# serial_subtractor

serial_subtractor, cell classes on the final placement:
Scale bar: 20 um. Fill, decap, tap and diode cells in gray.
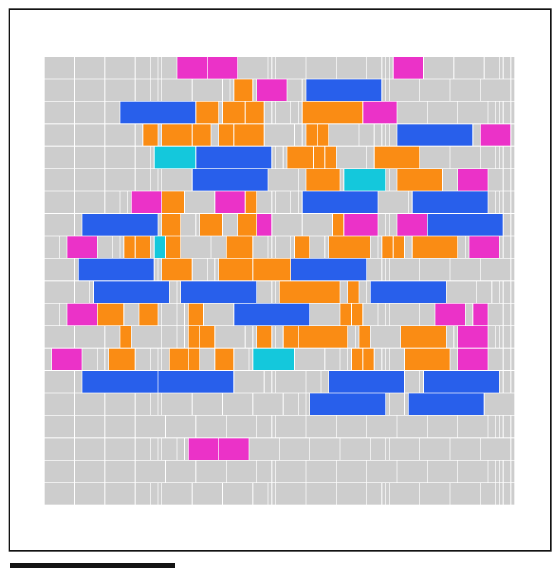

--- src/rtl/arith_pkg.sv ---
// Shared arithmetic definitions: FSM state encoding and a counter-width helper
// for the bit-serial datapaths.
package arith_pkg;

   typedef enum logic [1:0] {
      IDLE  = 2'd0,
      SHIFT = 2'd1,
      DONE  = 2'd2
   } state_e;

   // Bits needed to count 0..n-1; never less than one bit.
   function automatic int clog2(input int n);
      int r;
      r = 0;
      for (int i = 0; i < 31; i++) begin
         if ((1 << i) < n) r = i + 1;
      end
      return (r < 1) ? 1 : r;
   endfunction

endpackage

--- src/rtl/full_subtractor.sv ---
// One-bit full subtractor cell: d = x - y - bi, with borrow out bo.
module full_subtractor (
   input  logic x,
   input  logic y,
   input  logic bi,
   output logic d,
   output logic bo
);

   assign d  = x ^ y ^ bi;
   assign bo = (~x & y) | (~(x ^ y) & bi);

endmodule

--- src/rtl/serial_subtractor.sv ---
// Bit-serial A-B subtractor, LSB first, one full-subtractor cell, WIDTH+1 cycle latency.
// Optional build macro SERIAL_SUB_SATURATE_EN clamps diff to 0 when the result borrows.
//
// Handshake: start is accepted on a rising edge whenever busy is low (IDLE or DONE
// state); a/b are captured on that edge. done pulses for one cycle with diff and
// borrow_out already valid; both then hold until the next operation completes.
module serial_subtractor
   import arith_pkg::*;
#(
   parameter int WIDTH = 4
) (
   input  logic             clk,
   input  logic             rst_n,
   input  logic             start,
   input  logic [WIDTH-1:0] a,
   input  logic [WIDTH-1:0] b,
   output logic             busy,
   output logic             done,
   output logic [WIDTH-1:0] diff,
   output logic             borrow_out,
   output state_e           state_o
);

   localparam int CNT_W = clog2(WIDTH);
   localparam logic [CNT_W-1:0] LAST_CNT = CNT_W'(WIDTH - 1);

   state_e           state_q, state_d;
   logic [WIDTH-1:0] a_sr_q, a_sr_d;
   logic [WIDTH-1:0] b_sr_q, b_sr_d;
   logic [WIDTH-1:0] res_q, res_d;
   logic             borrow_q, borrow_d;
   logic [CNT_W-1:0] cnt_q, cnt_d;
   logic [WIDTH-1:0] diff_q, diff_d;
   logic             borrow_out_q, borrow_out_d;

   logic             fs_d, fs_bo;
   logic [WIDTH-1:0] res_shift;

   full_subtractor u_fs (
      .x  (a_sr_q[0]),
      .y  (b_sr_q[0]),
      .bi (borrow_q),
      .d  (fs_d),
      .bo (fs_bo)
   );

   // Result bits enter at the MSB so the LSB-first stream lands in place after WIDTH shifts.
   assign res_shift = {fs_d, res_q[WIDTH-1:1]};

   always_comb begin
      state_d      = state_q;
      a_sr_d       = a_sr_q;
      b_sr_d       = b_sr_q;
      res_d        = res_q;
      borrow_d     = borrow_q;
      cnt_d        = cnt_q;
      diff_d       = diff_q;
      borrow_out_d = borrow_out_q;

      case (state_q)
         IDLE, DONE: begin
            state_d = IDLE;
            if (start) begin
               a_sr_d   = a;
               b_sr_d   = b;
               borrow_d = 1'b0;
               cnt_d    = '0;
               state_d  = SHIFT;
            end
         end
         SHIFT: begin
            a_sr_d   = a_sr_q >> 1;
            b_sr_d   = b_sr_q >> 1;
            res_d    = res_shift;
            borrow_d = fs_bo;
            cnt_d    = cnt_q + 1'b1;
            if (cnt_q == LAST_CNT) begin
               state_d      = DONE;
               borrow_out_d = fs_bo;
`ifdef SERIAL_SUB_SATURATE_EN
               diff_d       = fs_bo ? '0 : res_shift;
`else
               diff_d       = res_shift;
`endif
            end
         end
         default: state_d = IDLE;
      endcase
   end

   always_ff @(posedge clk or negedge rst_n) begin
      if (!rst_n) begin
         state_q      <= IDLE;
         a_sr_q       <= '0;
         b_sr_q       <= '0;
         res_q        <= '0;
         borrow_q     <= 1'b0;
         cnt_q        <= '0;
         diff_q       <= '0;
         borrow_out_q <= 1'b0;
      end else begin
         state_q      <= state_d;
         a_sr_q       <= a_sr_d;
         b_sr_q       <= b_sr_d;
         res_q        <= res_d;
         borrow_q     <= borrow_d;
         cnt_q        <= cnt_d;
         diff_q       <= diff_d;
         borrow_out_q <= borrow_out_d;
      end
   end

   assign busy       = (state_q == SHIFT);
   assign done       = (state_q == DONE);
   assign diff       = diff_q;
   assign borrow_out = borrow_out_q;
   assign state_o    = state_q;

endmodule

--- config.mk ---
export PLATFORM = sky130hd
export DESIGN_NAME = serial_subtractor
export DESIGN_NICKNAME = d
export VERILOG_FILES = /design/src/rtl/arith_pkg.sv /design/src/rtl/full_subtractor.sv /design/src/rtl/serial_subtractor.sv
export SDC_FILE = /design/constraint.sdc
export NUM_CORES = 1
export LEC_CHECK = 0
export CORE_MARGIN = 4
export CORE_UTILIZATION = 30
export CTS_BUF_LIST = sky130_fd_sc_hd__clkbuf_8
export DETAILED_ROUTE_END_ITERATION = 12
export GPL_TIMING_DRIVEN = 0
export SLEW_MARGIN = 20
export SYNTH_ARGS = -nofsm -noshare
export SYNTH_HDL_FRONTEND = slang
export SYNTH_HIERARCHICAL = 1
export SYNTH_SLANG_ARGS = --single-unit
--- constraint.sdc ---
create_clock -name clk -period 2.59 [get_ports clk]
set_clock_uncertainty 0.05 [all_clocks]
set_input_delay 0.518 -clock clk [delete_from_list [all_inputs] [get_ports clk]]
set_output_delay 0.518 -clock clk [all_outputs]
set_load 0.02 [all_outputs]
# md_sched

--- config.mk ---
export PLATFORM = sky130hd
export DESIGN_NAME = md_sched
export DESIGN_NICKNAME = d
export VERILOG_FILES = /design/src/rtl/md_sched.sv
export SDC_FILE = /design/constraint.sdc
export NUM_CORES = 1
export LEC_CHECK = 0
export ABC_AREA = 1
export CAP_MARGIN = 20
export CORE_AREA = 2 2 39 41
export CTS_CLUSTER_DIAMETER = 120
export CTS_CLUSTER_SIZE = 25
export DETAILED_ROUTE_END_ITERATION = 8
export DIE_AREA = 0 0 41 43
export PLACE_DENSITY = 0.75
export SLEW_MARGIN = 5
export SYNTH_ARGS = -nofsm -noshare
export SYNTH_HDL_FRONTEND = slang
export SYNTH_SLANG_ARGS = --single-unit
--- constraint.sdc ---
create_clock -name clk -period 1.5 [get_ports clk]
set_input_delay 0.225 -clock clk [delete_from_list [all_inputs] [get_ports clk]]
set_output_delay 0.225 -clock clk [all_outputs]
set_load 0.02 [all_outputs]
--- src/rtl/md_sched.sv ---
// Issue controller and hazard scheduler for the multiply/divide unit.
// Gates E-stage HI/LO ops, tracks the unit's busy window, stalls D-stage md ops, drains after reset.
module md_sched #(
   parameter int unsigned MULT_LAT = 5,
   parameter int unsigned DIV_LAT  = 10
) (
   input  logic       clk,
   input  logic       reset_n,
   input  logic [3:0] e_op,
   input  logic       e_valid,
   input  logic       e_flush,
   input  logic       d_is_md,
   output logic [3:0] md_op,
   output logic       busy_o,
   output logic       stall_d,
   output logic       rd_hi,
   output logic       done,
   output logic       proto_err
);

   localparam int unsigned CNT_W = 4;

   typedef enum logic [1:0] {
      ST_RECOVER = 2'd0,
      ST_IDLE    = 2'd1,
      ST_BUSY    = 2'd2
   } state_e;

   state_e             state_q, state_d;
   logic [CNT_W-1:0]   cnt_q, cnt_d;
   logic               perr_q, perr_d;

   logic op_md;
   logic op_long;
   logic op_mul;
   logic go;
   logic cnt_last;

   // Op decode: 1..8 are real md ops, 1..4 occupy the unit for a latency window
   always_comb begin
      op_md    = (e_op >= 4'd1) && (e_op <= 4'd8);
      op_long  = (e_op >= 4'd1) && (e_op <= 4'd4);
      op_mul   = (e_op == 4'd1) || (e_op == 4'd3);
      go       = (state_q == ST_IDLE) && e_valid && !e_flush && op_md;
      cnt_last = (cnt_q == CNT_W'(1));
   end

   // Next-state logic
   always_comb begin
      state_d = state_q;
      cnt_d   = cnt_q;
      perr_d  = perr_q;

      case (state_q)
         ST_RECOVER, ST_BUSY: begin
            cnt_d = cnt_q - CNT_W'(1);
            if (cnt_last) state_d = ST_IDLE;
         end
         ST_IDLE: begin
            if (go && op_long) begin
               state_d = ST_BUSY;
               cnt_d   = op_mul ? CNT_W'(MULT_LAT) : CNT_W'(DIV_LAT);
            end
         end
         default: begin
            state_d = ST_RECOVER;
            cnt_d   = CNT_W'(DIV_LAT);
         end
      endcase

      // An md op reaching E while the unit is not accepting means upstream ignored a stall
      if (e_valid && op_md && (state_q != ST_IDLE) && !e_flush) perr_d = 1'b1;
   end

   always_ff @(posedge clk or negedge reset_n) begin
      if (!reset_n) begin
         state_q <= ST_RECOVER;
         cnt_q   <= CNT_W'(DIV_LAT);
         perr_q  <= 1'b0;
      end else begin
         state_q <= state_d;
         cnt_q   <= cnt_d;
         perr_q  <= perr_d;
      end
   end

   always_comb begin
      md_op     = go ? e_op : 4'd0;
      busy_o    = (state_q != ST_IDLE);
      done      = (state_q != ST_IDLE) && cnt_last;
      stall_d   = d_is_md && (busy_o || (go && op_long));
      rd_hi     = (e_op == 4'd5);
      proto_err = perr_q;
   end

endmodule


## Gallery

Routing congestion.
(a)
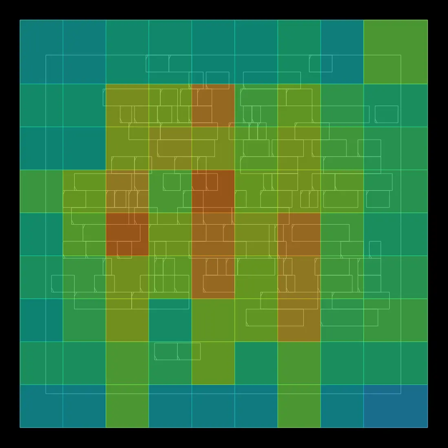
(b)
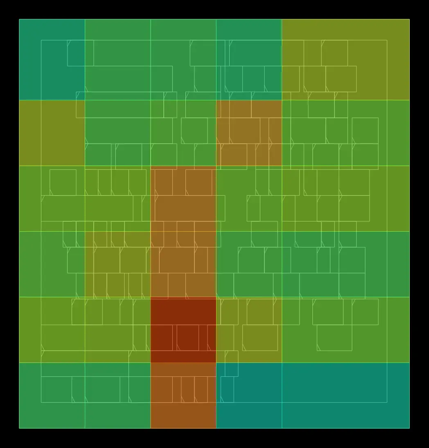
(b): md_sched
(a): serial_subtractor
- highest utilization: (b)
- highest track usage: (b)

serial_subtractor, cell area per tile:
7 x 7 tiles, from black (low) to pale yellow (high), 0 to 100% covered.
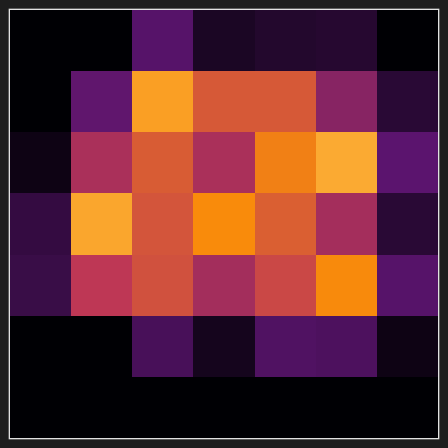
tiles over 75% full: 6.1%
fullest tile: 82%
mean over tiles: 28%
densest ninth of the die: center
emptiest ninth of the die: lower left

serial_subtractor, register map, names as in the netlist:
Scale bar: 20 um. Other sequential cells in the stronger gray, the rest of the logic in the fainter gray.
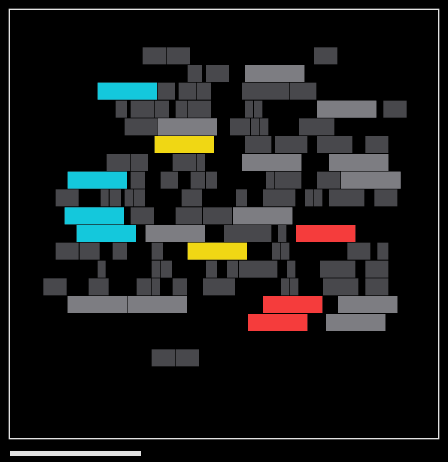
| signal | color | sequential cells |
|---|---|---|
| res_q | red | 3 |
| a_sr_q | cyan | 4 |
| cnt_q | yellow | 2 |

## Picture notes: 'cell classes on the final placement' of serial_subtractor
| class | color | cells | share of their area |
|---|---|---|---|
| clock drivers and dummy loads | cyan | 4 | 3.7% |
| flops | blue | 21 | 43% |
| combinational and other logic | orange | 58 | 36% |
| other buffers and delay cells | magenta | 22 | 17% |

==> impl_metrics.ini, serial_subtractor <==
; synthesis and place-and-route metrics
[route]
met2RoutedLength_um = 806
drt_pass1_iterations = 2

[logic_synthesis]
net_count_entering_floorplan = 95
synthTopLogicFamily = simple AND/OR/NAND/NOR gates
synthMostInstantiatedCell = sky130_fd_sc_hd__dfrtp_1

[critical_path]
reg2reg_slack_ns = 1.16
worstPathMaxFanout = 10

[finish]
seq-cell-share = 0.4118
nNonClkInverters = 5

[outcome]
status = finished, final reports clean

[clocking]
clk_pin_slew_worst_paths_ns = 0.07
cts.path.max_buffers = 2
post_cts_buffers = 0

[pwr]
power.switching_fraction = 0.3751
cellLeakagePower_nw = 0.5764
md_sched, register map, names as in the netlist:
Scale bar: 10 um. Other sequential cells in the stronger gray, the rest of the logic in the fainter gray.
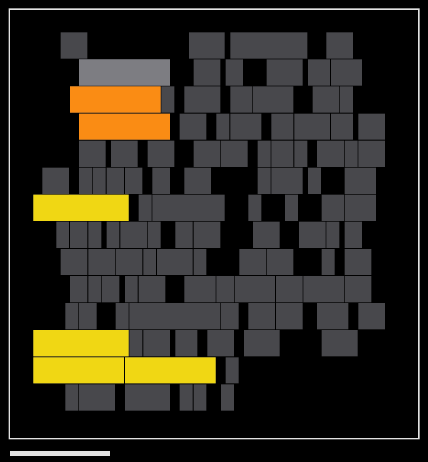
| signal | color | sequential cells |
|---|---|---|
| state_q | orange | 2 |
| cnt_q | yellow | 4 |

==> impl_metrics.ini, md_sched <==
; synthesis and place-and-route metrics
[outcome]
status = finished, final reports clean

[logic_synthesis]
adder_share = 0.04608
net_count_entering_floorplan = 80
topCellsByArea = sky130_fd_sc_hd__dfrtp_1, sky130_fd_sc_hd__dfstp_2, sky130_fd_sc_hd__nand2_1
synthMostInstantiatedCell = sky130_fd_sc_hd__nand2_1
ys_top_cells_by_count = sky130_fd_sc_hd__nand2_1, sky130_fd_sc_hd__inv_1, sky130_fd_sc_hd__nand3_1, sky130_fd_sc_hd__dfrtp_1, sky130_fd_sc_hd__nor2_1
synth.cellmix.simpleShare = 0.4424
synthXorXnorAreaFrac = 0.01613
flop_cell = sky130_fd_sc_hd__dfrtp_1
synth.cell_area_um2 = 543.0

[final_timing]
rsz0062_at_grt = yes
slew_violations = 0
setup_violations = 0
worst_slew_margin_rel = 0.7990
report.final.hold_viol_count = 0
fin_worst_skew_ns = 0.002418

[flow_run]
warnings = 29

[finish]
final_net_count = 124
finish.instance_area_um2 = 919.6
layout.area.comb_um2 = 346.6
lay_top_cells = sky130_fd_sc_hd__buf_4, sky130_fd_sc_hd__nand2_1, sky130_fd_sc_hd__inv_1, sky130_fd_sc_hd__nand3_1
layout.non_clock_buffers = 39
filler_cell_count = 125
fin_cells = 128
buf_share = 0.3306
ff_latch_count = 7
clockNetworkAreaShare = 0.02857
clock_buffers = 4
seq-cell-share = 0.1932

[clocking]
post_cts_buffers = 1
clock_sink_count = 7
cts_tree = done
cts.path.max_buffers = 2
cts-buffers-inserted = 3

[critical_path]
cp-start-kind = flop
arrival_ns = 1.26
cp-endpoint = stall_d
worstPathMaxFanout = 3

[hold_path]
min-delay-path-class = primary input to async pin

[global_route]
grt_max_degree = 8

[pwr]
pwr-share-seq = 0.239
power.internal_mw = 0.8170

[route]
route.detailed.drc = 0
drt_pass1_iterations = 2
drt-vias-per-instance = 4.719
detailedRoute.firstIterationViolations = 5

[floorplanning]
floorplan.io_pins = 18
die_width_um = 41

[placement]
gp_routability_congestion = 0.9064

# wshb_arbiter_rr

wshb_arbiter_rr, cell classes on the final placement:
Scale bar: 50 um. Fill, decap, tap and diode cells in gray.
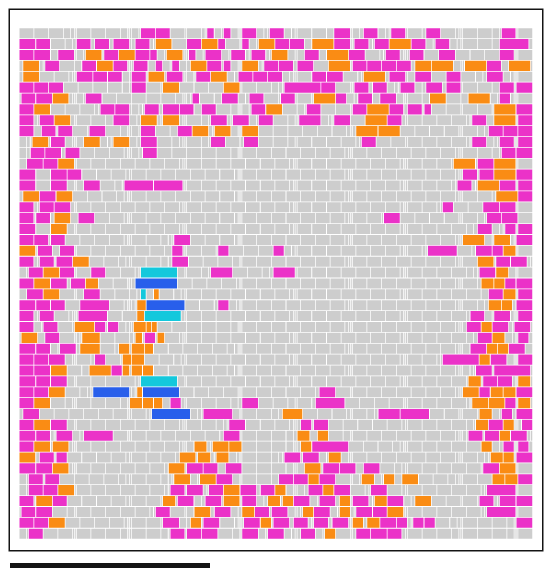

`src/rtl/wshb_arbiter_rr.sv`:
```
// Round-robin Wishbone arbiter: NB_MASTERS masters share one slave, ownership held for a whole s_cyc.
// Optional per-master grant counters on output grant_cnt when WSHB_ARB_STATS_EN is defined.
module wshb_arbiter_rr #(
  parameter int NB_MASTERS = 2,
  parameter int ADR_W      = 32,
  parameter int DAT_W      = 32,
  localparam int SEL_W     = DAT_W / 8
) (
  input  logic                        clk,
  input  logic                        rst_n,
  input  logic [NB_MASTERS-1:0]       s_cyc,
  input  logic [NB_MASTERS-1:0]       s_stb,
  input  logic [NB_MASTERS-1:0]       s_we,
  input  logic [NB_MASTERS*ADR_W-1:0] s_adr,
  input  logic [NB_MASTERS*DAT_W-1:0] s_dat_ms,
  input  logic [NB_MASTERS*SEL_W-1:0] s_sel,
  input  logic [NB_MASTERS*3-1:0]     s_cti,
  input  logic [NB_MASTERS*2-1:0]     s_bte,
  output logic [NB_MASTERS-1:0]       s_ack,
  output logic [NB_MASTERS-1:0]       s_err,
  output logic [NB_MASTERS-1:0]       s_rty,
  output logic [NB_MASTERS*DAT_W-1:0] s_dat_sm,
  output logic                        m_cyc,
  output logic                        m_stb,
  output logic                        m_we,
  output logic [ADR_W-1:0]            m_adr,
  output logic [DAT_W-1:0]            m_dat_ms,
  output logic [SEL_W-1:0]            m_sel,
  output logic [2:0]                  m_cti,
  output logic [1:0]                  m_bte,
  input  logic                        m_ack,
  input  logic                        m_err,
  input  logic                        m_rty,
  input  logic [DAT_W-1:0]            m_dat_sm,
  output logic [NB_MASTERS-1:0]       grant,
  output logic                        busy
`ifdef WSHB_ARB_STATS_EN
  ,
  output logic [NB_MASTERS*16-1:0]    grant_cnt
`endif
);

  localparam int IDX_W = $clog2(NB_MASTERS);
  localparam logic [IDX_W:0]   NB_L     = (IDX_W+1)'(NB_MASTERS);
  localparam logic [IDX_W-1:0] LAST_IDX = IDX_W'(NB_MASTERS - 1);

  typedef enum logic {IDLE, OWN} state_t;

  state_t                 state_q, state_d;
  logic [IDX_W-1:0]       owner_q, owner_d;
  logic [IDX_W-1:0]       ptr_q, ptr_d;
  logic [NB_MASTERS-1:0]  grant_q, grant_d;
  logic [IDX_W-1:0]       base, sel_idx;
  logic [IDX_W:0]         cand;
  logic                   sel_found, own_act, owner_cyc, grant_evt;
  logic [NB_MASTERS-1:0]  is_owner;

  logic [ADR_W-1:0] adr_a [NB_MASTERS];
  logic [DAT_W-1:0] dat_a [NB_MASTERS];
  logic [SEL_W-1:0] sel_a [NB_MASTERS];
  logic [2:0]       cti_a [NB_MASTERS];
  logic [1:0]       bte_a [NB_MASTERS];

  genvar gi;
  generate
    for (gi = 0; gi < NB_MASTERS; gi++) begin : g_slice
      assign adr_a[gi] = s_adr[gi*ADR_W +: ADR_W];
      assign dat_a[gi] = s_dat_ms[gi*DAT_W +: DAT_W];
      assign sel_a[gi] = s_sel[gi*SEL_W +: SEL_W];
      assign cti_a[gi] = s_cti[gi*3 +: 3];
      assign bte_a[gi] = s_bte[gi*2 +: 2];
      assign is_owner[gi]            = own_act && (owner_q == IDX_W'(gi));
      assign s_ack[gi]               = is_owner[gi] & m_ack;
      assign s_err[gi]               = is_owner[gi] & m_err;
      assign s_rty[gi]               = is_owner[gi] & m_rty;
      assign s_dat_sm[gi*DAT_W +: DAT_W] = is_owner[gi] ? m_dat_sm : '0;
    end
  endgenerate

  assign own_act   = (state_q == OWN);
  assign owner_cyc = s_cyc[owner_q];

  // Search starts just after the current owner (when releasing) or the last owner (when idle).
  always_comb begin
    base      = own_act ? owner_q : ptr_q;
    sel_found = 1'b0;
    sel_idx   = '0;
    cand      = '0;
    for (int k = 1; k <= NB_MASTERS; k++) begin
      cand = {1'b0, base} + (IDX_W+1)'(k);
      if (cand >= NB_L) cand = cand - NB_L;
      if (!sel_found && s_cyc[cand[IDX_W-1:0]]) begin
        sel_found = 1'b1;
        sel_idx   = cand[IDX_W-1:0];
      end
    end
  end

  assign grant_evt = sel_found && (!own_act || !owner_cyc);

  always_comb begin
    state_d = state_q;
    owner_d = owner_q;
    ptr_d   = ptr_q;
    grant_d = grant_q;
    case (state_q)
      IDLE: begin
        if (grant_evt) begin
          state_d          = OWN;
          owner_d          = sel_idx;
          grant_d          = '0;
          grant_d[sel_idx] = 1'b1;
        end
      end
      OWN: begin
        if (!owner_cyc) begin
          ptr_d = owner_q;
          if (grant_evt) begin
            owner_d          = sel_idx;
            grant_d          = '0;
            grant_d[sel_idx] = 1'b1;
          end else begin
            state_d = IDLE;
            grant_d = '0;
          end
        end
      end
      default: state_d = IDLE;
    endcase
  end

  always_ff @(posedge clk or negedge rst_n) begin
    if (!rst_n) begin
      state_q <= IDLE;
      owner_q <= '0;
      ptr_q   <= LAST_IDX;
      grant_q <= '0;
    end else begin
      state_q <= state_d;
      owner_q <= owner_d;
      ptr_q   <= ptr_d;
      grant_q <= grant_d;
    end
  end

  // m_cyc drops in the release cycle, guaranteeing a gap between owners.
  assign m_cyc    = own_act & owner_cyc;
  assign m_stb    = own_act & owner_cyc & s_stb[owner_q];
  assign m_we     = s_we[owner_q];
  assign m_adr    = adr_a[owner_q];
  assign m_dat_ms = dat_a[owner_q];
  assign m_sel    = sel_a[owner_q];
  assign m_cti    = cti_a[owner_q];
  assign m_bte    = bte_a[owner_q];
  assign grant    = grant_q;
  assign busy     = own_act;

`ifdef WSHB_ARB_STATS_EN
  generate
    for (gi = 0; gi < NB_MASTERS; gi++) begin : g_cnt
      logic [15:0] cnt_q, cnt_d;
      always_comb begin
        cnt_d = cnt_q;
        if (grant_evt && (sel_idx == IDX_W'(gi)) && (cnt_q != 16'hFFFF))
          cnt_d = cnt_q + 16'd1;
      end
      always_ff @(posedge clk or negedge rst_n) begin
        if (!rst_n) cnt_q <= '0;
        else        cnt_q <= cnt_d;
      end
      assign grant_cnt[gi*16 +: 16] = cnt_q;
    end
  endgenerate
`endif

endmodule

```
`config.mk`:
```
export PLATFORM = sky130hd
export DESIGN_NAME = wshb_arbiter_rr
export DESIGN_NICKNAME = d
export VERILOG_FILES = /design/src/rtl/wshb_arbiter_rr.sv
export SDC_FILE = /design/constraint.sdc
export NUM_CORES = 1
export LEC_CHECK = 0
export CAP_MARGIN = 20
export CORE_AREA = 2 2 131 133
export CTS_CLUSTER_SIZE = 16
export DETAILED_ROUTE_END_ITERATION = 10
export DIE_AREA = 0 0 133 135
export PLACE_DENSITY = 0.59
export SYNTH_ARGS = -nofsm -noshare
export SYNTH_HDL_FRONTEND = slang
export SYNTH_SLANG_ARGS = --single-unit
```
`constraint.sdc`:
```
create_clock -name clk -period 1.6 [get_ports clk]
set_clock_uncertainty 0.15 [all_clocks]
set_input_delay 0.32 -clock clk [delete_from_list [all_inputs] [get_ports clk]]
set_output_delay 0.32 -clock clk [all_outputs]
set_load 0.03 [all_outputs]
```
# game_ctrl

[config.mk]
export PLATFORM = sky130hd
export DESIGN_NAME = game_ctrl
export DESIGN_NICKNAME = d
export VERILOG_FILES = /design/src/rtl/game_ctrl.sv
export SDC_FILE = /design/constraint.sdc
export NUM_CORES = 1
export LEC_CHECK = 0
export ABC_AREA = 1
export CAP_MARGIN = 20
export CORE_ASPECT_RATIO = 1.2
export CORE_MARGIN = 2
export CORE_UTILIZATION = 55
export CTS_BUF_LIST = sky130_fd_sc_hd__clkbuf_4
export DETAILED_ROUTE_END_ITERATION = 16
export PLACE_DENSITY = 0.79
export SLEW_MARGIN = 20
export SYNTH_ARGS = -nofsm -noshare
export SYNTH_HDL_FRONTEND = slang
export SYNTH_SLANG_ARGS = --single-unit
export TNS_END_PERCENT = 100
[constraint.sdc]
create_clock -name clk -period 4.12 [get_ports clk]
set_clock_uncertainty 0.15 [all_clocks]
set_input_delay 0.618 -clock clk [delete_from_list [all_inputs] [get_ports clk]]
set_output_delay 0.618 -clock clk [all_outputs]
set_load 0.01 [all_outputs]
[src/rtl/game_ctrl.sv]
`default_nettype none
// ============================================================================
//  Module   : game_ctrl
//  Purpose  : Volleyball rally/scoring controller. Watches the ball position,
//             detects floor contact, awards points by court side, sequences
//             IDLE -> SERVE -> PLAY -> OVER and holds both scores.
//  Revision : 1.0  initial release
// ============================================================================
module game_ctrl #(
  parameter int BALL_W       = 30,
  parameter int BALL_H       = 30,
  parameter int GROUND_Y     = 220,
  parameter int NET_X        = 160,
  parameter int NET_W        = 6,
  parameter int WIN_SCORE    = 5,
  parameter int SERVE_CYCLES = 100_000_000
) (
  input  logic        clk,
  input  logic        reset_n,
  input  logic        start_btn,
  input  logic [11:0] Ball_X,
  input  logic [11:0] Ball_Y,
  output logic [1:0]  Game_state,
  output logic        who_win,
  output logic [3:0]  Player_score,
  output logic [3:0]  NPC_score,
  output logic        point
);

  // Counter only has to reach SERVE_CYCLES-1; keep at least one bit.
  localparam int CNT_W = (SERVE_CYCLES > 1) ? $clog2(SERVE_CYCLES) : 1;
  localparam logic [CNT_W-1:0] CNT_LAST = CNT_W'(SERVE_CYCLES - 1);
  localparam logic [3:0]       WIN_VAL  = 4'(WIN_SCORE);

  typedef enum logic [1:0] {
    ST_IDLE  = 2'd0,
    ST_SERVE = 2'd1,
    ST_PLAY  = 2'd2,
    ST_OVER  = 2'd3
  } state_e;

  state_e           state_q, state_d;
  logic [CNT_W-1:0] cnt_q, cnt_d;
  logic             armed_q, armed_d;
  logic             start_btn_q;
  logic [3:0]       player_q, player_d;
  logic [3:0]       npc_q, npc_d;
  logic             who_q, who_d;
  logic             point_q, point_d;

  logic             start_rise;
  logic             landed;
  logic             left_side;
  logic             score_evt;
  logic [3:0]       player_inc;
  logic [3:0]       npc_inc;

  // Geometry is evaluated in 13 bits so a ball near the 12-bit limit cannot wrap.
  assign start_rise = start_btn & ~start_btn_q;
  assign landed     = ({1'b0, Ball_Y} + 13'(BALL_H)) >= 13'(GROUND_Y);
  assign left_side  = ({1'b0, Ball_X} + 13'(BALL_W / 2)) < 13'(NET_X + NET_W / 2);
  assign score_evt  = (state_q == ST_PLAY) && armed_q && landed;
  assign player_inc = (player_q == 4'hF) ? player_q : player_q + 4'd1;
  assign npc_inc    = (npc_q == 4'hF) ? npc_q : npc_q + 4'd1;

  // Next-state logic: sequencing, serve delay, scoring and arming.
  always_comb begin
    state_d  = state_q;
    cnt_d    = cnt_q;
    player_d = player_q;
    npc_d    = npc_q;
    who_d    = who_q;
    point_d  = 1'b0;
    // The ball must be seen airborne in PLAY before a landing can count, so a
    // ball still resting on the floor at PLAY entry never scores.
    armed_d  = (state_q == ST_PLAY) && !score_evt && (armed_q || !landed);

    case (state_q)
      ST_IDLE, ST_OVER: begin
        if (start_rise) begin
          state_d  = ST_SERVE;
          player_d = 4'd0;
          npc_d    = 4'd0;
          who_d    = 1'b0;
          cnt_d    = '0;
        end
      end
      ST_SERVE: begin
        if (cnt_q == CNT_LAST) begin
          state_d = ST_PLAY;
          cnt_d   = '0;
        end else begin
          cnt_d = cnt_q + 1'b1;
        end
      end
      ST_PLAY: begin
        if (score_evt) begin
          point_d = 1'b1;
          cnt_d   = '0;
          if (left_side) begin
            player_d = player_inc;
            who_d    = 1'b0;
            state_d  = (player_inc == WIN_VAL) ? ST_OVER : ST_SERVE;
          end else begin
            npc_d   = npc_inc;
            who_d   = 1'b1;
            state_d = (npc_inc == WIN_VAL) ? ST_OVER : ST_SERVE;
          end
        end
      end
      default: state_d = ST_IDLE;
    endcase
  end

  // State and output registers with asynchronous clear.
  always_ff @(posedge clk or negedge reset_n) begin
    if (!reset_n) begin
      state_q     <= ST_IDLE;
      cnt_q       <= '0;
      armed_q     <= 1'b0;
      start_btn_q <= 1'b0;
      player_q    <= 4'd0;
      npc_q       <= 4'd0;
      who_q       <= 1'b0;
      point_q     <= 1'b0;
    end else begin
      state_q     <= state_d;
      cnt_q       <= cnt_d;
      armed_q     <= armed_d;
      start_btn_q <= start_btn;
      player_q    <= player_d;
      npc_q       <= npc_d;
      who_q       <= who_d;
      point_q     <= point_d;
    end
  end

  assign Game_state   = state_q;
  assign who_win      = who_q;
  assign Player_score = player_q;
  assign NPC_score    = npc_q;
  assign point        = point_q;

endmodule
`default_nettype wire

game_ctrl, cell classes on the final placement:
Scale bar: 20 um. Fill, decap, tap and diode cells in gray.
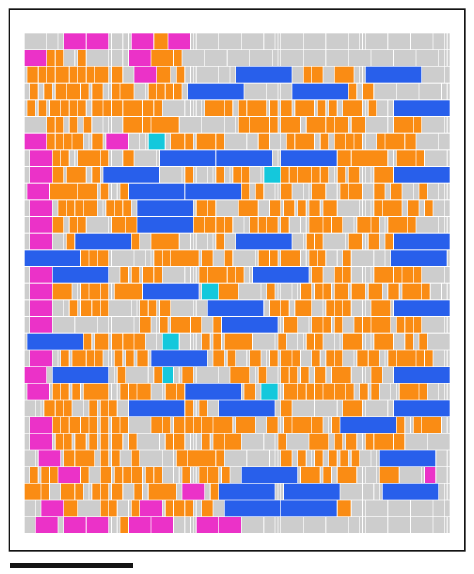
| class | color | cells | share of their area |
|---|---|---|---|
| combinational and other logic | orange | 426 | 60% |
| clock drivers and dummy loads | cyan | 6 | 1.2% |
| flops | blue | 41 | 29% |
| other buffers and delay cells | magenta | 37 | 10% |

==> impl_metrics.ini, game_ctrl <==
; synthesis and place-and-route metrics
[floorplanning]
die_width_um = 74.07
die_height_um = 88.09
die_area_mm2 = 0.006524
floorplan.io_pins = 39

[clocking]
cts-resized-gates = 0
clock_sink_count = 41
cts-buffers-inserted = 5
cts.path.max_buffers = 2

[finish]
layout.cells.most_common = sky130_fd_sc_hd__nand2_1
max_flop_register = cnt_q
clock_buffers = 5
clockNetworkAreaShare = 0.01160
seq-cell-share = 0.2797

[pwr]
pg_comb_mw = 0.489
vdd_ir_drop_max_v = 0.0002755
power.internal_mw = 0.6261

[critical_path]
combined_buffer_and_inverter_count_along_the_critical_path = 3
cp-start-kind = primary input
critical_path.reg2reg.startpoint = cnt_q[1]
reg2reg_slack_ns = 1.56

[placement]
post-place-cells = 584
dp.final_hpwl_um = 5507

[outcome]
status = finished, final reports clean

[logic_synthesis]
net_count_entering_floorplan = 513
synth.cellmix.simpleShare = 0.3784
synth_async_sr_flop_share = 1.000
edf_count = 0

[final_timing]
worst_slew_pin_slew_ns = 0.9095

[route]
met3RoutedLength_um = 225
wshb_arbiter_rr, routing congestion:
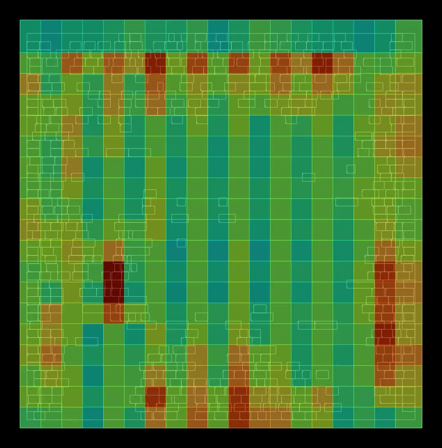
met3 demand-to-capacity share in global routing: 0.03078
GR Util met2: 0.2360
Global Route Usage Sum: 0.1128
most used routing layer in global routing: met2
wire length per cell: 15.65 um

wshb_arbiter_rr, ports around the boundary:
Scale bar: 50 um. Pins as bars across the die edge, other pins in gray.
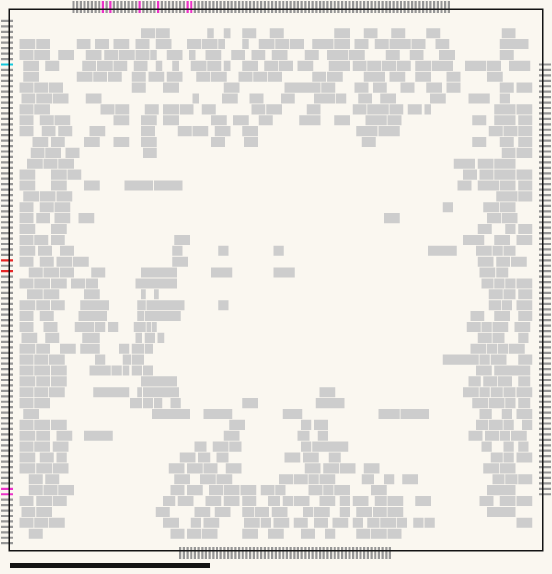
| port | color | pins | direction | edge |
|---|---|---|---|---|
| s_cyc | red | 2 | input | left |
| s_sel | magenta | 8 | input | 6 top, 2 left |
| m_we | cyan | 1 | output | left |

## Picture notes: 'cell classes on the final placement' of wshb_arbiter_rr
| class | color | cells | share of their area |
|---|---|---|---|
| flops | blue | 5 | 2.2% |
| other buffers and delay cells | magenta | 374 | 67% |
| clock drivers and dummy loads | cyan | 4 | 1.3% |
| combinational and other logic | orange | 170 | 29% |

==> impl_metrics.ini, wshb_arbiter_rr <==
; synthesis and place-and-route metrics
[floorplanning]
fp-utilization = 0.1091
die_height_um = 135
die_width_um = 133

[finish]
synthToLayoutAreaGrowth_pct = 246.8
seq-cell-share = 0.02116
dominant_cells = buffers
filler_cell_count = 1588
lay_top_cells = sky130_fd_sc_hd__clkdlybuf4s50_1, sky130_fd_sc_hd__buf_6, sky130_fd_sc_hd__mux2_2, sky130_fd_sc_hd__and2_4, sky130_fd_sc_hd__buf_4
clockNetworkAreaShare = 0.01269
drive_above_1_share = 0.6203
nNonClkInverters = 1
ff_latch_count = 5

[logic_synthesis]
yosys_warnings = 0
mux_area_frac = 0.5115
net_count_entering_floorplan = 387
synth_async_sr_flop_share = 1.000
flop_cell = sky130_fd_sc_hd__dfrtp_1
synthesis.instances = 198

[global_route]
global_route_wire_length_before_repair_um = 16480

[route]
dr.max_layer_used = met4

[pwr]
pg_comb_mw = 3.36

[critical_path]
crit_path_frequent_cell = sky130_fd_sc_hd__buf_6
worstSetupEndpointType = output port
critical_path.reg2reg.startpoint = owner_q
cp-endpoint = s_dat_sm[9]

[clocking]
cts_tree = done
post_cts_buffers = 7
clk_latency_ns = 0.23
cts-hold-fix-buffers = 0
cts-resized-gates = 423

[outcome]
status = finished, violations left
violations_in_the_final_reports = negative setup slack

[flow_run]
warnings = 28

[final_timing]
fin_ws_ns = -0.5184
fmax_ghz = 0.4721
setup_violations = 147

[placement]
gp_routability_congestion = 0.8418
count_of_input_and_output_buffers = 337

[hold_path]
min-delay-path-class = primary input to async pin

==> gallery <==
Cell area per tile.
picture 1
7 x 9 tiles, from black (low) to pale yellow (high), 0 to 100% covered.
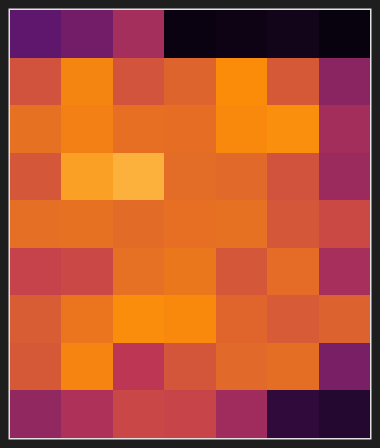
picture 2
13 x 14 tiles, from black (low) to pale yellow (high), 0 to 100% covered.
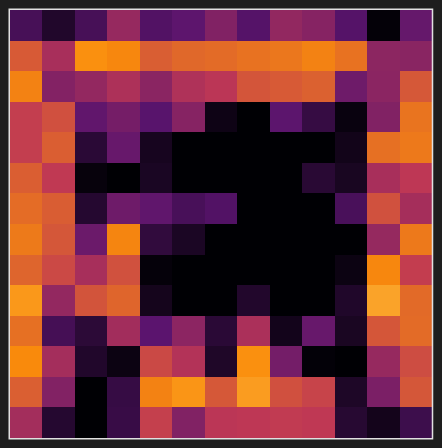
Picture 2 comes from wshb_arbiter_rr.
Picture 1 comes from game_ctrl.
The one with the highest utilization is picture 1.

Key to picture 2:
emptiest ninth of the die: center
fullest tile: 80%
mean over tiles: 33%


# wave_meter

wave_meter, cell classes on the final placement:
Scale bar: 20 um. Fill, decap, tap and diode cells in gray.
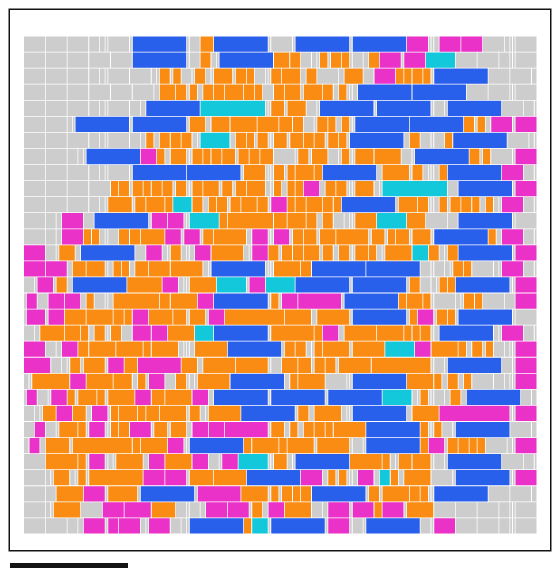

**src/rtl/wave_pkg.sv**
```systemverilog
// Shared definitions for the wave generator / meter pair: sample width,
// period counter width, hysteresis defaults and the meter FSM state encoding.
package wave_pkg;

  localparam int DATA_W_DEF   = 8;
  localparam int PERIOD_W_DEF = 16;
  localparam int HYST_DEF     = 8;

  typedef enum logic [1:0] {
    SEEK_LOW  = 2'd0,
    SEEK_RISE = 2'd1,
    RUN_HIGH  = 2'd2,
    RUN_LOW   = 2'd3
  } meter_state_e;

endpackage

```
**src/rtl/wave_minmax_track.sv**
```systemverilog
// Running minimum/maximum of the accepted samples in the current window.
// init loads both registers with the sample; update folds the sample in.
module wave_minmax_track
  import wave_pkg::*;
#(
  parameter int DATA_W = DATA_W_DEF
) (
  input  logic              clk,
  input  logic              rst_n,
  input  logic              init,
  input  logic              update,
  input  logic [DATA_W-1:0] sample,
  output logic [DATA_W-1:0] min_val,
  output logic [DATA_W-1:0] max_val
);

  // Window extrema; init takes priority over update
  always_ff @(posedge clk or negedge rst_n) begin
    if (!rst_n) begin
      min_val <= {DATA_W{1'b0}};
      max_val <= {DATA_W{1'b0}};
    end else if (init) begin
      min_val <= sample;
      max_val <= sample;
    end else if (update) begin
      if (sample < min_val) min_val <= sample;
      else                  min_val <= min_val;
      if (sample > max_val) max_val <= sample;
      else                  max_val <= max_val;
    end else begin
      min_val <= min_val;
      max_val <= max_val;
    end
  end

endmodule

```
**src/rtl/wave_meter.sv**
```systemverilog
// Period / min / max meter for an unsigned sample stream, using a hysteretic
// threshold crossing detector to delimit each waveform cycle.
module wave_meter
  import wave_pkg::*;
#(
  parameter int DATA_W   = DATA_W_DEF,
  parameter int PERIOD_W = PERIOD_W_DEF,
  parameter int HYST     = HYST_DEF
) (
  input  logic                clk,
  input  logic                rst_n,
  input  logic                ena,
  input  logic [DATA_W-1:0]   sample_in,
  input  logic                sample_valid,
  input  logic [DATA_W-1:0]   threshold,
  output logic [PERIOD_W-1:0] period_out,
  output logic [DATA_W-1:0]   min_out,
  output logic [DATA_W-1:0]   max_out,
  output logic                meas_valid,
  output logic                locked,
  output logic                timeout
);

  localparam logic [DATA_W:0]   HYST_EXT = (DATA_W+1)'(HYST);
  localparam logic [PERIOD_W-1:0] CNT_ONE  = {{(PERIOD_W-1){1'b0}}, 1'b1};
  // Last count value a window may hold; one more sample would hit all-ones
  localparam logic [PERIOD_W-1:0] CNT_LAST = {{(PERIOD_W-1){1'b1}}, 1'b0};

  meter_state_e        state_r, state_next_s;
  logic [PERIOD_W-1:0] cnt_r, cnt_next_s;
  logic [DATA_W:0]     thr_ext_s, hi_sum_s;
  logic [DATA_W-1:0]   hi_s, lo_s, run_min_s, run_max_s;
  logic                accept_s, is_low_s, is_high_s;
  logic                mm_init_s, mm_update_s, close_s, expire_s;

  // Saturated hysteresis band edges and sample classification
  always_comb begin
    thr_ext_s = {1'b0, threshold};
    hi_sum_s  = thr_ext_s + HYST_EXT;
    if (hi_sum_s[DATA_W]) hi_s = {DATA_W{1'b1}};
    else                  hi_s = hi_sum_s[DATA_W-1:0];
    if (thr_ext_s < HYST_EXT) lo_s = {DATA_W{1'b0}};
    else                      lo_s = threshold - HYST_EXT[DATA_W-1:0];
    accept_s  = ena & sample_valid;
    is_low_s  = (sample_in <= lo_s);
    is_high_s = (sample_in >= hi_s);
  end

  // Next-state, counter and tracker control
  always_comb begin
    state_next_s = state_r;
    cnt_next_s   = cnt_r;
    mm_init_s    = 1'b0;
    mm_update_s  = 1'b0;
    close_s      = 1'b0;
    expire_s     = 1'b0;
    if (accept_s) begin
      case (state_r)
        SEEK_LOW: begin
          if (is_low_s) state_next_s = SEEK_RISE;
          else          state_next_s = SEEK_LOW;
        end
        SEEK_RISE: begin
          if (is_high_s) begin
            state_next_s = RUN_HIGH;
            cnt_next_s   = {PERIOD_W{1'b0}};
            mm_init_s    = 1'b1;
          end else begin
            state_next_s = SEEK_RISE;
          end
        end
        RUN_HIGH: begin
          if (cnt_r == CNT_LAST) begin
            expire_s     = 1'b1;
            state_next_s = SEEK_LOW;
            cnt_next_s   = {PERIOD_W{1'b0}};
          end else begin
            mm_update_s = 1'b1;
            cnt_next_s  = cnt_r + CNT_ONE;
            if (is_low_s) state_next_s = RUN_LOW;
            else          state_next_s = RUN_HIGH;
          end
        end
        RUN_LOW: begin
          // A crossing closes the window even when the counter is at its limit
          if (is_high_s) begin
            close_s      = 1'b1;
            mm_init_s    = 1'b1;
            cnt_next_s   = {PERIOD_W{1'b0}};
            state_next_s = RUN_HIGH;
          end else if (cnt_r == CNT_LAST) begin
            expire_s     = 1'b1;
            state_next_s = SEEK_LOW;
            cnt_next_s   = {PERIOD_W{1'b0}};
          end else begin
            mm_update_s = 1'b1;
            cnt_next_s  = cnt_r + CNT_ONE;
          end
        end
        default: begin
          state_next_s = SEEK_LOW;
          cnt_next_s   = {PERIOD_W{1'b0}};
        end
      endcase
    end else begin
      state_next_s = state_r;
    end
  end

  // FSM state and sample counter
  always_ff @(posedge clk or negedge rst_n) begin
    if (!rst_n) begin
      state_r <= SEEK_LOW;
      cnt_r   <= {PERIOD_W{1'b0}};
    end else begin
      state_r <= state_next_s;
      cnt_r   <= cnt_next_s;
    end
  end

  wave_minmax_track #(
    .DATA_W (DATA_W)
  ) u_minmax (
    .clk     (clk),
    .rst_n   (rst_n),
    .init    (mm_init_s),
    .update  (mm_update_s),
    .sample  (sample_in),
    .min_val (run_min_s),
    .max_val (run_max_s)
  );

  // Published results and status flags
  always_ff @(posedge clk or negedge rst_n) begin
    if (!rst_n) begin
      period_out <= {PERIOD_W{1'b0}};
      min_out    <= {DATA_W{1'b0}};
      max_out    <= {DATA_W{1'b0}};
      meas_valid <= 1'b0;
      locked     <= 1'b0;
      timeout    <= 1'b0;
    end else begin
      meas_valid <= close_s;
      if (close_s) begin
        period_out <= cnt_r + CNT_ONE;
        min_out    <= run_min_s;
        max_out    <= run_max_s;
        locked     <= 1'b1;
        timeout    <= 1'b0;
      end else if (expire_s) begin
        locked     <= 1'b0;
        timeout    <= 1'b1;
      end else begin
        locked     <= locked;
        timeout    <= timeout;
      end
    end
  end

endmodule

```
**config.mk**
```make
export PLATFORM = sky130hd
export DESIGN_NAME = wave_meter
export DESIGN_NICKNAME = d
export VERILOG_FILES = /design/src/rtl/wave_pkg.sv /design/src/rtl/wave_minmax_track.sv /design/src/rtl/wave_meter.sv
export SDC_FILE = /design/constraint.sdc
export NUM_CORES = 1
export LEC_CHECK = 0
export ABC_AREA = 0
export ABC_CLOCK_PERIOD_IN_PS = 2600
export CAP_MARGIN = 20
export CORE_MARGIN = 2
export CORE_UTILIZATION = 56
export DETAILED_ROUTE_END_ITERATION = 10
export GPL_TIMING_DRIVEN = 1
export PLACE_DENSITY = 0.82
export SYNTH_ARGS = -nofsm -noshare
export SYNTH_HDL_FRONTEND = slang
export SYNTH_SLANG_ARGS = --single-unit
```
**constraint.sdc**
```tcl
create_clock -name clk -period 2.6 [get_ports clk]
set_clock_uncertainty 0.2 [all_clocks]
set_input_delay 0.26 -clock clk [delete_from_list [all_inputs] [get_ports clk]]
set_output_delay 0.26 -clock clk [all_outputs]
set_load 0.01 [all_outputs]
```
# genetic_eval_ctrl

`src/rtl/genetic_eval_ctrl.sv`:
```
// Serial chromosome loader and truth-table sweep sequencer for the evolvable LE grid.
// Shifts in a chromosome, drives every input vector through the grid and counts output matches.
module genetic_eval_ctrl #(
  parameter int ROW    = 2,
  parameter int COL    = 2,
  parameter int IN     = 2,
  parameter int OUT    = 1,
  parameter int SETTLE = 2,
  localparam int SELW       = $clog2(ROW*COL),
  localparam int CHROM_BITS = ROW*COL*16 + OUT*SELW,
  localparam int FITW       = IN + $clog2(OUT+1)
) (
  input  logic                  clk,
  input  logic                  rst,
  input  logic                  cfg_valid,
  input  logic                  cfg_bit,
  output logic                  cfg_ready,
  input  logic                  start,
  output logic                  busy,
  output logic [ROW*COL*16-1:0] saidas_LE,
  output logic [OUT*SELW-1:0]   out_chrom,
  output logic [IN-1:0]         inp,
  input  logic [OUT-1:0]        out,
  output logic [IN-1:0]         tgt_addr,
  input  logic [OUT-1:0]        tgt_data,
  output logic [FITW-1:0]       fitness,
  output logic                  done,
  output logic                  perfect,
  output logic [1:0]            dbg_state
);

  localparam int BCW = $clog2(CHROM_BITS+1);
  localparam int SCW = $clog2(SETTLE+1);
  localparam int VW  = IN + 1;

  localparam logic [BCW-1:0]  BIT_FULL = BCW'(CHROM_BITS);
  localparam logic [SCW-1:0]  SCNT_END = SCW'(SETTLE-1);
  localparam logic [VW-1:0]   VEC_LAST = VW'((2**IN)-1);
  localparam logic [FITW-1:0] FIT_MAX  = FITW'((2**IN)*OUT);

  typedef enum logic [1:0] {
    S_IDLE   = 2'd0,
    S_APPLY  = 2'd1,
    S_SAMPLE = 2'd2,
    S_DONE   = 2'd3
  } state_t;

  state_t                  state;
  logic [CHROM_BITS-1:0]   chrom;
  logic [BCW-1:0]          bitcnt;
  logic [SCW-1:0]          scnt;
  logic [VW-1:0]           vec;
  logic [FITW-1:0]         match_cnt;
  logic [FITW-1:0]         fit_sum;
  logic                    loaded;

  assign saidas_LE = chrom[CHROM_BITS-1 -: ROW*COL*16];
  assign out_chrom = chrom[OUT*SELW-1:0];
  assign inp       = vec[IN-1:0];
  assign tgt_addr  = vec[IN-1:0];
  assign dbg_state = state;
  assign loaded    = (bitcnt == BIT_FULL);

  // Number of grid output bits agreeing with the target word for the vector on inp.
  always_comb begin
    match_cnt = '0;
    for (int o = 0; o < OUT; o++) begin
      match_cnt = match_cnt + FITW'(out[o] ~^ tgt_data[o]);
    end
    fit_sum = fitness + match_cnt;
  end

  always_ff @(posedge clk) begin
    if (rst) begin
      state     <= S_IDLE;
      chrom     <= '0;
      bitcnt    <= '0;
      scnt      <= '0;
      vec       <= '0;
      fitness   <= '0;
      done      <= 1'b0;
      perfect   <= 1'b0;
      busy      <= 1'b0;
      cfg_ready <= 1'b1;
    end else begin
      done <= 1'b0;
      case (state)
        S_IDLE: begin
          if (cfg_valid) begin
            chrom <= {chrom[CHROM_BITS-2:0], cfg_bit};
            if (!loaded) bitcnt <= bitcnt + 1'b1;
          end
          // loaded is the registered count, so a start alongside the last bit is ignored
          if (start && loaded) begin
            fitness   <= '0;
            perfect   <= 1'b0;
            vec       <= '0;
            scnt      <= '0;
            busy      <= 1'b1;
            cfg_ready <= 1'b0;
            state     <= S_APPLY;
          end
        end
        S_APPLY: begin
          if (scnt == SCNT_END) begin
            state <= S_SAMPLE;
          end else begin
            scnt <= scnt + 1'b1;
          end
        end
        S_SAMPLE: begin
          fitness <= fit_sum;
          if (vec == VEC_LAST) begin
            perfect <= (fit_sum == FIT_MAX);
            done    <= 1'b1;
            busy    <= 1'b0;
            state   <= S_DONE;
          end else begin
            vec   <= vec + 1'b1;
            scnt  <= '0;
            state <= S_APPLY;
          end
        end
        S_DONE: begin
          bitcnt    <= '0;
          cfg_ready <= 1'b1;
          state     <= S_IDLE;
        end
        default: state <= S_IDLE;
      endcase
    end
  end

endmodule
```
`config.mk`:
```
export PLATFORM = sky130hd
export DESIGN_NAME = genetic_eval_ctrl
export DESIGN_NICKNAME = d
export VERILOG_FILES = /design/src/rtl/genetic_eval_ctrl.sv
export SDC_FILE = /design/constraint.sdc
export NUM_CORES = 1
export LEC_CHECK = 0
export CAP_MARGIN = 0
export CORE_UTILIZATION = 44
export CTS_CLUSTER_DIAMETER = 40
export DETAILED_ROUTE_END_ITERATION = 6
export PLACE_DENSITY = 0.75
export SLEW_MARGIN = 0
export SYNTH_ARGS = -nofsm -noshare
export SYNTH_HDL_FRONTEND = slang
export SYNTH_SLANG_ARGS = --single-unit
```
`constraint.sdc`:
```
create_clock -name clk -period 1.9 [get_ports clk]
set_input_delay 0.475 -clock clk [delete_from_list [all_inputs] [get_ports clk]]
set_output_delay 0.475 -clock clk [all_outputs]
set_load 0.01 [all_outputs]
```
# hazard_scoreboard

**src/rtl/core_defs.sv**
```systemverilog
// Shared core definitions for the hazard scoreboard: register file geometry,
// load latency limits and the scoreboard entry layout.
package core_defs;

  localparam int unsigned NREG_DEF     = 32;
  localparam int unsigned REG_W        = 5;
  localparam int unsigned LOAD_LAT_DEF = 1;
  localparam int unsigned LOAD_LAT_MAX = 7;
  localparam int unsigned CNT_W_DEF    = 32;
  localparam int unsigned SB_W         = $clog2(LOAD_LAT_MAX + 1);

  // One register's pending-result state: cycles until forwardable, and load origin.
  typedef struct packed {
    logic [SB_W-1:0] cnt;
    logic            ld;
  } sb_entry_t;

endpackage

```
**src/rtl/reg_countdown.sv**
```systemverilog
// Single-register countdown entry: loaded on issue of a writer, decremented
// every cycle until it reaches zero.
module reg_countdown
  import core_defs::*;
#(
  parameter int unsigned LAT = LOAD_LAT_DEF
) (
  input  logic      clk,
  input  logic      rst,
  input  logic      set,
  input  logic      load,
  output sb_entry_t entry
);

  // A fresh write from ID takes priority over the ongoing countdown.
  always_ff @(posedge clk) begin
    if (rst) begin
      entry <= '0;
    end else if (set) begin
      entry.cnt <= load ? SB_W'(LAT) : '0;
      entry.ld  <= load;
    end else if (entry.cnt != '0) begin
      entry.cnt <= entry.cnt - SB_W'(1);
    end
  end

endmodule

```
**src/rtl/hazard_scoreboard.sv**
```systemverilog
// ID/EX hazard unit: per-register countdown scoreboard driving stall/flush.
// Optional mul/div tracking is built when HAZARD_MULDIV_EN is defined.
module hazard_scoreboard
  import core_defs::*;
#(
  parameter int unsigned NREG     = NREG_DEF,
  parameter int unsigned LOAD_LAT = LOAD_LAT_DEF,
  parameter int unsigned CNT_W    = CNT_W_DEF
) (
  input  logic             clk,
  input  logic             rst,
  input  logic             id_valid,
  input  logic [REG_W-1:0] id_rs1,
  input  logic [REG_W-1:0] id_rs2,
  input  logic             id_rs1_used,
  input  logic             id_rs2_used,
  input  logic [REG_W-1:0] id_rd,
  input  logic             id_reg_write,
  input  logic             id_mem_read,
  input  logic             id_mem_write,
`ifdef HAZARD_MULDIV_EN
  input  logic             id_muldiv,
  input  logic             md_done,
`endif
  input  logic             br_ctrl,
  input  logic             ret_ctrl,
  output logic             stall,
  output logic             flush,
  output logic             issue,
  output logic [CNT_W-1:0] stall_cycles
);

  sb_entry_t sb [NREG];
  logic      wr_en;
  logic      rs1_hit;
  logic      rs2_hit;
  logic      rs2_fwd;
  logic      md_haz;

  assign sb[0] = '0;

  always_comb wr_en = issue & id_reg_write & (id_rd != '0);

  for (genvar r = 1; r < NREG; r++) begin : g_sb
    reg_countdown #(.LAT(LOAD_LAT)) u_cnt (
      .clk   (clk),
      .rst   (rst),
      .set   (wr_en && (id_rd == REG_W'(r))),
      .load  (id_mem_read),
      .entry (sb[r])
    );
  end

  // Store data one cycle from a load is covered by MEM->MEM forwarding.
  always_comb begin
    rs1_hit = id_rs1_used && (id_rs1 != '0) && (sb[id_rs1].cnt != '0);
    rs2_hit = id_rs2_used && (id_rs2 != '0) && (sb[id_rs2].cnt != '0);
    rs2_fwd = id_mem_write && sb[id_rs2].ld && (sb[id_rs2].cnt == SB_W'(1));
  end

`ifdef HAZARD_MULDIV_EN
  logic             md_busy;
  logic [REG_W-1:0] md_rd;
  logic             md_live;

  // md_done bypasses the hazard in the same cycle it writes back.
  always_comb begin
    md_live = md_busy & ~md_done;
    md_haz  = md_live & (id_muldiv
                       | (id_rs1_used & (id_rs1 != '0) & (id_rs1 == md_rd))
                       | (id_rs2_used & (id_rs2 != '0) & (id_rs2 == md_rd))
                       | (id_reg_write & (id_rd != '0) & (id_rd == md_rd)));
  end

  always_ff @(posedge clk) begin
    if (rst) begin
      md_busy <= 1'b0;
      md_rd   <= '0;
    end else if (issue & id_muldiv) begin
      md_busy <= 1'b1;
      md_rd   <= id_rd;
    end else if (md_done) begin
      md_busy <= 1'b0;
    end
  end
`else
  always_comb md_haz = 1'b0;
`endif

  always_comb begin
    flush = rst | br_ctrl | ret_ctrl;
    stall = id_valid & ~flush & (rs1_hit | (rs2_hit & ~rs2_fwd) | md_haz);
    issue = id_valid & ~stall & ~flush;
  end

  // Saturating stall-cycle performance counter.
  always_ff @(posedge clk) begin
    if (rst) begin
      stall_cycles <= '0;
    end else if (stall && (stall_cycles != '1)) begin
      stall_cycles <= stall_cycles + CNT_W'(1);
    end
  end

endmodule

```
**config.mk**
```make
export PLATFORM = sky130hd
export DESIGN_NAME = hazard_scoreboard
export DESIGN_NICKNAME = d
export VERILOG_FILES = /design/src/rtl/core_defs.sv /design/src/rtl/reg_countdown.sv /design/src/rtl/hazard_scoreboard.sv
export SDC_FILE = /design/constraint.sdc
export NUM_CORES = 1
export LEC_CHECK = 0
export CAP_MARGIN = 20
export CORE_ASPECT_RATIO = 1.25
export CORE_MARGIN = 2
export CORE_UTILIZATION = 27
export DETAILED_ROUTE_END_ITERATION = 10
export SLEW_MARGIN = 20
export SYNTH_ARGS = -nofsm -noshare
export SYNTH_HDL_FRONTEND = slang
export SYNTH_HIERARCHICAL = 1
export SYNTH_SLANG_ARGS = --single-unit
```
**constraint.sdc**
```tcl
create_clock -name clk -period 2.4 [get_ports clk]
set_input_delay 0.24 -clock clk [delete_from_list [all_inputs] [get_ports clk]]
set_output_delay 0.24 -clock clk [all_outputs]
set_load 0.02 [all_outputs]
```
hazard_scoreboard, routing congestion:
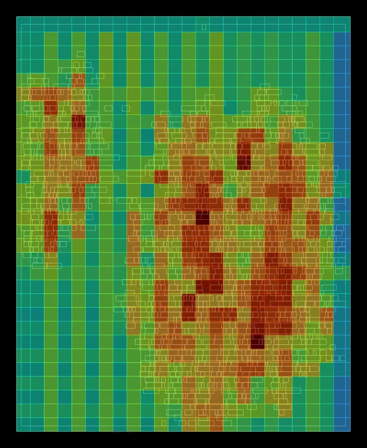
wire length per cell: 16.56 um
Global Route Usage Sum: 0.1583
met1 track demand over resource in global routing: 0.1867

==> impl_metrics.ini, hazard_scoreboard <==
; synthesis and place-and-route metrics
[route]
drt-vias-per-instance = 5.067
detailedRoute.firstIterationViolations = 348
route.detailed.drc = 0
met2RoutedLength_um = 14140

[flow_run]
warnings = 29

[final_timing]
fin_ws_ns = -0.5835
slew_violations = 0
setup_violations = 158

[clocking]
cts-resized-gates = 191
h-tree-depth = 4

[pwr]
power_frac_comb = 0.467
pg_comb_mw = 5.94
power_switching_mw = 4.560

[floorplanning]
floorplan.io_pins = 60
die_height_um = 207.8

[finish]
dominant_cells = multi-input combinational cells
ff_latch_count = 156
postLayoutCoreUtil = 0.4020
seq-cell-share = 0.2391
layout.non_clock_buffers = 215

[global_route]
grt_max_degree = 69
grt_overflow_total = 0

[hold_path]
hold_path_startpoint = g_sb[27].u_cnt/entry[0]
hold-path-endpoint = g_sb[27].u_cnt/entry[0]

[outcome]
status = finished, violations left
violations_in_the_final_reports = negative setup slack

[critical_path]
critical-path-slowest-cell = sky130_fd_sc_hd__or4_4

[logic_synthesis]
synthMostInstantiatedCell = sky130_fd_sc_hd__dfxtp_1
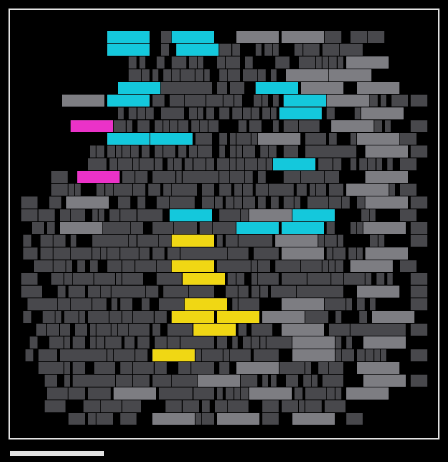
wave_meter: register map, names as in the netlist
Scale bar: 20 um. Other sequential cells in the stronger gray, the rest of the logic in the fainter gray.
| signal | color | sequential cells |
|---|---|---|
| state_r | magenta | 2 |
| u_minmax.max_val | yellow | 8 |
| cnt_r | cyan | 16 |
not colored: 43

About 'cell classes on the final placement' of wave_meter:
| class | color | cells | share of their area |
|---|---|---|---|
| other buffers and delay cells | magenta | 106 | 18% |
| clock drivers and dummy loads | cyan | 16 | 4.1% |
| combinational and other logic | orange | 341 | 45% |
| flops | blue | 69 | 32% |

==> impl_metrics.ini, wave_meter <==
; synthesis and place-and-route metrics
[clocking]
cts-hold-fix-buffers = 1
cts-resized-gates = 7
h-tree-depth = 3
cts.path.max_buffers = 2
cts_root_buffer = sky130_fd_sc_hd__clkbuf_8
clock_sink_count = 69
cts_tree = done

[route]
num_vias = 3663
antenna_violating_nets_remaining = 0
dr.max_layer_used = met4
drt-wirelength-per-cell_um = 16.52

[global_route]
global_route.usage.met2 = 0.4252
grt_overflow_total = 0

[final_timing]
fmax_ghz = 0.3981
fin_ws_ns = 0.08835
setup_tns_ns = 0

[pwr]
pwr-share-clk = 0.210
seq-power_mw = 1.74
power_frac_comb = 0.417
power_switching_mw = 1.619
power.switching_fraction = 0.3463
finalPower_mw = 4.676

[critical_path]
ff2ff_path_depth = 9
cp-endpoint = u_minmax.max_val[7]
reg2reg_slack_ns = 0.13
worstSetupPathDepth = 8
arrival_ns = 2.54
timing_worst_setup_path_type = primary input to flop

[outcome]
status = finished, final reports clean

[logic_synthesis]
number_of_cells_in_yosys_stat = 436
numSynthFlops = 69
net_count_entering_floorplan = 491
synth.cellmix.simpleShare = 0.1744
synth_async_sr_flop_share = 1.000
topCellsByArea = sky130_fd_sc_hd__dfrtp_1, sky130_fd_sc_hd__ha_1, sky130_fd_sc_hd__mux2_4
ys_types = 54
synth.cell_area_mm2 = 0.004283
synth.yosys.seq_area_share = 0.4032
syn_avg_cell_area_um2 = 9.823
synthDominantCellAreaShare = 0.4032

[finish]
fin_cells = 631
comb_share = 0.4296
postLayoutCoreUtil = 0.7501
diodes = 0
lay_top_cells = sky130_fd_sc_hd__dfrtp_1, sky130_fd_sc_hd__nand2_1, sky130_fd_sc_hd__buf_4, sky130_fd_sc_hd__clkdlybuf4s50_1, sky130_fd_sc_hd__o21ai_0
ff_latch_count = 69
drive_above_1_share = 0.2143
layout_top_registers = cnt_r x16, period_out x16

[flow_run]
warnings = 29

[placement]
place_worst_setup_slack_ns = -0.6064
genetic_eval_ctrl, cell area per tile:
9 x 9 tiles, from black (low) to pale yellow (high), 0 to 100% covered.
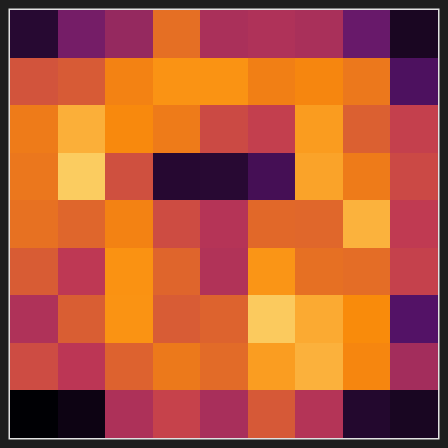
tiles over 75% full: 17%
fullest tile: 89%
mean over tiles: 56%
nearly empty tiles: 1.2%

==> impl_metrics.ini, genetic_eval_ctrl <==
; synthesis and place-and-route metrics
[finish]
layout.cells.most_common = sky130_fd_sc_hd__nand2_1
layout_top_registers = chrom x66, bitcnt x7
seq-cell-share = 0.3687
fin_cells = 615
lay_top_cells = sky130_fd_sc_hd__nand2_1, sky130_fd_sc_hd__dfxtp_1, sky130_fd_sc_hd__clkdlybuf4s50_1, sky130_fd_sc_hd__a21oi_1, sky130_fd_sc_hd__buf_4
diodes = 0
filler_cell_count = 700
clockNetworkAreaShare = 0.04606
layout.non_clock_buffers = 104
layout.area.comb_mm2 = 0.001555
clock_buffers = 9
buf_share = 0.2205
final_net_count = 528
finish.instance_area_mm2 = 0.004727
comb_share = 0.3290

[pwr]
finalPower_mw = 3.394
vdd_ir_drop_max_v = 0.0004261
power_frac_comb = 0.043
power_switching_mw = 0.7700
top_power_group = registers

[final_timing]
worst_slew_pin_slew_ns = 0.4929
rsz0062_at_grt = no

[route]
num_vias = 3138
drt-vias-per-instance = 5.102
detail_route.wirelength_um = 8008
route.detailed.drc = 0
met1Wirelength_um = 3644

[hold_path]
holdPathStages = 2
hold-path-endpoint = chrom[1]

[critical_path]
cp_top_family = buffers and inverters
cp-start-kind = flop
max_stage_delay_ns = 0.53
cp-endpoint = dbg_state[0]
worst-endpoint-required_ns = 1.42
worstSetupEndpointType = output port
critical-path-slowest-cell = sky130_fd_sc_hd__clkdlybuf4s50_1

[floorplanning]
core.rowCount = 32
floorplan.io_pins = 86
die_area_mm2 = 0.008250
die_height_um = 90.83

[clocking]
cts-buffers-inserted = 9
cts-resized-gates = 1
h-tree-depth = 3
cts-hold-fix-buffers = 0
clock_sink_count = 87
post_cts_buffers = 0

[logic_synthesis]
edf_count = 0
synth.cellmix.simpleShare = 0.2223
synthAoiAreaFrac = 0.1701
library_cell_with_the_largest_summed_area_after_synthesis = sky130_fd_sc_hd__dfxtp_1
total_cell_area_reported_by_yosys_after_synthesis_mm2 = 0.003472
synthDominantCellAreaShare = 0.5016
synthTopLogicFamily = simple AND/OR/NAND/NOR gates

[global_route]
antenna_found_initial = 0
globalRoute.busiestLayer = met2
global_route_wire_length_before_repair_um = 13370
met3_demand_to_capacity_share_in_global_routing = 0.04377
met1_usage = 0.2421
grt_overflow_total = 0

[placement]
dp.final_hpwl_um = 5404
gp_routability_congestion = 0.7774
post-place-cells = 600
place_worst_setup_slack_ns = -0.1121

[outcome]
status = finished, final reports clean

[flow_run]
max_cap_viol_count = 0

# uart_tx_arbiter

uart_tx_arbiter, cell area per tile:
7 x 8 tiles, from black (low) to pale yellow (high), 0 to 100% covered.
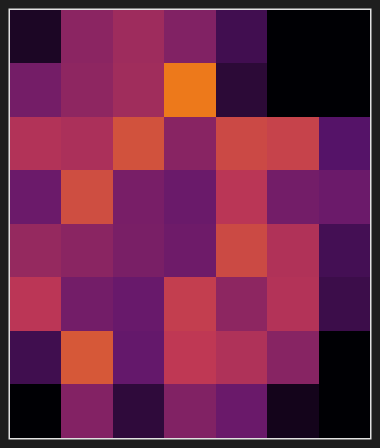

===== src/rtl/uart_tx_arbiter.sv =====
// uart_tx_arbiter: round-robin share of one UART transmitter among NUM_REQ
// requesters. The UART has no done flag, so each frame occupies a fixed
// slot of SLOT clocks counted locally from the UART's baud parameters.
module uart_tx_arbiter #(
    parameter int NUM_REQ     = 4,
    parameter int DATA_SIZE   = 7,
    parameter int CLK_FREQ_HZ = 50_000_000,
    parameter int BAUD_RATE   = 960000,
    parameter int GUARD_BITS  = 1
) (
    input  logic                         clk,
    input  logic                         reset,
    input  logic [NUM_REQ-1:0]           req,
    input  logic [NUM_REQ*DATA_SIZE-1:0] req_data,
    output logic [NUM_REQ-1:0]           ack,
    output logic                         tx_start,
    output logic [DATA_SIZE-1:0]         tx_data,
    output logic                         busy,
    output logic [$clog2(NUM_REQ)-1:0]   owner
);

    localparam int CPB  = (CLK_FREQ_HZ + BAUD_RATE/2) / BAUD_RATE;
    localparam int SLOT = (DATA_SIZE + 2 + GUARD_BITS) * CPB;
    localparam int OW   = $clog2(NUM_REQ);
    localparam int CW   = (SLOT > 1) ? $clog2(SLOT) : 1;

    localparam logic [OW-1:0]      LAST_REQ = OW'(NUM_REQ - 1);
    localparam logic [CW-1:0]      LAST_CNT = CW'(SLOT - 1);
    localparam logic [NUM_REQ-1:0] ONE_HOT0 = NUM_REQ'(1);

    if (CPB < 1 || NUM_REQ < 2) begin : g_bad_params
        $error("uart_tx_arbiter: CPB must be >= 1 and NUM_REQ >= 2");
    end

    typedef enum logic {IDLE, SLOT_ST} state_t;

    state_t          state;
    logic [OW-1:0]   rr_ptr;
    logic [CW-1:0]   cnt;
    logic [OW-1:0]   win;
    logic            found;

    // Winner: first set req bit scanning upward from rr_ptr with wrap.
    always_comb begin
        win   = '0;
        found = 1'b0;
        for (int k = 0; k < NUM_REQ; k++) begin
            if (!found && req[(int'(rr_ptr) + k) % NUM_REQ]) begin
                found = 1'b1;
                win   = OW'((int'(rr_ptr) + k) % NUM_REQ);
            end
        end
    end

    // Grant/slot FSM; all outputs are registered here.
    always_ff @(posedge clk) begin
        if (reset) begin
            state    <= IDLE;
            ack      <= '0;
            tx_start <= 1'b0;
            tx_data  <= '0;
            busy     <= 1'b0;
            owner    <= '0;
            rr_ptr   <= '0;
            cnt      <= '0;
        end else begin
            ack      <= '0;
            tx_start <= 1'b0;
            case (state)
                IDLE: begin
                    if (found) begin
                        ack      <= ONE_HOT0 << win;
                        tx_start <= 1'b1;
                        tx_data  <= req_data[int'(win)*DATA_SIZE +: DATA_SIZE];
                        owner    <= win;
                        busy     <= 1'b1;
                        cnt      <= '0;
                        state    <= SLOT_ST;
                    end
                end
                SLOT_ST: begin
                    // Slot ends after SLOT busy cycles; pointer moves past owner.
                    if (cnt == LAST_CNT) begin
                        busy   <= 1'b0;
                        rr_ptr <= (owner == LAST_REQ) ? '0 : owner + 1'b1;
                        state  <= IDLE;
                    end else begin
                        cnt <= cnt + 1'b1;
                    end
                end
                default: state <= IDLE;
            endcase
        end
    end

endmodule


===== config.mk =====
export PLATFORM = sky130hd
export DESIGN_NAME = uart_tx_arbiter
export DESIGN_NICKNAME = d
export VERILOG_FILES = /design/src/rtl/uart_tx_arbiter.sv
export SDC_FILE = /design/constraint.sdc
export NUM_CORES = 1
export LEC_CHECK = 0
export ABC_CLOCK_PERIOD_IN_PS = 2200
export CELL_PAD_IN_SITES_DETAIL_PLACEMENT = 1
export CELL_PAD_IN_SITES_GLOBAL_PLACEMENT = 2
export CORE_ASPECT_RATIO = 1.2
export CORE_MARGIN = 2
export CORE_UTILIZATION = 25
export DETAILED_ROUTE_END_ITERATION = 6
export PLACE_DENSITY_LB_ADDON = 0.1
export SLEW_MARGIN = 10
export SYNTH_ARGS = -nofsm -noshare
export SYNTH_HDL_FRONTEND = slang
export SYNTH_SLANG_ARGS = --single-unit

===== constraint.sdc =====
create_clock -name clk -period 2.2 [get_ports clk]
set_input_delay 0.33 -clock clk [delete_from_list [all_inputs] [get_ports clk]]
set_output_delay 0.33 -clock clk [all_outputs]
set_load 0.01 [all_outputs]

# line_buffer_ctrl_flat

--- config.mk ---
export PLATFORM = sky130hd
export DESIGN_NAME = line_buffer_ctrl_flat
export DESIGN_NICKNAME = d
export VERILOG_FILES = /design/src/rtl/line_buffer_ctrl_pkg.sv /design/src/rtl/line_buffer_ctrl_if.sv /design/src/rtl/line_buffer_ctrl_sync_edge_det.sv /design/src/rtl/line_buffer_ctrl.sv /design/src/flat_wrapper.sv
export SDC_FILE = /design/constraint.sdc
export NUM_CORES = 1
export LEC_CHECK = 0
export ABC_AREA = 1
export CORE_UTILIZATION = 35
export DETAILED_ROUTE_END_ITERATION = 8
export RECOVER_POWER = 50
export SLEW_MARGIN = 20
export SYNTH_ARGS = -nofsm -noshare
export SYNTH_HDL_FRONTEND = slang
export SYNTH_SLANG_ARGS = --single-unit
--- constraint.sdc ---
create_clock -name clk -period 3 [get_ports clk]
set_clock_uncertainty 0.15 [all_clocks]
set_input_delay 0.3 -clock clk [delete_from_list [all_inputs] [get_ports clk]]
set_output_delay 0.3 -clock clk [all_outputs]
set_load 0.03 [all_outputs]
--- src/rtl/line_buffer_ctrl_pkg.sv ---
// Shared constants and state type for the scanline ping-pong buffer controller.
package line_buffer_pkg;

  localparam int DEPTH_DEFAULT = 512;
  localparam int SKEW_DEFAULT  = 9;
  localparam int MASK_DEFAULT  = 8;

  typedef enum logic [1:0] {
    WAIT_SYNC,
    FILL,
    RUN
  } ctrl_state_t;

endpackage

--- src/rtl/line_buffer_ctrl_if.sv ---
// Sync inputs, runtime config and bank/address outputs of the line buffer controller.
interface line_buffer_ctrl_if
  import line_buffer_pkg::*;
#(
    parameter int DEPTH = DEPTH_DEFAULT
);
    localparam int ADDR_W = $clog2(DEPTH);

    logic              hsync;
    logic              vsync;
    logic [ADDR_W-1:0] cfg_skew;
    logic [ADDR_W-1:0] cfg_mask;
    logic              wr_en;
    logic              wr_bank;
    logic [ADDR_W-1:0] wr_addr;
    logic              rd_bank;
    logic [ADDR_W-1:0] rd_addr;
    logic              rd_mask;
    logic              out_valid;
    logic [ADDR_W:0]   line_len;
    logic              ovf;
    logic              frame_start;

    // Controller side.
    modport slave (
        input  hsync, vsync, cfg_skew, cfg_mask,
        output wr_en, wr_bank, wr_addr, rd_bank, rd_addr, rd_mask,
        output out_valid, line_len, ovf, frame_start
    );

    // Timing source / pixel path side.
    modport master (
        output hsync, vsync, cfg_skew, cfg_mask,
        input  wr_en, wr_bank, wr_addr, rd_bank, rd_addr, rd_mask,
        input  out_valid, line_len, ovf, frame_start
    );

endinterface

--- src/rtl/line_buffer_ctrl_sync_edge_det.sv ---
// Rising-edge detector: registers the previous sample, flags din high after a low sample.
module sync_edge_det (
    input  logic clk,
    input  logic reset_n,
    input  logic din,
    output logic rise
);

    logic last;

    // NOTE: clocked state uses non-blocking assignments so every flop samples pre-edge values.
    always_ff @(posedge clk or negedge reset_n) begin
        if (!reset_n) begin
            last <= 1'b0;
        end else begin
            last <= din;
        end
    end

    assign rise = din & ~last;

endmodule

--- src/rtl/line_buffer_ctrl.sv ---
// Ping-pong scanline buffer sequencer: bank select, write/read addressing, skew, mask, overflow.
module line_buffer_ctrl
  import line_buffer_pkg::*;
#(
    parameter int DEPTH = DEPTH_DEFAULT
) (
    input  logic               clk,
    input  logic               reset_n,
    line_buffer_ctrl_if.slave  bus
);

    localparam int              ADDR_W = $clog2(DEPTH);
    localparam logic [ADDR_W:0] FULL   = (ADDR_W + 1)'(DEPTH);
    localparam logic [ADDR_W:0] LAST   = (ADDR_W + 1)'(DEPTH - 1);

    logic [ADDR_W:0] index;
    logic [ADDR_W:0] line_len_q;
    logic            bank;
    logic            ovf_q;
    logic            frame_q;
    ctrl_state_t     state;
    logic            h_rise;
    logic            v_rise;

    sync_edge_det u_hsync_det (
        .clk     (clk),
        .reset_n (reset_n),
        .din     (bus.hsync),
        .rise    (h_rise)
    );

    sync_edge_det u_vsync_det (
        .clk     (clk),
        .reset_n (reset_n),
        .din     (bus.vsync),
        .rise    (v_rise)
    );

    always_ff @(posedge clk or negedge reset_n) begin
        if (!reset_n) begin
            index      <= '0;
            line_len_q <= '0;
            bank       <= 1'b0;
            ovf_q      <= 1'b0;
            frame_q    <= 1'b0;
            state      <= WAIT_SYNC;
        end else begin
            frame_q <= v_rise;
            if (h_rise) begin
                // The edge-cycle pixel was written at the old index, hence the +1.
                line_len_q <= (index == FULL) ? FULL : index + 1'b1;
                index      <= '0;
                bank       <= ~bank;
                ovf_q      <= 1'b0;
                case (state)
                    WAIT_SYNC: state <= FILL;
                    FILL:      state <= RUN;
                    default:   state <= RUN;
                endcase
            end else begin
                // Saturate at DEPTH; overflow asserts the cycle index lands there.
                if (index != FULL) begin
                    index <= index + 1'b1;
                end
                ovf_q <= (index >= LAST);
            end
        end
    end

    logic valid;
    assign valid = (state == RUN);

    assign bus.wr_en       = (state != WAIT_SYNC) && !ovf_q;
    assign bus.wr_bank     = bank;
    assign bus.rd_bank     = ~bank;
    assign bus.wr_addr     = index[ADDR_W-1:0];
    // Truncation to ADDR_W bits gives the wrap modulo DEPTH.
    assign bus.rd_addr     = index[ADDR_W-1:0] + bus.cfg_skew;
    assign bus.rd_mask     = (index < {1'b0, bus.cfg_mask}) || !valid;
    assign bus.out_valid   = valid;
    assign bus.line_len    = line_len_q;
    assign bus.ovf         = ovf_q;
    assign bus.frame_start = frame_q;

endmodule

--- src/flat_wrapper.sv ---
// flat-port wrapper written by rule: the top's interface ports become plain ports
module line_buffer_ctrl_flat import line_buffer_pkg::*;
#(
    parameter int DEPTH = DEPTH_DEFAULT
)
  (clk, reset_n, bus_hsync, bus_vsync, bus_cfg_skew, bus_cfg_mask, bus_wr_en, bus_wr_bank, bus_wr_addr, bus_rd_bank, bus_rd_addr, bus_rd_mask, bus_out_valid, bus_line_len, bus_ovf, bus_frame_start);
  line_buffer_ctrl_if #(.DEPTH(DEPTH)) bus_i ();
  input  logic clk;
  input  logic reset_n;
  input wire logic [$bits(bus_i.hsync)-1:0] bus_hsync;
  input wire logic [$bits(bus_i.vsync)-1:0] bus_vsync;
  input wire logic [$bits(bus_i.cfg_skew)-1:0] bus_cfg_skew;
  input wire logic [$bits(bus_i.cfg_mask)-1:0] bus_cfg_mask;
  output wire logic [$bits(bus_i.wr_en)-1:0] bus_wr_en;
  output wire logic [$bits(bus_i.wr_bank)-1:0] bus_wr_bank;
  output wire logic [$bits(bus_i.wr_addr)-1:0] bus_wr_addr;
  output wire logic [$bits(bus_i.rd_bank)-1:0] bus_rd_bank;
  output wire logic [$bits(bus_i.rd_addr)-1:0] bus_rd_addr;
  output wire logic [$bits(bus_i.rd_mask)-1:0] bus_rd_mask;
  output wire logic [$bits(bus_i.out_valid)-1:0] bus_out_valid;
  output wire logic [$bits(bus_i.line_len)-1:0] bus_line_len;
  output wire logic [$bits(bus_i.ovf)-1:0] bus_ovf;
  output wire logic [$bits(bus_i.frame_start)-1:0] bus_frame_start;
  assign bus_i.hsync = bus_hsync;
  assign bus_i.vsync = bus_vsync;
  assign bus_i.cfg_skew = bus_cfg_skew;
  assign bus_i.cfg_mask = bus_cfg_mask;
  assign bus_wr_en = bus_i.wr_en;
  assign bus_wr_bank = bus_i.wr_bank;
  assign bus_wr_addr = bus_i.wr_addr;
  assign bus_rd_bank = bus_i.rd_bank;
  assign bus_rd_addr = bus_i.rd_addr;
  assign bus_rd_mask = bus_i.rd_mask;
  assign bus_out_valid = bus_i.out_valid;
  assign bus_line_len = bus_i.line_len;
  assign bus_ovf = bus_i.ovf;
  assign bus_frame_start = bus_i.frame_start;
  line_buffer_ctrl #(.DEPTH(DEPTH)) u_core (.clk(clk), .reset_n(reset_n), .bus(bus_i));
endmodule
# link_init_seq

==> config.mk <==
export PLATFORM = sky130hd
export DESIGN_NAME = link_init_seq
export DESIGN_NICKNAME = d
export VERILOG_FILES = /design/src/rtl/link_init_pkg.sv /design/src/rtl/sync_2ff.sv /design/src/rtl/link_init_seq.sv
export SDC_FILE = /design/constraint.sdc
export NUM_CORES = 1
export LEC_CHECK = 0
export ABC_AREA = 1
export CAP_MARGIN = 40
export CORE_MARGIN = 3
export CORE_UTILIZATION = 53
export CTS_CLUSTER_SIZE = 8
export DETAILED_ROUTE_END_ITERATION = 8
export GPL_ROUTABILITY_DRIVEN = 0
export PLACE_DENSITY_LB_ADDON = 0.25
export SETUP_SLACK_MARGIN = 0.5
export SYNTH_ARGS = -nofsm -noshare
export SYNTH_HDL_FRONTEND = slang
export SYNTH_SLANG_ARGS = --single-unit
==> constraint.sdc <==
create_clock -name clk -period 2 [get_ports clk]
set_input_delay 0.2 -clock clk [delete_from_list [all_inputs] [get_ports clk]]
set_output_delay 0.2 -clock clk [all_outputs]
set_load 0.02 [all_outputs]
==> src/rtl/link_init_pkg.sv <==
// Shared types for the link bring-up sequencer: FSM state encoding and helpers.
package link_init_pkg;

    localparam int STATE_W = 3;

    typedef enum logic [STATE_W-1:0] {
        IDLE      = 3'd0,
        PLL_RST   = 3'd1,
        WAIT_LOCK = 3'd2,
        SETTLE    = 3'd3,
        READY     = 3'd4,
        FAULT     = 3'd5
    } state_t;

    function automatic int max3(input int a, input int b, input int c);
        int m;
        m = (a > b) ? a : b;
        return (m > c) ? m : c;
    endfunction

endpackage

==> src/rtl/sync_2ff.sv <==
// Two-flop synchronizer, one chain per bit, for asynchronous lock inputs.
module sync_2ff #(
    parameter int W = 1
) (
    input  logic         clk,
    input  logic         rst,
    input  logic [W-1:0] d,
    output logic [W-1:0] q
);

    logic [W-1:0] meta;

    always_ff @(posedge clk or posedge rst) begin
        if (rst) begin
            meta <= '0;
            q    <= '0;
        end else begin
            meta <= d;
            q    <= meta;
        end
    end

endmodule

==> src/rtl/link_init_seq.sv <==
// PLL reset / lock-wait / settle sequencer with bounded retries and sticky fault.
// Define LOCK_SYNC_EN to pass the lock inputs through a 2-flop synchronizer.
module link_init_seq
    import link_init_pkg::*;
#(
    parameter int N_CH      = 2,
    parameter int RST_CNT_W = 16,
    parameter int TIMEOUT_W = 20,
    parameter int SETTLE_W  = 25,
    parameter int MAX_RETRY = 3
) (
    input  logic                         clk,
    input  logic                         rst,
    input  logic                         wakeup,
    input  logic [N_CH-1:0]              lock,
    input  logic [N_CH-1:0]              lock_mask,
    output logic                         pll_rst,
    output logic                         n_ready,
    output logic                         fault,
    output logic [2:0]                   state,
    output logic [$clog2(MAX_RETRY+1)-1:0] retry_cnt
);

    localparam int CNT_W   = max3(RST_CNT_W, TIMEOUT_W, SETTLE_W);
    localparam int RETRY_W = $clog2(MAX_RETRY + 1);

    localparam logic [CNT_W-1:0] RST_LAST = CNT_W'(2**RST_CNT_W - 1);
    localparam logic [CNT_W-1:0] TO_LAST  = CNT_W'(2**TIMEOUT_W - 1);
    localparam logic [CNT_W-1:0] SET_LAST = CNT_W'(2**SETTLE_W - 1);

    state_t               st;
    state_t               st_nxt;
    logic [CNT_W-1:0]     cnt;
    logic [RETRY_W-1:0]   retry_nxt;
    logic [N_CH-1:0]      lock_s;
    logic                 all_lock;
    logic                 fail;

`ifdef LOCK_SYNC_EN
    sync_2ff #(
        .W (N_CH)
    ) u_sync (
        .clk (clk),
        .rst (rst),
        .d   (lock),
        .q   (lock_s)
    );
`else
    assign lock_s = lock;
`endif

    // Unmasked channels count as locked, so an all-zero mask is locked.
    assign all_lock = &(lock_s | ~lock_mask);
    assign state    = st;

    always_comb begin
        st_nxt    = st;
        retry_nxt = retry_cnt;
        fail      = 1'b0;
        if (!wakeup) begin
            st_nxt    = IDLE;
            retry_nxt = '0;
        end else begin
            unique case (st)
                IDLE:      st_nxt = PLL_RST;
                PLL_RST:   if (cnt == RST_LAST) st_nxt = WAIT_LOCK;
                WAIT_LOCK: begin
                    if (all_lock)           st_nxt = SETTLE;
                    else if (cnt == TO_LAST) fail  = 1'b1;
                end
                SETTLE: begin
                    if (!all_lock)           fail   = 1'b1;
                    else if (cnt == SET_LAST) st_nxt = READY;
                end
                READY:     if (!all_lock) fail = 1'b1;
                FAULT:     st_nxt = FAULT;
                default:   st_nxt = IDLE;
            endcase
            if (fail) begin
                if (retry_cnt < RETRY_W'(MAX_RETRY)) begin
                    retry_nxt = retry_cnt + RETRY_W'(1);
                    st_nxt    = PLL_RST;
                end else begin
                    st_nxt = FAULT;
                end
            end
        end
    end

    always_ff @(posedge clk or posedge rst) begin
        if (rst) begin
            st        <= IDLE;
            cnt       <= '0;
            retry_cnt <= '0;
        end else begin
            st        <= st_nxt;
            retry_cnt <= retry_nxt;
            // Time-in-state counter saturates rather than wrapping.
            if (st_nxt != st)
                cnt <= '0;
            else if (cnt != '1)
                cnt <= cnt + CNT_W'(1);
        end
    end

    always_ff @(posedge clk or posedge rst) begin
        if (rst) begin
            pll_rst <= 1'b1;
            n_ready <= 1'b1;
            fault   <= 1'b0;
        end else begin
            pll_rst <= (st == IDLE) || (st == PLL_RST) || (st == FAULT);
            n_ready <= (st != READY);
            fault   <= (st == FAULT);
        end
    end

endmodule
uart_tx_arbiter, cell classes on the final placement:
Scale bar: 20 um. Fill, decap, tap and diode cells in gray.
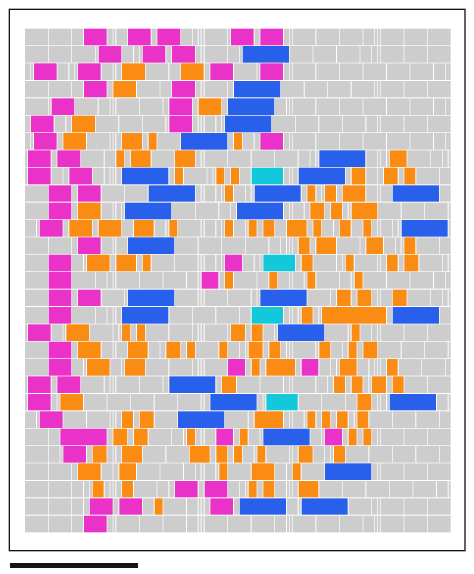
| class | color | cells | share of their area |
|---|---|---|---|
| flops | blue | 28 | 29% |
| clock drivers and dummy loads | cyan | 4 | 2.9% |
| combinational and other logic | orange | 119 | 39% |
| other buffers and delay cells | magenta | 55 | 28% |

uart_tx_arbiter, register map, names as in the netlist:
Scale bar: 20 um. Other sequential cells in the stronger gray, the rest of the logic in the fainter gray.
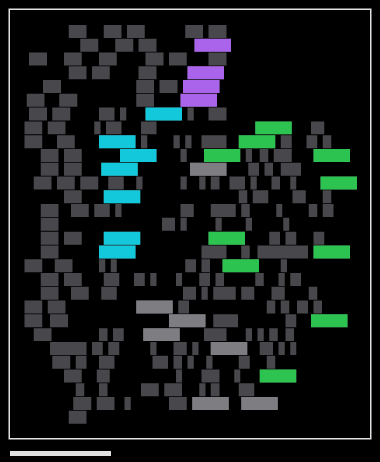
| signal | color | sequential cells |
|---|---|---|
| tx_data | cyan | 7 |
| cnt | green | 10 |
| ack | purple | 4 |

About 'cell area per tile' of uart_tx_arbiter:
fullest tile: 70%
mean over tiles: 32%
nearly empty tiles: 13%
emptiest ninth of the die: upper right

==> impl_metrics.ini, uart_tx_arbiter <==
; synthesis and place-and-route metrics
[outcome]
status = finished, final reports clean

[pwr]
pwr_density_cell_mw_per_mm2 = 550.9
power.switching_fraction = 0.2449
finalPower_mw = 1.099
cellLeakagePower_nw = 0.7019
vdd_ir_drop_max_v = 0.0002340

[logic_synthesis]
adder_share = 0.01855
synth.yosys.seq_area_share = 0.4156
synthesis.instances = 155
flop_cell = sky130_fd_sc_hd__dfxtp_1
synthMostInstantiatedCell = sky130_fd_sc_hd__dfxtp_1
edf_count = 0
mux_area_frac = 0.1113
synthAoiAreaFrac = 0.1753
library_cell_with_the_largest_summed_area_after_synthesis = sky130_fd_sc_hd__dfxtp_1
synth.cell_area_mm2 = 0.001349
synth_async_sr_flop_share = 0
yosys_warnings = 0

[route]
met3RoutedLength_um = 148
drt-vias-per-instance = 4.937
met1Wirelength_um = 1635
route.detailed.drc = 0
met2RoutedLength_um = 1948
drt-wirelength-per-cell_um = 14.13

[clocking]
cts-resized-gates = 0
clk_pin_slew_worst_paths_ns = 0.09
cts-buffers-inserted = 3

[finish]
diodes = 0
layout.area.comb_um2 = 737.0
postLayoutCoreUtil = 0.3791
clockNetworkAreaShare = 0.02760
final_net_count = 243
synthToLayoutAreaGrowth_pct = 47.87
layout.non_clock_buffers = 55
seq-cell-share = 0.2811
comb.multi_input.count = 114
comb_share = 0.3695

[global_route]
global_route_wire_length_before_repair_um = 6430
met3_demand_to_capacity_share_in_global_routing = 0.03121
global_route.usage.met2 = 0.2285
first_global_vias = 1392
grt_overflow_total = 0
globalRoute.busiestLayer = met2

[critical_path]
cp-start-kind = flop
combined_buffer_and_inverter_count_along_the_critical_path = 0
timing_worst_setup_path_type = flop to flop
cp_top_family = simple AND/OR/NAND/NOR gates

[final_timing]
setup_violations = 0
worst_slew_pin_slew_ns = 0.4377
hold_ws_ns = 0.4901
fin_worst_skew_ns = 0.002793
worst_slew_margin_rel = 0.7078
final_min_period_over_clock_period = 0.9014
slew_violations = 0

[flow_run]
max_cap_viol_count = 0

[placement]
post-place-cells = 264
line_buffer_ctrl_flat, cell area per tile:
8 x 8 tiles, from black (low) to pale yellow (high), 0 to 100% covered.
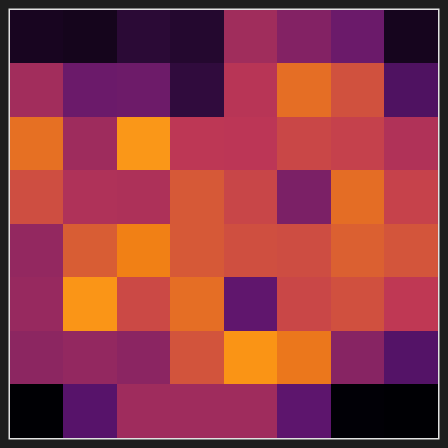
mean over tiles: 43%
fullest tile: 77%
tiles over 75% full: 4.7%
nearly empty tiles: 4.7%

==> impl_metrics.ini, line_buffer_ctrl_flat <==
; synthesis and place-and-route metrics
[finish]
layout.area.comb_mm2 = 0.001015
clockNetworkAreaShare = 0.01732
flop_area_um2 = 675.6
comb.multi_input.count = 189

[global_route]
grt_overflow_total = 0

[critical_path]
combined_buffer_and_inverter_count_along_the_critical_path = 1
cp-endpoint = bus_rd_addr[7]
regToRegEndpoint = u_core.bus.line_len[0]

[clocking]
clock_sink_count = 27
post_cts_buffers = 0

[logic_synthesis]
mux_area_frac = 0
adder_share = 0.1269
synthXorXnorAreaFrac = 0.03172

[outcome]
status = finished, final reports clean

[route]
dr.max_layer_used = met4
num_vias = 1760

[flow_run]
max_cap_viol_count = 0

[final_timing]
slew_violations = 0

[hold_path]
min-delay-path-class = flop to flop
link_init_seq, cell area per tile:
7 x 7 tiles, from black (low) to pale yellow (high), 0 to 100% covered.
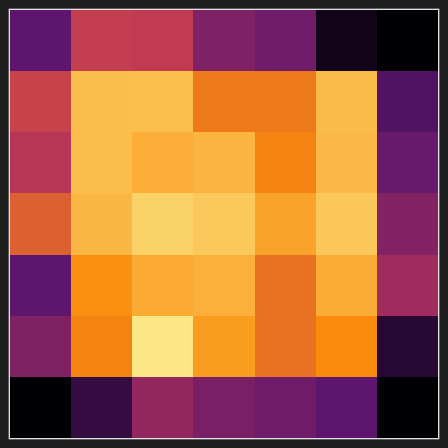
fullest tile: 95%
densest ninth of the die: center
mean over tiles: 56%
tiles over 75% full: 37%

==> impl_metrics.ini, link_init_seq <==
; synthesis and place-and-route metrics
[route]
drt-vias-per-instance = 5.068
drt_pass1_iterations = 5
num_vias = 1708
met3RoutedLength_um = 131
met1Wirelength_um = 1934
antenna_violating_nets_remaining = 0

[logic_synthesis]
synthMostInstantiatedCell = sky130_fd_sc_hd__nand2_1
total_cell_area_reported_by_yosys_after_synthesis_mm2 = 0.002126
library_cell_with_the_largest_summed_area_after_synthesis = sky130_fd_sc_hd__dfrtp_1
synthXorXnorAreaFrac = 0.06180
synth.yosys.seq_area_share = 0.3896
net_count_entering_floorplan = 252
synthesis.instances = 243
synthAoiAreaFrac = 0.04179
synthTopLogicFamily = simple AND/OR/NAND/NOR gates
synth.cell_area_mm2 = 0.002126

[final_timing]
report.final.hold_viol_count = 0
fmax_ghz = 0.5052
hold_ws_ns = 0.3088
final_min_period_over_clock_period = 0.9897
worst_slew_margin_rel = 0.7169
setup_tns_ns = 0

[finish]
nNonClkInverters = 25
layout.non_clock_buffers = 41
dominant_cells = multi-input combinational cells
comb.multi_input.count = 182

[placement]
dpl_cell_area_mm2 = 0.002459

[critical_path]
worstSetupEndpointType = flop
regToRegEndpoint = cnt[13]
worstSetupPathDepth = 15
cp_cell_sequence = ha_2, inv_2, nor2_4, nand2_4, nor2_8, nand2_2, nand2_4, nand2_4, nor2_4, nor2_4, nand2_2, nand2_2, nand3_4, buf_12, nor2_1
reg2reg_slack_ns = 0.02

[global_route]
grt_overflow_total = 0
met1_usage = 0.2548

[clocking]
clk_pin_slew_worst_paths_ns = 0.08
clk_latency_ns = 0.29
h-tree-depth = 2
post_cts_buffers = 6
cts-buffers-inserted = 5
cts_tree = done

[pwr]
vdd_ir_drop_max_v = 0.0004102
power_frac_comb = 0.143
power.switching_fraction = 0.2496

[floorplanning]
floorplan.io_pins = 15
die_width_um = 69.33

[outcome]
status = finished, final reports clean

==> gallery <==
Signal wires by layer.
Scale bar: 20 um. Two of the layers only.
panel A
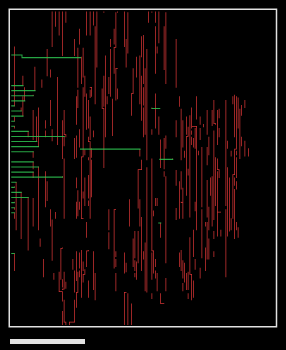
panel B
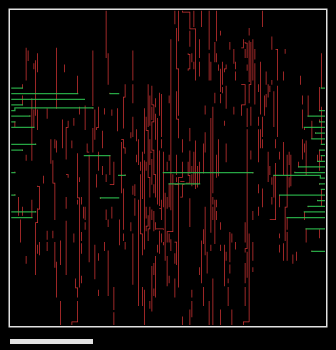
panel C
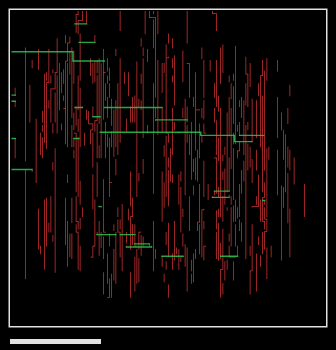
The one with the least wire is panel A.
The one with the smallest die is panel C.
uart_tx_arbiter -> panel A
link_init_seq -> panel C
line_buffer_ctrl_flat -> panel B


# univ_reg

univ_reg, signal wires by layer:
Scale bar: 10 um. Two of the layers only.
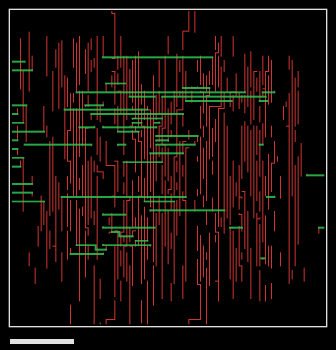

File: src/rtl/univ_reg.sv
`default_nettype none
// ============================================================================
// Module   : univ_reg
// Brief    : WIDTH-bit universal register. Modes: hold, load, shift, rotate,
//            increment and decrement. Outputs a registered carry/shift-out flag
//            and a combinational zero flag.
// Revision : 1.0 - initial release
// ============================================================================
module univ_reg #(
  parameter int WIDTH   = 8,
  parameter     RST_VAL = 0
) (
  input  logic             clk,
  input  logic             rst,
  input  logic             en_i,
  input  logic [2:0]       mode_i,
  input  logic [WIDTH-1:0] d_i,
  input  logic             sin_l_i,
  input  logic             sin_r_i,
  output logic [WIDTH-1:0] q_o,
  output logic             cout_o,
  output logic             zero_o
);

  localparam logic [2:0] C_HOLD = 3'd0;
  localparam logic [2:0] C_LOAD = 3'd1;
  localparam logic [2:0] C_SHL  = 3'd2;
  localparam logic [2:0] C_SHR  = 3'd3;
  localparam logic [2:0] C_ROL  = 3'd4;
  localparam logic [2:0] C_ROR  = 3'd5;
  localparam logic [2:0] C_INC  = 3'd6;
  localparam logic [2:0] C_DEC  = 3'd7;

  // The cast truncates or zero-extends RST_VAL to WIDTH bits.
  localparam logic [WIDTH-1:0] C_RST_VAL = WIDTH'(RST_VAL);

  logic [WIDTH-1:0] q_q, q_d;
  logic             cout_q, cout_d;

  always_comb begin
    q_d    = q_q;
    cout_d = cout_q;
    if (en_i) begin
      case (mode_i)
        C_HOLD: begin
          q_d    = q_q;
          cout_d = cout_q;
        end
        C_LOAD: begin
          q_d    = d_i;
          cout_d = 1'b0;
        end
        C_SHL: begin
          q_d    = {q_q[WIDTH-2:0], sin_l_i};
          cout_d = q_q[WIDTH-1];
        end
        C_SHR: begin
          q_d    = {sin_r_i, q_q[WIDTH-1:1]};
          cout_d = q_q[0];
        end
        C_ROL: begin
          q_d    = {q_q[WIDTH-2:0], q_q[WIDTH-1]};
          cout_d = q_q[WIDTH-1];
        end
        C_ROR: begin
          q_d    = {q_q[0], q_q[WIDTH-1:1]};
          cout_d = q_q[0];
        end
        C_INC: begin
          q_d    = q_q + 1'b1;
          cout_d = &q_q;
        end
        C_DEC: begin
          q_d    = q_q - 1'b1;
          cout_d = ~|q_q;
        end
        default: begin
          q_d    = q_q;
          cout_d = cout_q;
        end
      endcase
    end
  end

  always_ff @(posedge clk) begin
    if (rst) begin
      q_q    <= C_RST_VAL;
      cout_q <= 1'b0;
    end else begin
      q_q    <= q_d;
      cout_q <= cout_d;
    end
  end

  assign q_o    = q_q;
  assign cout_o = cout_q;
  assign zero_o = ~|q_q;

endmodule
`default_nettype wire

File: config.mk
export PLATFORM = sky130hd
export DESIGN_NAME = univ_reg
export DESIGN_NICKNAME = d
export VERILOG_FILES = /design/src/rtl/univ_reg.sv
export SDC_FILE = /design/constraint.sdc
export NUM_CORES = 1
export LEC_CHECK = 0
export ABC_AREA = 1
export CORE_UTILIZATION = 49
export CTS_CLUSTER_DIAMETER = 200
export DETAILED_ROUTE_END_ITERATION = 16
export PLACE_DENSITY_LB_ADDON = 0.2
export SLEW_MARGIN = 15
export SYNTH_ARGS = -nofsm -noshare
export SYNTH_HDL_FRONTEND = slang
export SYNTH_SLANG_ARGS = --single-unit
File: constraint.sdc
create_clock -name clk -period 2.1 [get_ports clk]
set_input_delay 0.42 -clock clk [delete_from_list [all_inputs] [get_ports clk]]
set_output_delay 0.42 -clock clk [all_outputs]
set_load 0.05 [all_outputs]
# maxpool2x2_stream

[src/rtl/maxpool2x2_stream.sv]
// Streaming 2x2 stride-2 max-pool over a raster, channel-interleaved sample stream.
// Define MAXPOOL_FP32_CMP_EN to compare samples as IEEE-754 binary32 instead of signed integers.
module maxpool2x2_stream #(
    parameter int unsigned IMG_Width  = 5,
    parameter int unsigned IMG_Height = 5,
    parameter int unsigned Channel    = 12,
    parameter int unsigned Datawidth  = 32
) (
    input  logic                 clk,
    input  logic                 rst,
    input  logic                 valid_in,
    input  logic [Datawidth-1:0] data_in,
    output logic                 valid_out,
    output logic [Datawidth-1:0] data_out
);

    localparam int unsigned CH_W     = (Channel > 1) ? $clog2(Channel) : 1;
    localparam int unsigned COL_W    = $clog2(IMG_Width + 1);
    localparam int unsigned ROW_W    = $clog2(IMG_Height + 1);
    localparam int unsigned PAIRS    = IMG_Width / 2;
    localparam int unsigned LB_DEPTH = PAIRS * Channel;
    localparam int unsigned LB_AW    = (LB_DEPTH > 1) ? $clog2(LB_DEPTH) : 1;
    localparam int unsigned USED_COLS = 2 * PAIRS;
    localparam int unsigned USED_ROWS = 2 * (IMG_Height / 2);

    // Returns b only when it is strictly greater, so ties keep the earlier operand a.
    function automatic logic [Datawidth-1:0] pool_max(input logic [Datawidth-1:0] a,
                                                      input logic [Datawidth-1:0] b);
        logic b_wins;
`ifdef MAXPOOL_FP32_CMP_EN
        if (a[Datawidth-1] != b[Datawidth-1])
            b_wins = a[Datawidth-1] && ((a[Datawidth-2:0] | b[Datawidth-2:0]) != '0);
        else if (!a[Datawidth-1])
            b_wins = b[Datawidth-2:0] > a[Datawidth-2:0];
        else
            b_wins = b[Datawidth-2:0] < a[Datawidth-2:0];
`else
        b_wins = $signed(b) > $signed(a);
`endif
        return b_wins ? b : a;
    endfunction

    logic [CH_W-1:0]      ch_q;
    logic [COL_W-1:0]     col_q;
    logic [ROW_W-1:0]     row_q;
    logic [Datawidth-1:0] hold_q [Channel];
    logic [Datawidth-1:0] lb_q   [LB_DEPTH];

    logic                 last_ch_c;
    logic                 last_col_c;
    logic                 last_row_c;
    logic                 in_window_c;
    logic                 complete_c;
    logic [LB_AW-1:0]     lb_idx_c;
    logic [Datawidth-1:0] pair_c;
    logic [Datawidth-1:0] result_c;

    // Position decode and the two-stage max for the current sample.
    always_comb begin
        last_ch_c   = (ch_q == CH_W'(Channel - 1));
        last_col_c  = (col_q == COL_W'(IMG_Width - 1));
        last_row_c  = (row_q == ROW_W'(IMG_Height - 1));
        in_window_c = (32'(col_q) < 32'(USED_COLS)) && (32'(row_q) < 32'(USED_ROWS));
        complete_c  = valid_in && in_window_c && col_q[0] && row_q[0];
        lb_idx_c    = LB_AW'((32'(col_q) >> 1) * 32'(Channel) + 32'(ch_q));
        pair_c      = pool_max(hold_q[ch_q], data_in);
        result_c    = pool_max(lb_q[lb_idx_c], pair_c);
    end

    // Raster position counters; a frame wraps straight into the next one.
    always_ff @(posedge clk or negedge rst) begin
        if (!rst) begin
            ch_q  <= '0;
            col_q <= '0;
            row_q <= '0;
        end else if (valid_in) begin
            if (last_ch_c) begin
                ch_q <= '0;
                if (last_col_c) begin
                    col_q <= '0;
                    row_q <= last_row_c ? '0 : row_q + ROW_W'(1);
                end else begin
                    col_q <= col_q + COL_W'(1);
                end
            end else begin
                ch_q <= ch_q + CH_W'(1);
            end
        end
    end

    // Pair and line storage; a trailing odd column or row never touches it.
    always_ff @(posedge clk) begin
        if (valid_in && in_window_c) begin
            if (!col_q[0])
                hold_q[ch_q] <= data_in;
            else if (!row_q[0])
                lb_q[lb_idx_c] <= pair_c;
        end
    end

    // Registered result; data_out keeps its last value between pulses.
    always_ff @(posedge clk or negedge rst) begin
        if (!rst) begin
            valid_out <= 1'b0;
            data_out  <= '0;
        end else begin
            valid_out <= complete_c;
            if (complete_c)
                data_out <= result_c;
        end
    end

endmodule
[config.mk]
export PLATFORM = sky130hd
export DESIGN_NAME = maxpool2x2_stream
export DESIGN_NICKNAME = d
export VERILOG_FILES = /design/src/rtl/maxpool2x2_stream.sv
export SDC_FILE = /design/constraint.sdc
export NUM_CORES = 1
export LEC_CHECK = 0
export CAP_MARGIN = 20
export CORE_MARGIN = 2
export CORE_UTILIZATION = 30
export DETAILED_ROUTE_END_ITERATION = 7
export GPL_TIMING_DRIVEN = 0
export PLACE_DENSITY = 0.55
export SYNTH_ARGS = -nofsm -noshare
export SYNTH_HDL_FRONTEND = slang
export SYNTH_SLANG_ARGS = --single-unit
[constraint.sdc]
create_clock -name clk -period 6.8 [get_ports clk]
set_input_delay 1.7 -clock clk [delete_from_list [all_inputs] [get_ports clk]]
set_output_delay 1.7 -clock clk [all_outputs]
set_load 0.05 [all_outputs]
univ_reg, routing congestion:
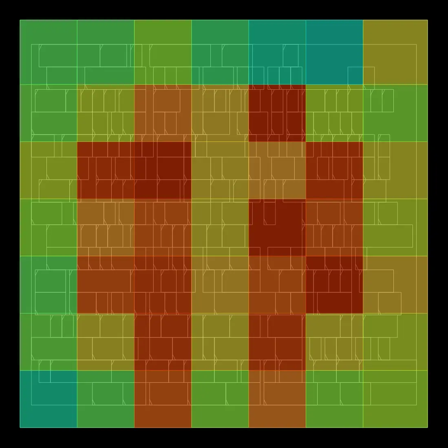
most used routing layer in global routing: met2
met1 track demand over resource in global routing: 0.3612
met3 demand-to-capacity share in global routing: 0.06231

Notes on 'signal wires by layer' of univ_reg above:
| layer | color | wire length |
|---|---|---|
| metal 3 | green | 274 um |
| metal 2 | red | 1710 um |

==> impl_metrics.ini, univ_reg <==
; synthesis and place-and-route metrics
[clocking]
cts-buffers-inserted = 3
cts_root_buffer = sky130_fd_sc_hd__clkbuf_4

[route]
antenna_violating_nets_remaining = 0
detailedRoute.firstIterationViolations = 85

[logic_synthesis]
synthAoiAreaFrac = 0.2122
synthDominantCellAreaShare = 0.1961
synth.yosys.seq_area_share = 0.1651

[hold_path]
hold_path_startpoint = cout_o

[critical_path]
critical-path-slowest-cell = sky130_fd_sc_hd__clkdlybuf4s50_1
critical_path.reg2reg.startpoint = q_o[1]
worstSetupPathDepth = 1
worstSetupEndpointType = output port
regToRegEndpoint = q_o[6]

[placement]
post-place-cells = 247
gp_routability_congestion = 0.9044

[global_route]
global_route.usage.met2 = 0.5502
global_route_wire_length_before_repair_um = 5968

[outcome]
status = finished, final reports clean

[final_timing]
rsz0062_at_grt = no
hold_ws_ns = 0.4856
maxpool2x2_stream, routing congestion:
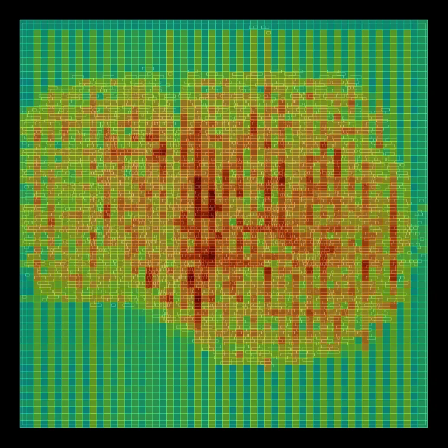
wire length per cell: 27.69 um
fraction of the core area covered by cells at the end of the flow: 0.3643

maxpool2x2_stream, cell classes on the final placement:
Scale bar: 100 um. Fill, decap, tap and diode cells in gray.
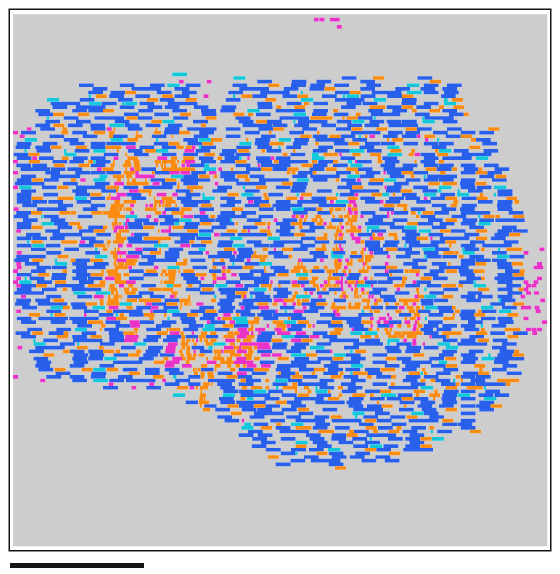
| class | color | cells | share of their area |
|---|---|---|---|
| flops | blue | 1195 | 65% |
| clock drivers and dummy loads | cyan | 214 | 6.7% |
| combinational and other logic | orange | 1014 | 23% |
| other buffers and delay cells | magenta | 315 | 6.0% |

==> impl_metrics.ini, maxpool2x2_stream <==
; synthesis and place-and-route metrics
[finish]
dominant_cells = registers
layout_top_registers = lb_q x768, hold_q x384, data_out x32
filler_cell_count = 14580
layout.area.comb_mm2 = 0.01184
comb.multi_input.count = 909
layout.cells.most_common = sky130_fd_sc_hd__edfxtp_1
nNonClkInverters = 105
ff_latch_count = 1195
drive_above_1_share = 0.2936
max_flop_register = lb_q
seq-cell-share = 0.6189
buf_share = 0.05719

[critical_path]
cp_top_family = buffers and inverters
cp-start-kind = flop
arrival_ns = 7.23
max_stage_delay_ns = 0.74
crit_path_frequent_cell = sky130_fd_sc_hd__clkbuf_1
worstSetupPathDepth = 19
worstSetupEndpointType = flop
worstPathMaxFanout = 10
combined_buffer_and_inverter_count_along_the_critical_path = 6

[hold_path]
hold-path-endpoint = row_q[1]

[placement]
dp.final_hpwl_um = 86860
gp_routability_congestion = 0.8378

[floorplanning]
core.rowCount = 146
die_width_um = 402.9
fp-utilization = 0.3018

[clocking]
cts-resized-gates = 157
post_cts_buffers = 51
clk_latency_ns = 0.74

[route]
detailedRoute.firstIterationViolations = 2790
num_vias = 24630
detail_route.wirelength_um = 133200
met3RoutedLength_um = 9773
antenna_violating_nets_remaining = 0
dr.max_layer_used = met5

[global_route]
global_route.usage.met2 = 0.2611
track_usage = 0.1623
globalRoute.busiestLayer = met2
met1_usage = 0.2293

[logic_synthesis]
number_of_cells_in_yosys_stat = 2297
mux_area_frac = 0.1560
synthesis.instances = 2297
net_count_entering_floorplan = 2407
edf_count = 1152

[final_timing]
minimum_period_implied_by_the_final_worst_setup_slack_ns = 6.636
fin_ws_ns = 0.1637
slew_violations = 0

[outcome]
status = finished, final reports clean

[flow_run]
warnings = 33

# fetch_unit

fetch_unit, cell classes on the final placement:
Scale bar: 50 um. Fill, decap, tap and diode cells in gray.
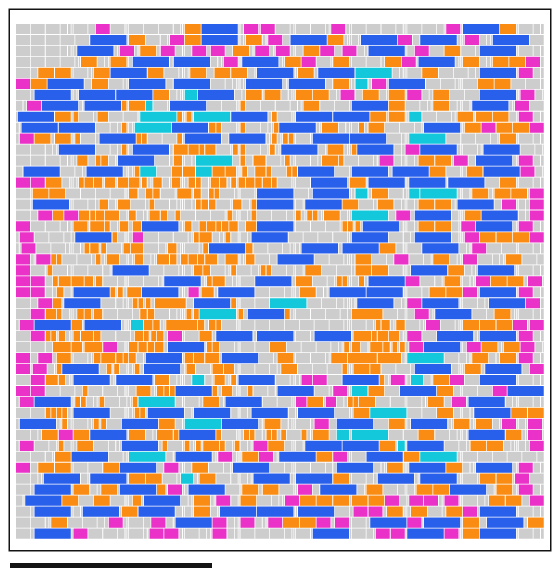

===== src/rtl/fetch_unit.sv =====
// Instruction fetch stage: owns the PC, issues word reads to main_mem and buffers
// responses in a two-entry {inst, pc} queue toward decode; redirects flush everything.
module fetch_unit #(
    parameter logic [31:0] RESET_PC = 32'h0000_0000
) (
    input  logic        i_clk,
    input  logic        i_rst,
    input  logic        i_mem_ready,
    output logic        o_im_ren,
    output logic [13:0] o_im_addr,
    input  logic [31:0] i_im_rdata,
    input  logic        i_redirect,
    input  logic [31:0] i_redirect_pc,
    output logic        o_valid,
    output logic [31:0] o_inst,
    output logic [31:0] o_pc,
    input  logic        i_ready
);

    logic [31:0] pc;
    logic        inflight;
    logic [31:0] inflight_pc;
    logic [1:0]  count;
    logic [31:0] head_inst;
    logic [31:0] head_pc;
    logic [31:0] tail_inst;
    logic [31:0] tail_pc;

    logic        pop;
    logic        push;
    logic        accept;
    logic [2:0]  occupancy;
    logic [1:0]  wr_slot;
    logic [1:0]  count_next;
    logic [31:0] head_inst_next;
    logic [31:0] head_pc_next;
    logic [31:0] tail_inst_next;
    logic [31:0] tail_pc_next;
    logic [31:0] redirect_target;
    logic        unused_redirect_bits;

    assign o_valid   = (count != 2'd0);
    assign o_inst    = head_inst;
    assign o_pc      = head_pc;
    assign o_im_addr = pc[15:2];

    assign pop  = o_valid && i_ready;
    assign push = inflight;

    // Slots committed after this cycle's pop; the in-flight word already owns one.
    assign occupancy = {1'b0, count} + {2'b00, inflight} - {2'b00, pop};
    assign o_im_ren  = !i_rst && !i_redirect && (occupancy < 3'd2);
    assign accept    = o_im_ren && i_mem_ready;

    assign redirect_target      = {i_redirect_pc[31:2], 2'b00};
    assign unused_redirect_bits = ^i_redirect_pc[1:0];

    assign wr_slot    = count - {1'b0, pop};
    assign count_next = count + {1'b0, push} - {1'b0, pop};

    always_comb begin
        head_inst_next = head_inst;
        head_pc_next   = head_pc;
        tail_inst_next = tail_inst;
        tail_pc_next   = tail_pc;
        if (pop) begin
            head_inst_next = tail_inst;
            head_pc_next   = tail_pc;
        end
        if (push) begin
            if (wr_slot == 2'd0) begin
                head_inst_next = i_im_rdata;
                head_pc_next   = inflight_pc;
            end else begin
                tail_inst_next = i_im_rdata;
                tail_pc_next   = inflight_pc;
            end
        end
    end

    always_ff @(posedge i_clk or posedge i_rst) begin
        if (i_rst) begin
            pc          <= RESET_PC;
            inflight    <= 1'b0;
            inflight_pc <= 32'h0;
            count       <= 2'd0;
            head_inst   <= 32'h0;
            head_pc     <= 32'h0;
            tail_inst   <= 32'h0;
            tail_pc     <= 32'h0;
        end else if (i_redirect) begin
            // Response landing next cycle belongs to the old stream and is dropped.
            pc       <= redirect_target;
            inflight <= 1'b0;
            count    <= 2'd0;
        end else begin
            if (accept) begin
                pc          <= pc + 32'd4;
                inflight_pc <= pc;
            end
            inflight  <= accept;
            count     <= count_next;
            head_inst <= head_inst_next;
            head_pc   <= head_pc_next;
            tail_inst <= tail_inst_next;
            tail_pc   <= tail_pc_next;
        end
    end

endmodule


===== config.mk =====
export PLATFORM = sky130hd
export DESIGN_NAME = fetch_unit
export DESIGN_NICKNAME = d
export VERILOG_FILES = /design/src/rtl/fetch_unit.sv
export SDC_FILE = /design/constraint.sdc
export NUM_CORES = 1
export LEC_CHECK = 0
export CORE_MARGIN = 1
export CORE_UTILIZATION = 50
export DETAILED_ROUTE_END_ITERATION = 6
export PLACE_DENSITY_LB_ADDON = 0.08
export SYNTH_ARGS = -nofsm -noshare
export SYNTH_HDL_FRONTEND = slang
export SYNTH_SLANG_ARGS = --single-unit
export TNS_END_PERCENT = 50

===== constraint.sdc =====
create_clock -name i_clk -period 10.65 [get_ports i_clk]
set_input_delay 2.13 -clock i_clk [delete_from_list [all_inputs] [get_ports i_clk]]
set_output_delay 2.13 -clock i_clk [all_outputs]
set_load 0.1 [all_outputs]

# bf_run_controller

File: src/rtl/bf_run_controller.sv
// bf_run_controller: sequences a brainfuck core through program load, array clear, run and done
module bf_run_controller #(
  parameter int addrSize_code  = 9,
  parameter int addrSize_array = 9
) (
  input  logic                      clk,
  input  logic                      reset,
  input  logic                      rx_valid,
  input  logic [7:0]                rx_data,
  input  logic                      reload,
  output logic                      core_reset,
  input  logic [addrSize_code-1:0]  core_addr_code,
  input  logic                      core_done,
  output logic                      core_rx_valid,
  output logic [7:0]                core_rx_data,
  output logic [addrSize_code-1:0]  code_addr,
  output logic                      code_we,
  output logic [7:0]                code_wdata,
  input  logic [addrSize_array-1:0] core_addr_arr,
  input  logic                      core_we_arr,
  input  logic [7:0]                core_dout_arr,
  output logic [addrSize_array-1:0] arr_addr,
  output logic                      arr_we,
  output logic [7:0]                arr_wdata,
  output logic [1:0]                state,
  output logic                      overflow
);
  typedef enum logic [1:0] {LOAD, CLEAR, RUN, DONE} state_t;
  state_t                      st;
  logic [addrSize_code-1:0]    load_ptr;
  logic [addrSize_code-1:0]    wr_addr;
  logic [addrSize_array-1:0]   clr_ptr;
  logic                        full;
  logic                        trunc;
  assign full  = &load_ptr;
  assign trunc = full && rx_data != 8'h00;
  // Sequencer: program bytes land in code RAM one cycle after they arrive; the last
  // slot is forced to a null terminator when the program does not fit.
  always_ff @(posedge clk) begin
    if (!reset) begin
      st         <= LOAD;
      load_ptr   <= '0;
      wr_addr    <= '0;
      clr_ptr    <= '0;
      code_we    <= 1'b0;
      code_wdata <= 8'h00;
      core_reset <= 1'b0;
      overflow   <= 1'b0;
    end else begin
      code_we <= 1'b0;
      if (reload && st != LOAD) begin
        st         <= LOAD;
        core_reset <= 1'b0;
        load_ptr   <= '0;
        clr_ptr    <= '0;
        overflow   <= 1'b0;
      end else begin
        case (st)
          LOAD: if (rx_valid) begin
            code_we    <= 1'b1;
            wr_addr    <= load_ptr;
            load_ptr   <= load_ptr + 1'b1;
            code_wdata <= trunc ? 8'h00 : rx_data;
            if (trunc) overflow <= 1'b1;
            if (full || rx_data == 8'h00) st <= CLEAR;
          end
          CLEAR: begin
            clr_ptr <= clr_ptr + 1'b1;
            if (&clr_ptr) begin
              st         <= RUN;
              core_reset <= 1'b1;
            end
          end
          RUN: if (core_done) st <= DONE;
          default: ;
        endcase
      end
    end
  end
  // RAM muxes: the pending load write owns the code port for its one cycle,
  // the clearer owns the array port for all of CLEAR.
  always_comb begin
    code_addr     = code_we ? wr_addr : (st == LOAD ? load_ptr : core_addr_code);
    arr_addr      = st == CLEAR ? clr_ptr : core_addr_arr;
    arr_we        = st == CLEAR ? 1'b1 : core_we_arr;
    arr_wdata     = st == CLEAR ? 8'h00 : core_dout_arr;
    core_rx_valid = rx_valid && st == RUN;
    core_rx_data  = rx_data;
    state         = st;
  end
endmodule
File: config.mk
export PLATFORM = sky130hd
export DESIGN_NAME = bf_run_controller
export DESIGN_NICKNAME = d
export VERILOG_FILES = /design/src/rtl/bf_run_controller.sv
export SDC_FILE = /design/constraint.sdc
export NUM_CORES = 1
export LEC_CHECK = 0
export CORE_UTILIZATION = 39
export DETAILED_ROUTE_END_ITERATION = 16
export GPL_TIMING_DRIVEN = 0
export PLACE_DENSITY = 0.77
export RECOVER_POWER = 25
export SYNTH_ARGS = -nofsm -noshare
export SYNTH_HDL_FRONTEND = slang
export SYNTH_SLANG_ARGS = --single-unit
File: constraint.sdc
create_clock -name clk -period 1.7 [get_ports clk]
set_input_delay 0.17 -clock clk [delete_from_list [all_inputs] [get_ports clk]]
set_output_delay 0.17 -clock clk [all_outputs]
set_load 0.005 [all_outputs]
fetch_unit, register map, names as in the netlist:
Scale bar: 50 um. Other sequential cells in the stronger gray, the rest of the logic in the fainter gray.
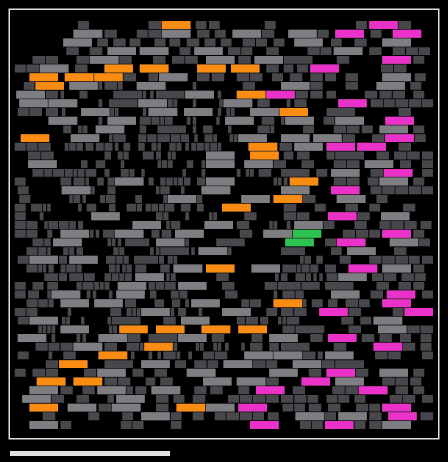
| signal | color | sequential cells |
|---|---|---|
| tail_pc | orange | 30 |
| tail_inst | magenta | 32 |
| count | green | 2 |
not colored: 125

fetch_unit, routing congestion:
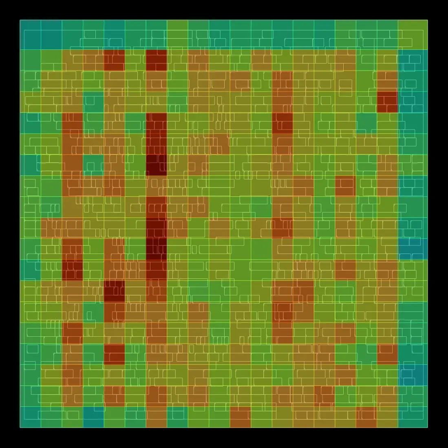
most used routing layer in global routing: met2
wire length per cell: 17.18 um
met1 track demand over resource in global routing: 0.2941

Notes on 'cell classes on the final placement' of fetch_unit above:
| class | color | cells | share of their area |
|---|---|---|---|
| combinational and other logic | orange | 467 | 35% |
| clock drivers and dummy loads | cyan | 32 | 5.3% |
| flops | blue | 189 | 45% |
| other buffers and delay cells | magenta | 151 | 14% |

==> impl_metrics.ini, fetch_unit <==
; synthesis and place-and-route metrics
[outcome]
status = finished, final reports clean

[placement]
place_worst_setup_slack_ns = 3.187

[final_timing]
final_min_period_over_clock_period = 0.7022

[finish]
postLayoutCoreUtil = 0.6402
finish.instance_area_mm2 = 0.01073

[floorplanning]
core.rowCount = 47
tap_cells = 220
core-area_mm2 = 0.01676

[clocking]
h-tree-depth = 4
cts_root_buffer = sky130_fd_sc_hd__clkbuf_16
cts-buffers-inserted = 17

[logic_synthesis]
mux_area_frac = 0.2442
synth.cellmix.simpleShare = 0.1145
synth_async_sr_flop_share = 1.000
ys_types = 53

[pwr]
vdd_ir_drop_max_v = 0.0001295
power_frac_comb = 0.289

[critical_path]
cp_top_family = buffers and inverters

[hold_path]
min-delay-path-class = flop to flop

[global_route]
grt_max_degree = 138
bf_run_controller, routing congestion:
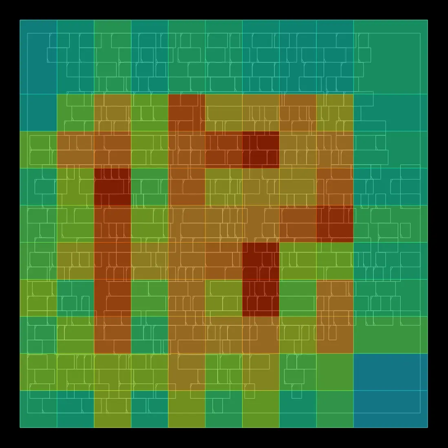
GR Util met2: 0.3471
fraction of the core area covered by cells at the end of the flow: 0.6725
Global Route Usage Sum: 0.2078
met3 demand-to-capacity share in global routing: 0.04233
most used routing layer in global routing: met2

==> impl_metrics.ini, bf_run_controller <==
; synthesis and place-and-route metrics
[outcome]
status = finished, violations left
violations_in_the_final_reports = negative setup slack

[placement]
post-place-cells = 417
dpl_cell_area_mm2 = 0.003098
count_of_input_and_output_buffers = 88
gp_routability_congestion = 0.8041

[route]
detail_route.wirelength_um = 5826
route.detailed.drc = 0
dr.max_layer_used = met4
met3RoutedLength_um = 298

[finish]
layout.area.comb_mm2 = 0.001271
buf_share = 0.3367
layout_top_registers = clr_ptr x9, load_ptr x9, wr_addr x9
layout.non_clock_buffers = 130
finish.instance_area_mm2 = 0.003478
dominant_cells = multi-input combinational cells

[final_timing]
slew_violations = 0
setup_violations = 7
minimum_period_implied_by_the_final_worst_setup_slack_ns = 1.798
fin_ws_ns = -0.09842

[critical_path]
critical_path.reg2reg.startpoint = clr_ptr[6]
worstSetupEndpointType = flop
arrival_ns = 2.02
max_stage_delay_ns = 0.40
cp-endpoint = state[0]
regToRegEndpoint = state[0]
critical-path-slowest-cell = sky130_fd_sc_hd__or3_1
ff2ff_path_depth = 7
worst-endpoint-required_ns = 1.92

[clocking]
cts-buffers-inserted = 5

[global_route]
grt_max_degree = 14
first_global_vias = 1982
antenna_found_initial = 0
met1_usage = 0.2687
grt_overflow_total = 0

[floorplanning]
fp-utilization = 0.4117
floorplan.io_pins = 89
die_width_um = 75.90

[logic_synthesis]
library_cell_with_the_largest_summed_area_after_synthesis = sky130_fd_sc_hd__dfxtp_1
total_cell_area_reported_by_yosys_after_synthesis_mm2 = 0.002130
ys_types = 36

[pwr]
power_frac_comb = 0.162
pwr_density_cell_mw_per_mm2 = 592.7

[flow_run]
warnings = 32

[hold_path]
hold_path_startpoint = wr_addr[4]

==> layout pictures side by side <==
Cell area per tile.
Plate I
8 x 8 tiles, from black (low) to pale yellow (high), 0 to 100% covered.
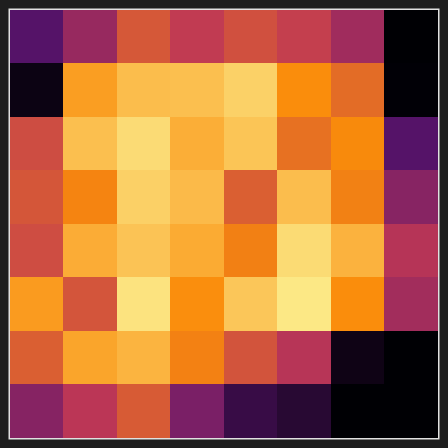
Plate II
13 x 13 tiles, from black (low) to pale yellow (high), 0 to 100% covered.
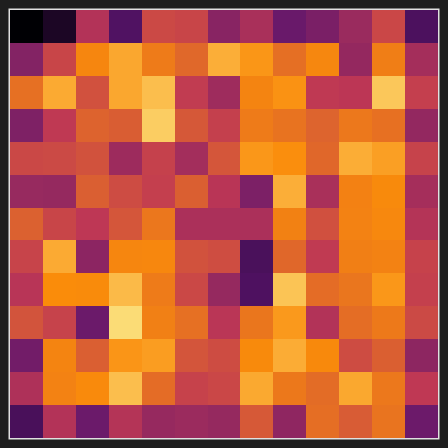
Plate I comes from bf_run_controller.
Plate II comes from fetch_unit.



==> screenshots <==
Register map, names as in the netlist.
shot_01.png
Scale bar: 20 um. Other sequential cells in the stronger gray, the rest of the logic in the fainter gray.
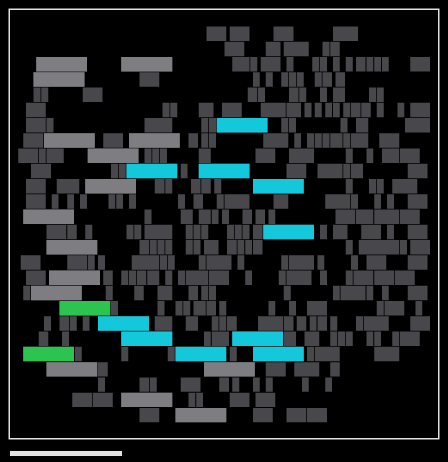
shot_02.png
Scale bar: 20 um. Other sequential cells in the stronger gray, the rest of the logic in the fainter gray.
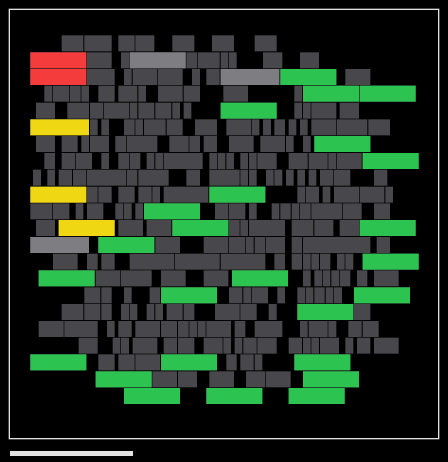
shot_03.png
Scale bar: 20 um. Other sequential cells in the stronger gray, the rest of the logic in the fainter gray.
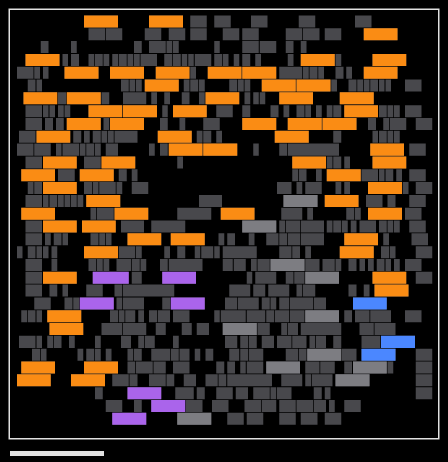
shot_04.png
Scale bar: 100 um. Other sequential cells in the stronger gray, the rest of the logic in the fainter gray.
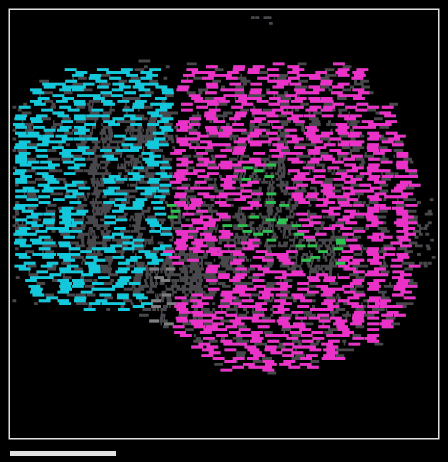
shot_05.png
Scale bar: 20 um. Other sequential cells in the stronger gray, the rest of the logic in the fainter gray.
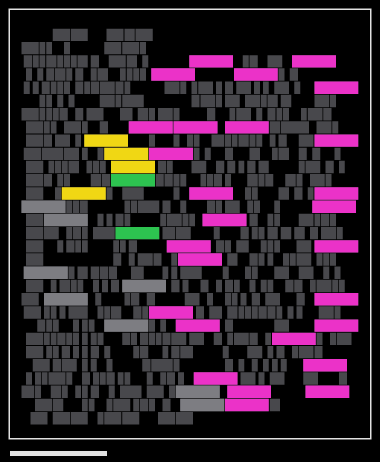
shot_06.png
Scale bar: 20 um. Other sequential cells in the stronger gray, the rest of the logic in the fainter gray.
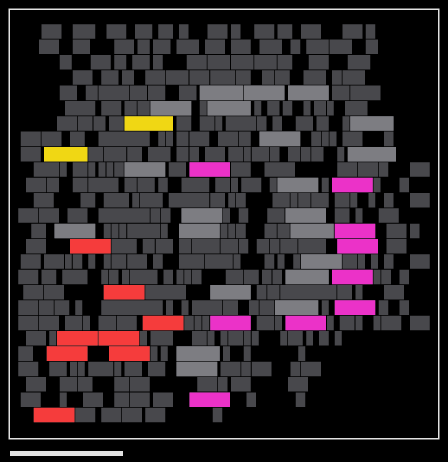
- shot_02.png = link_init_seq
- shot_05.png = game_ctrl
- shot_04.png = maxpool2x2_stream
- shot_01.png = line_buffer_ctrl_flat
- shot_03.png = genetic_eval_ctrl
- shot_06.png = bf_run_controller


==> layout pictures side by side <==
Routing congestion.
image #1
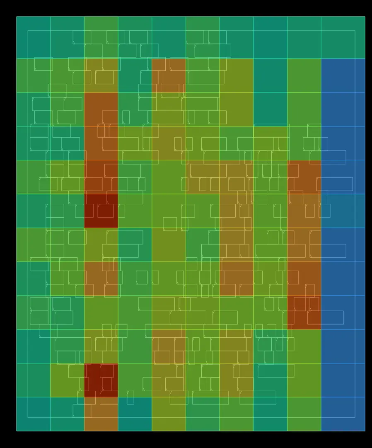
image #2
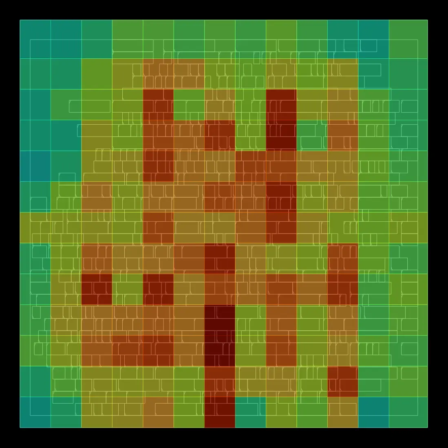
image #3
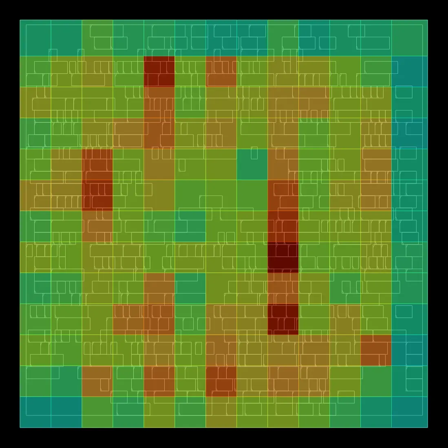
image #4
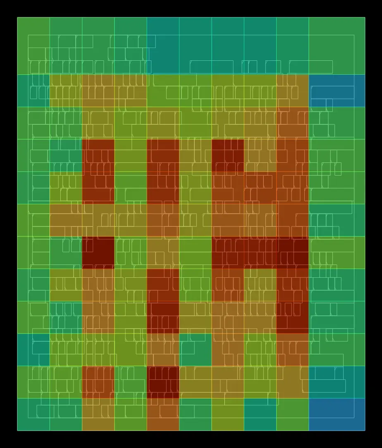
image #5
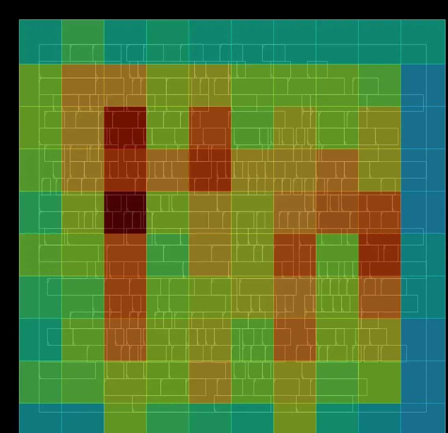
image #6
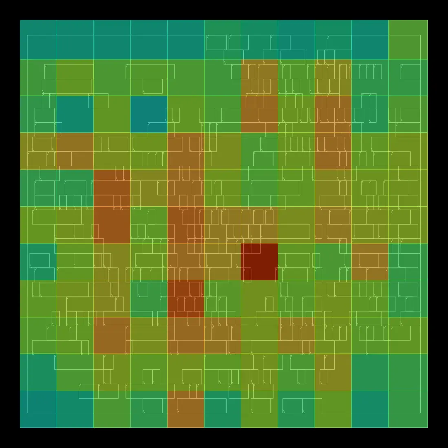
genetic_eval_ctrl is image #3.
wave_meter is image #2.
link_init_seq is image #5.
game_ctrl is image #4.
uart_tx_arbiter is image #1.
line_buffer_ctrl_flat is image #6.
- most wire per cell: image #2

Power and IR drop assume default switching activity.
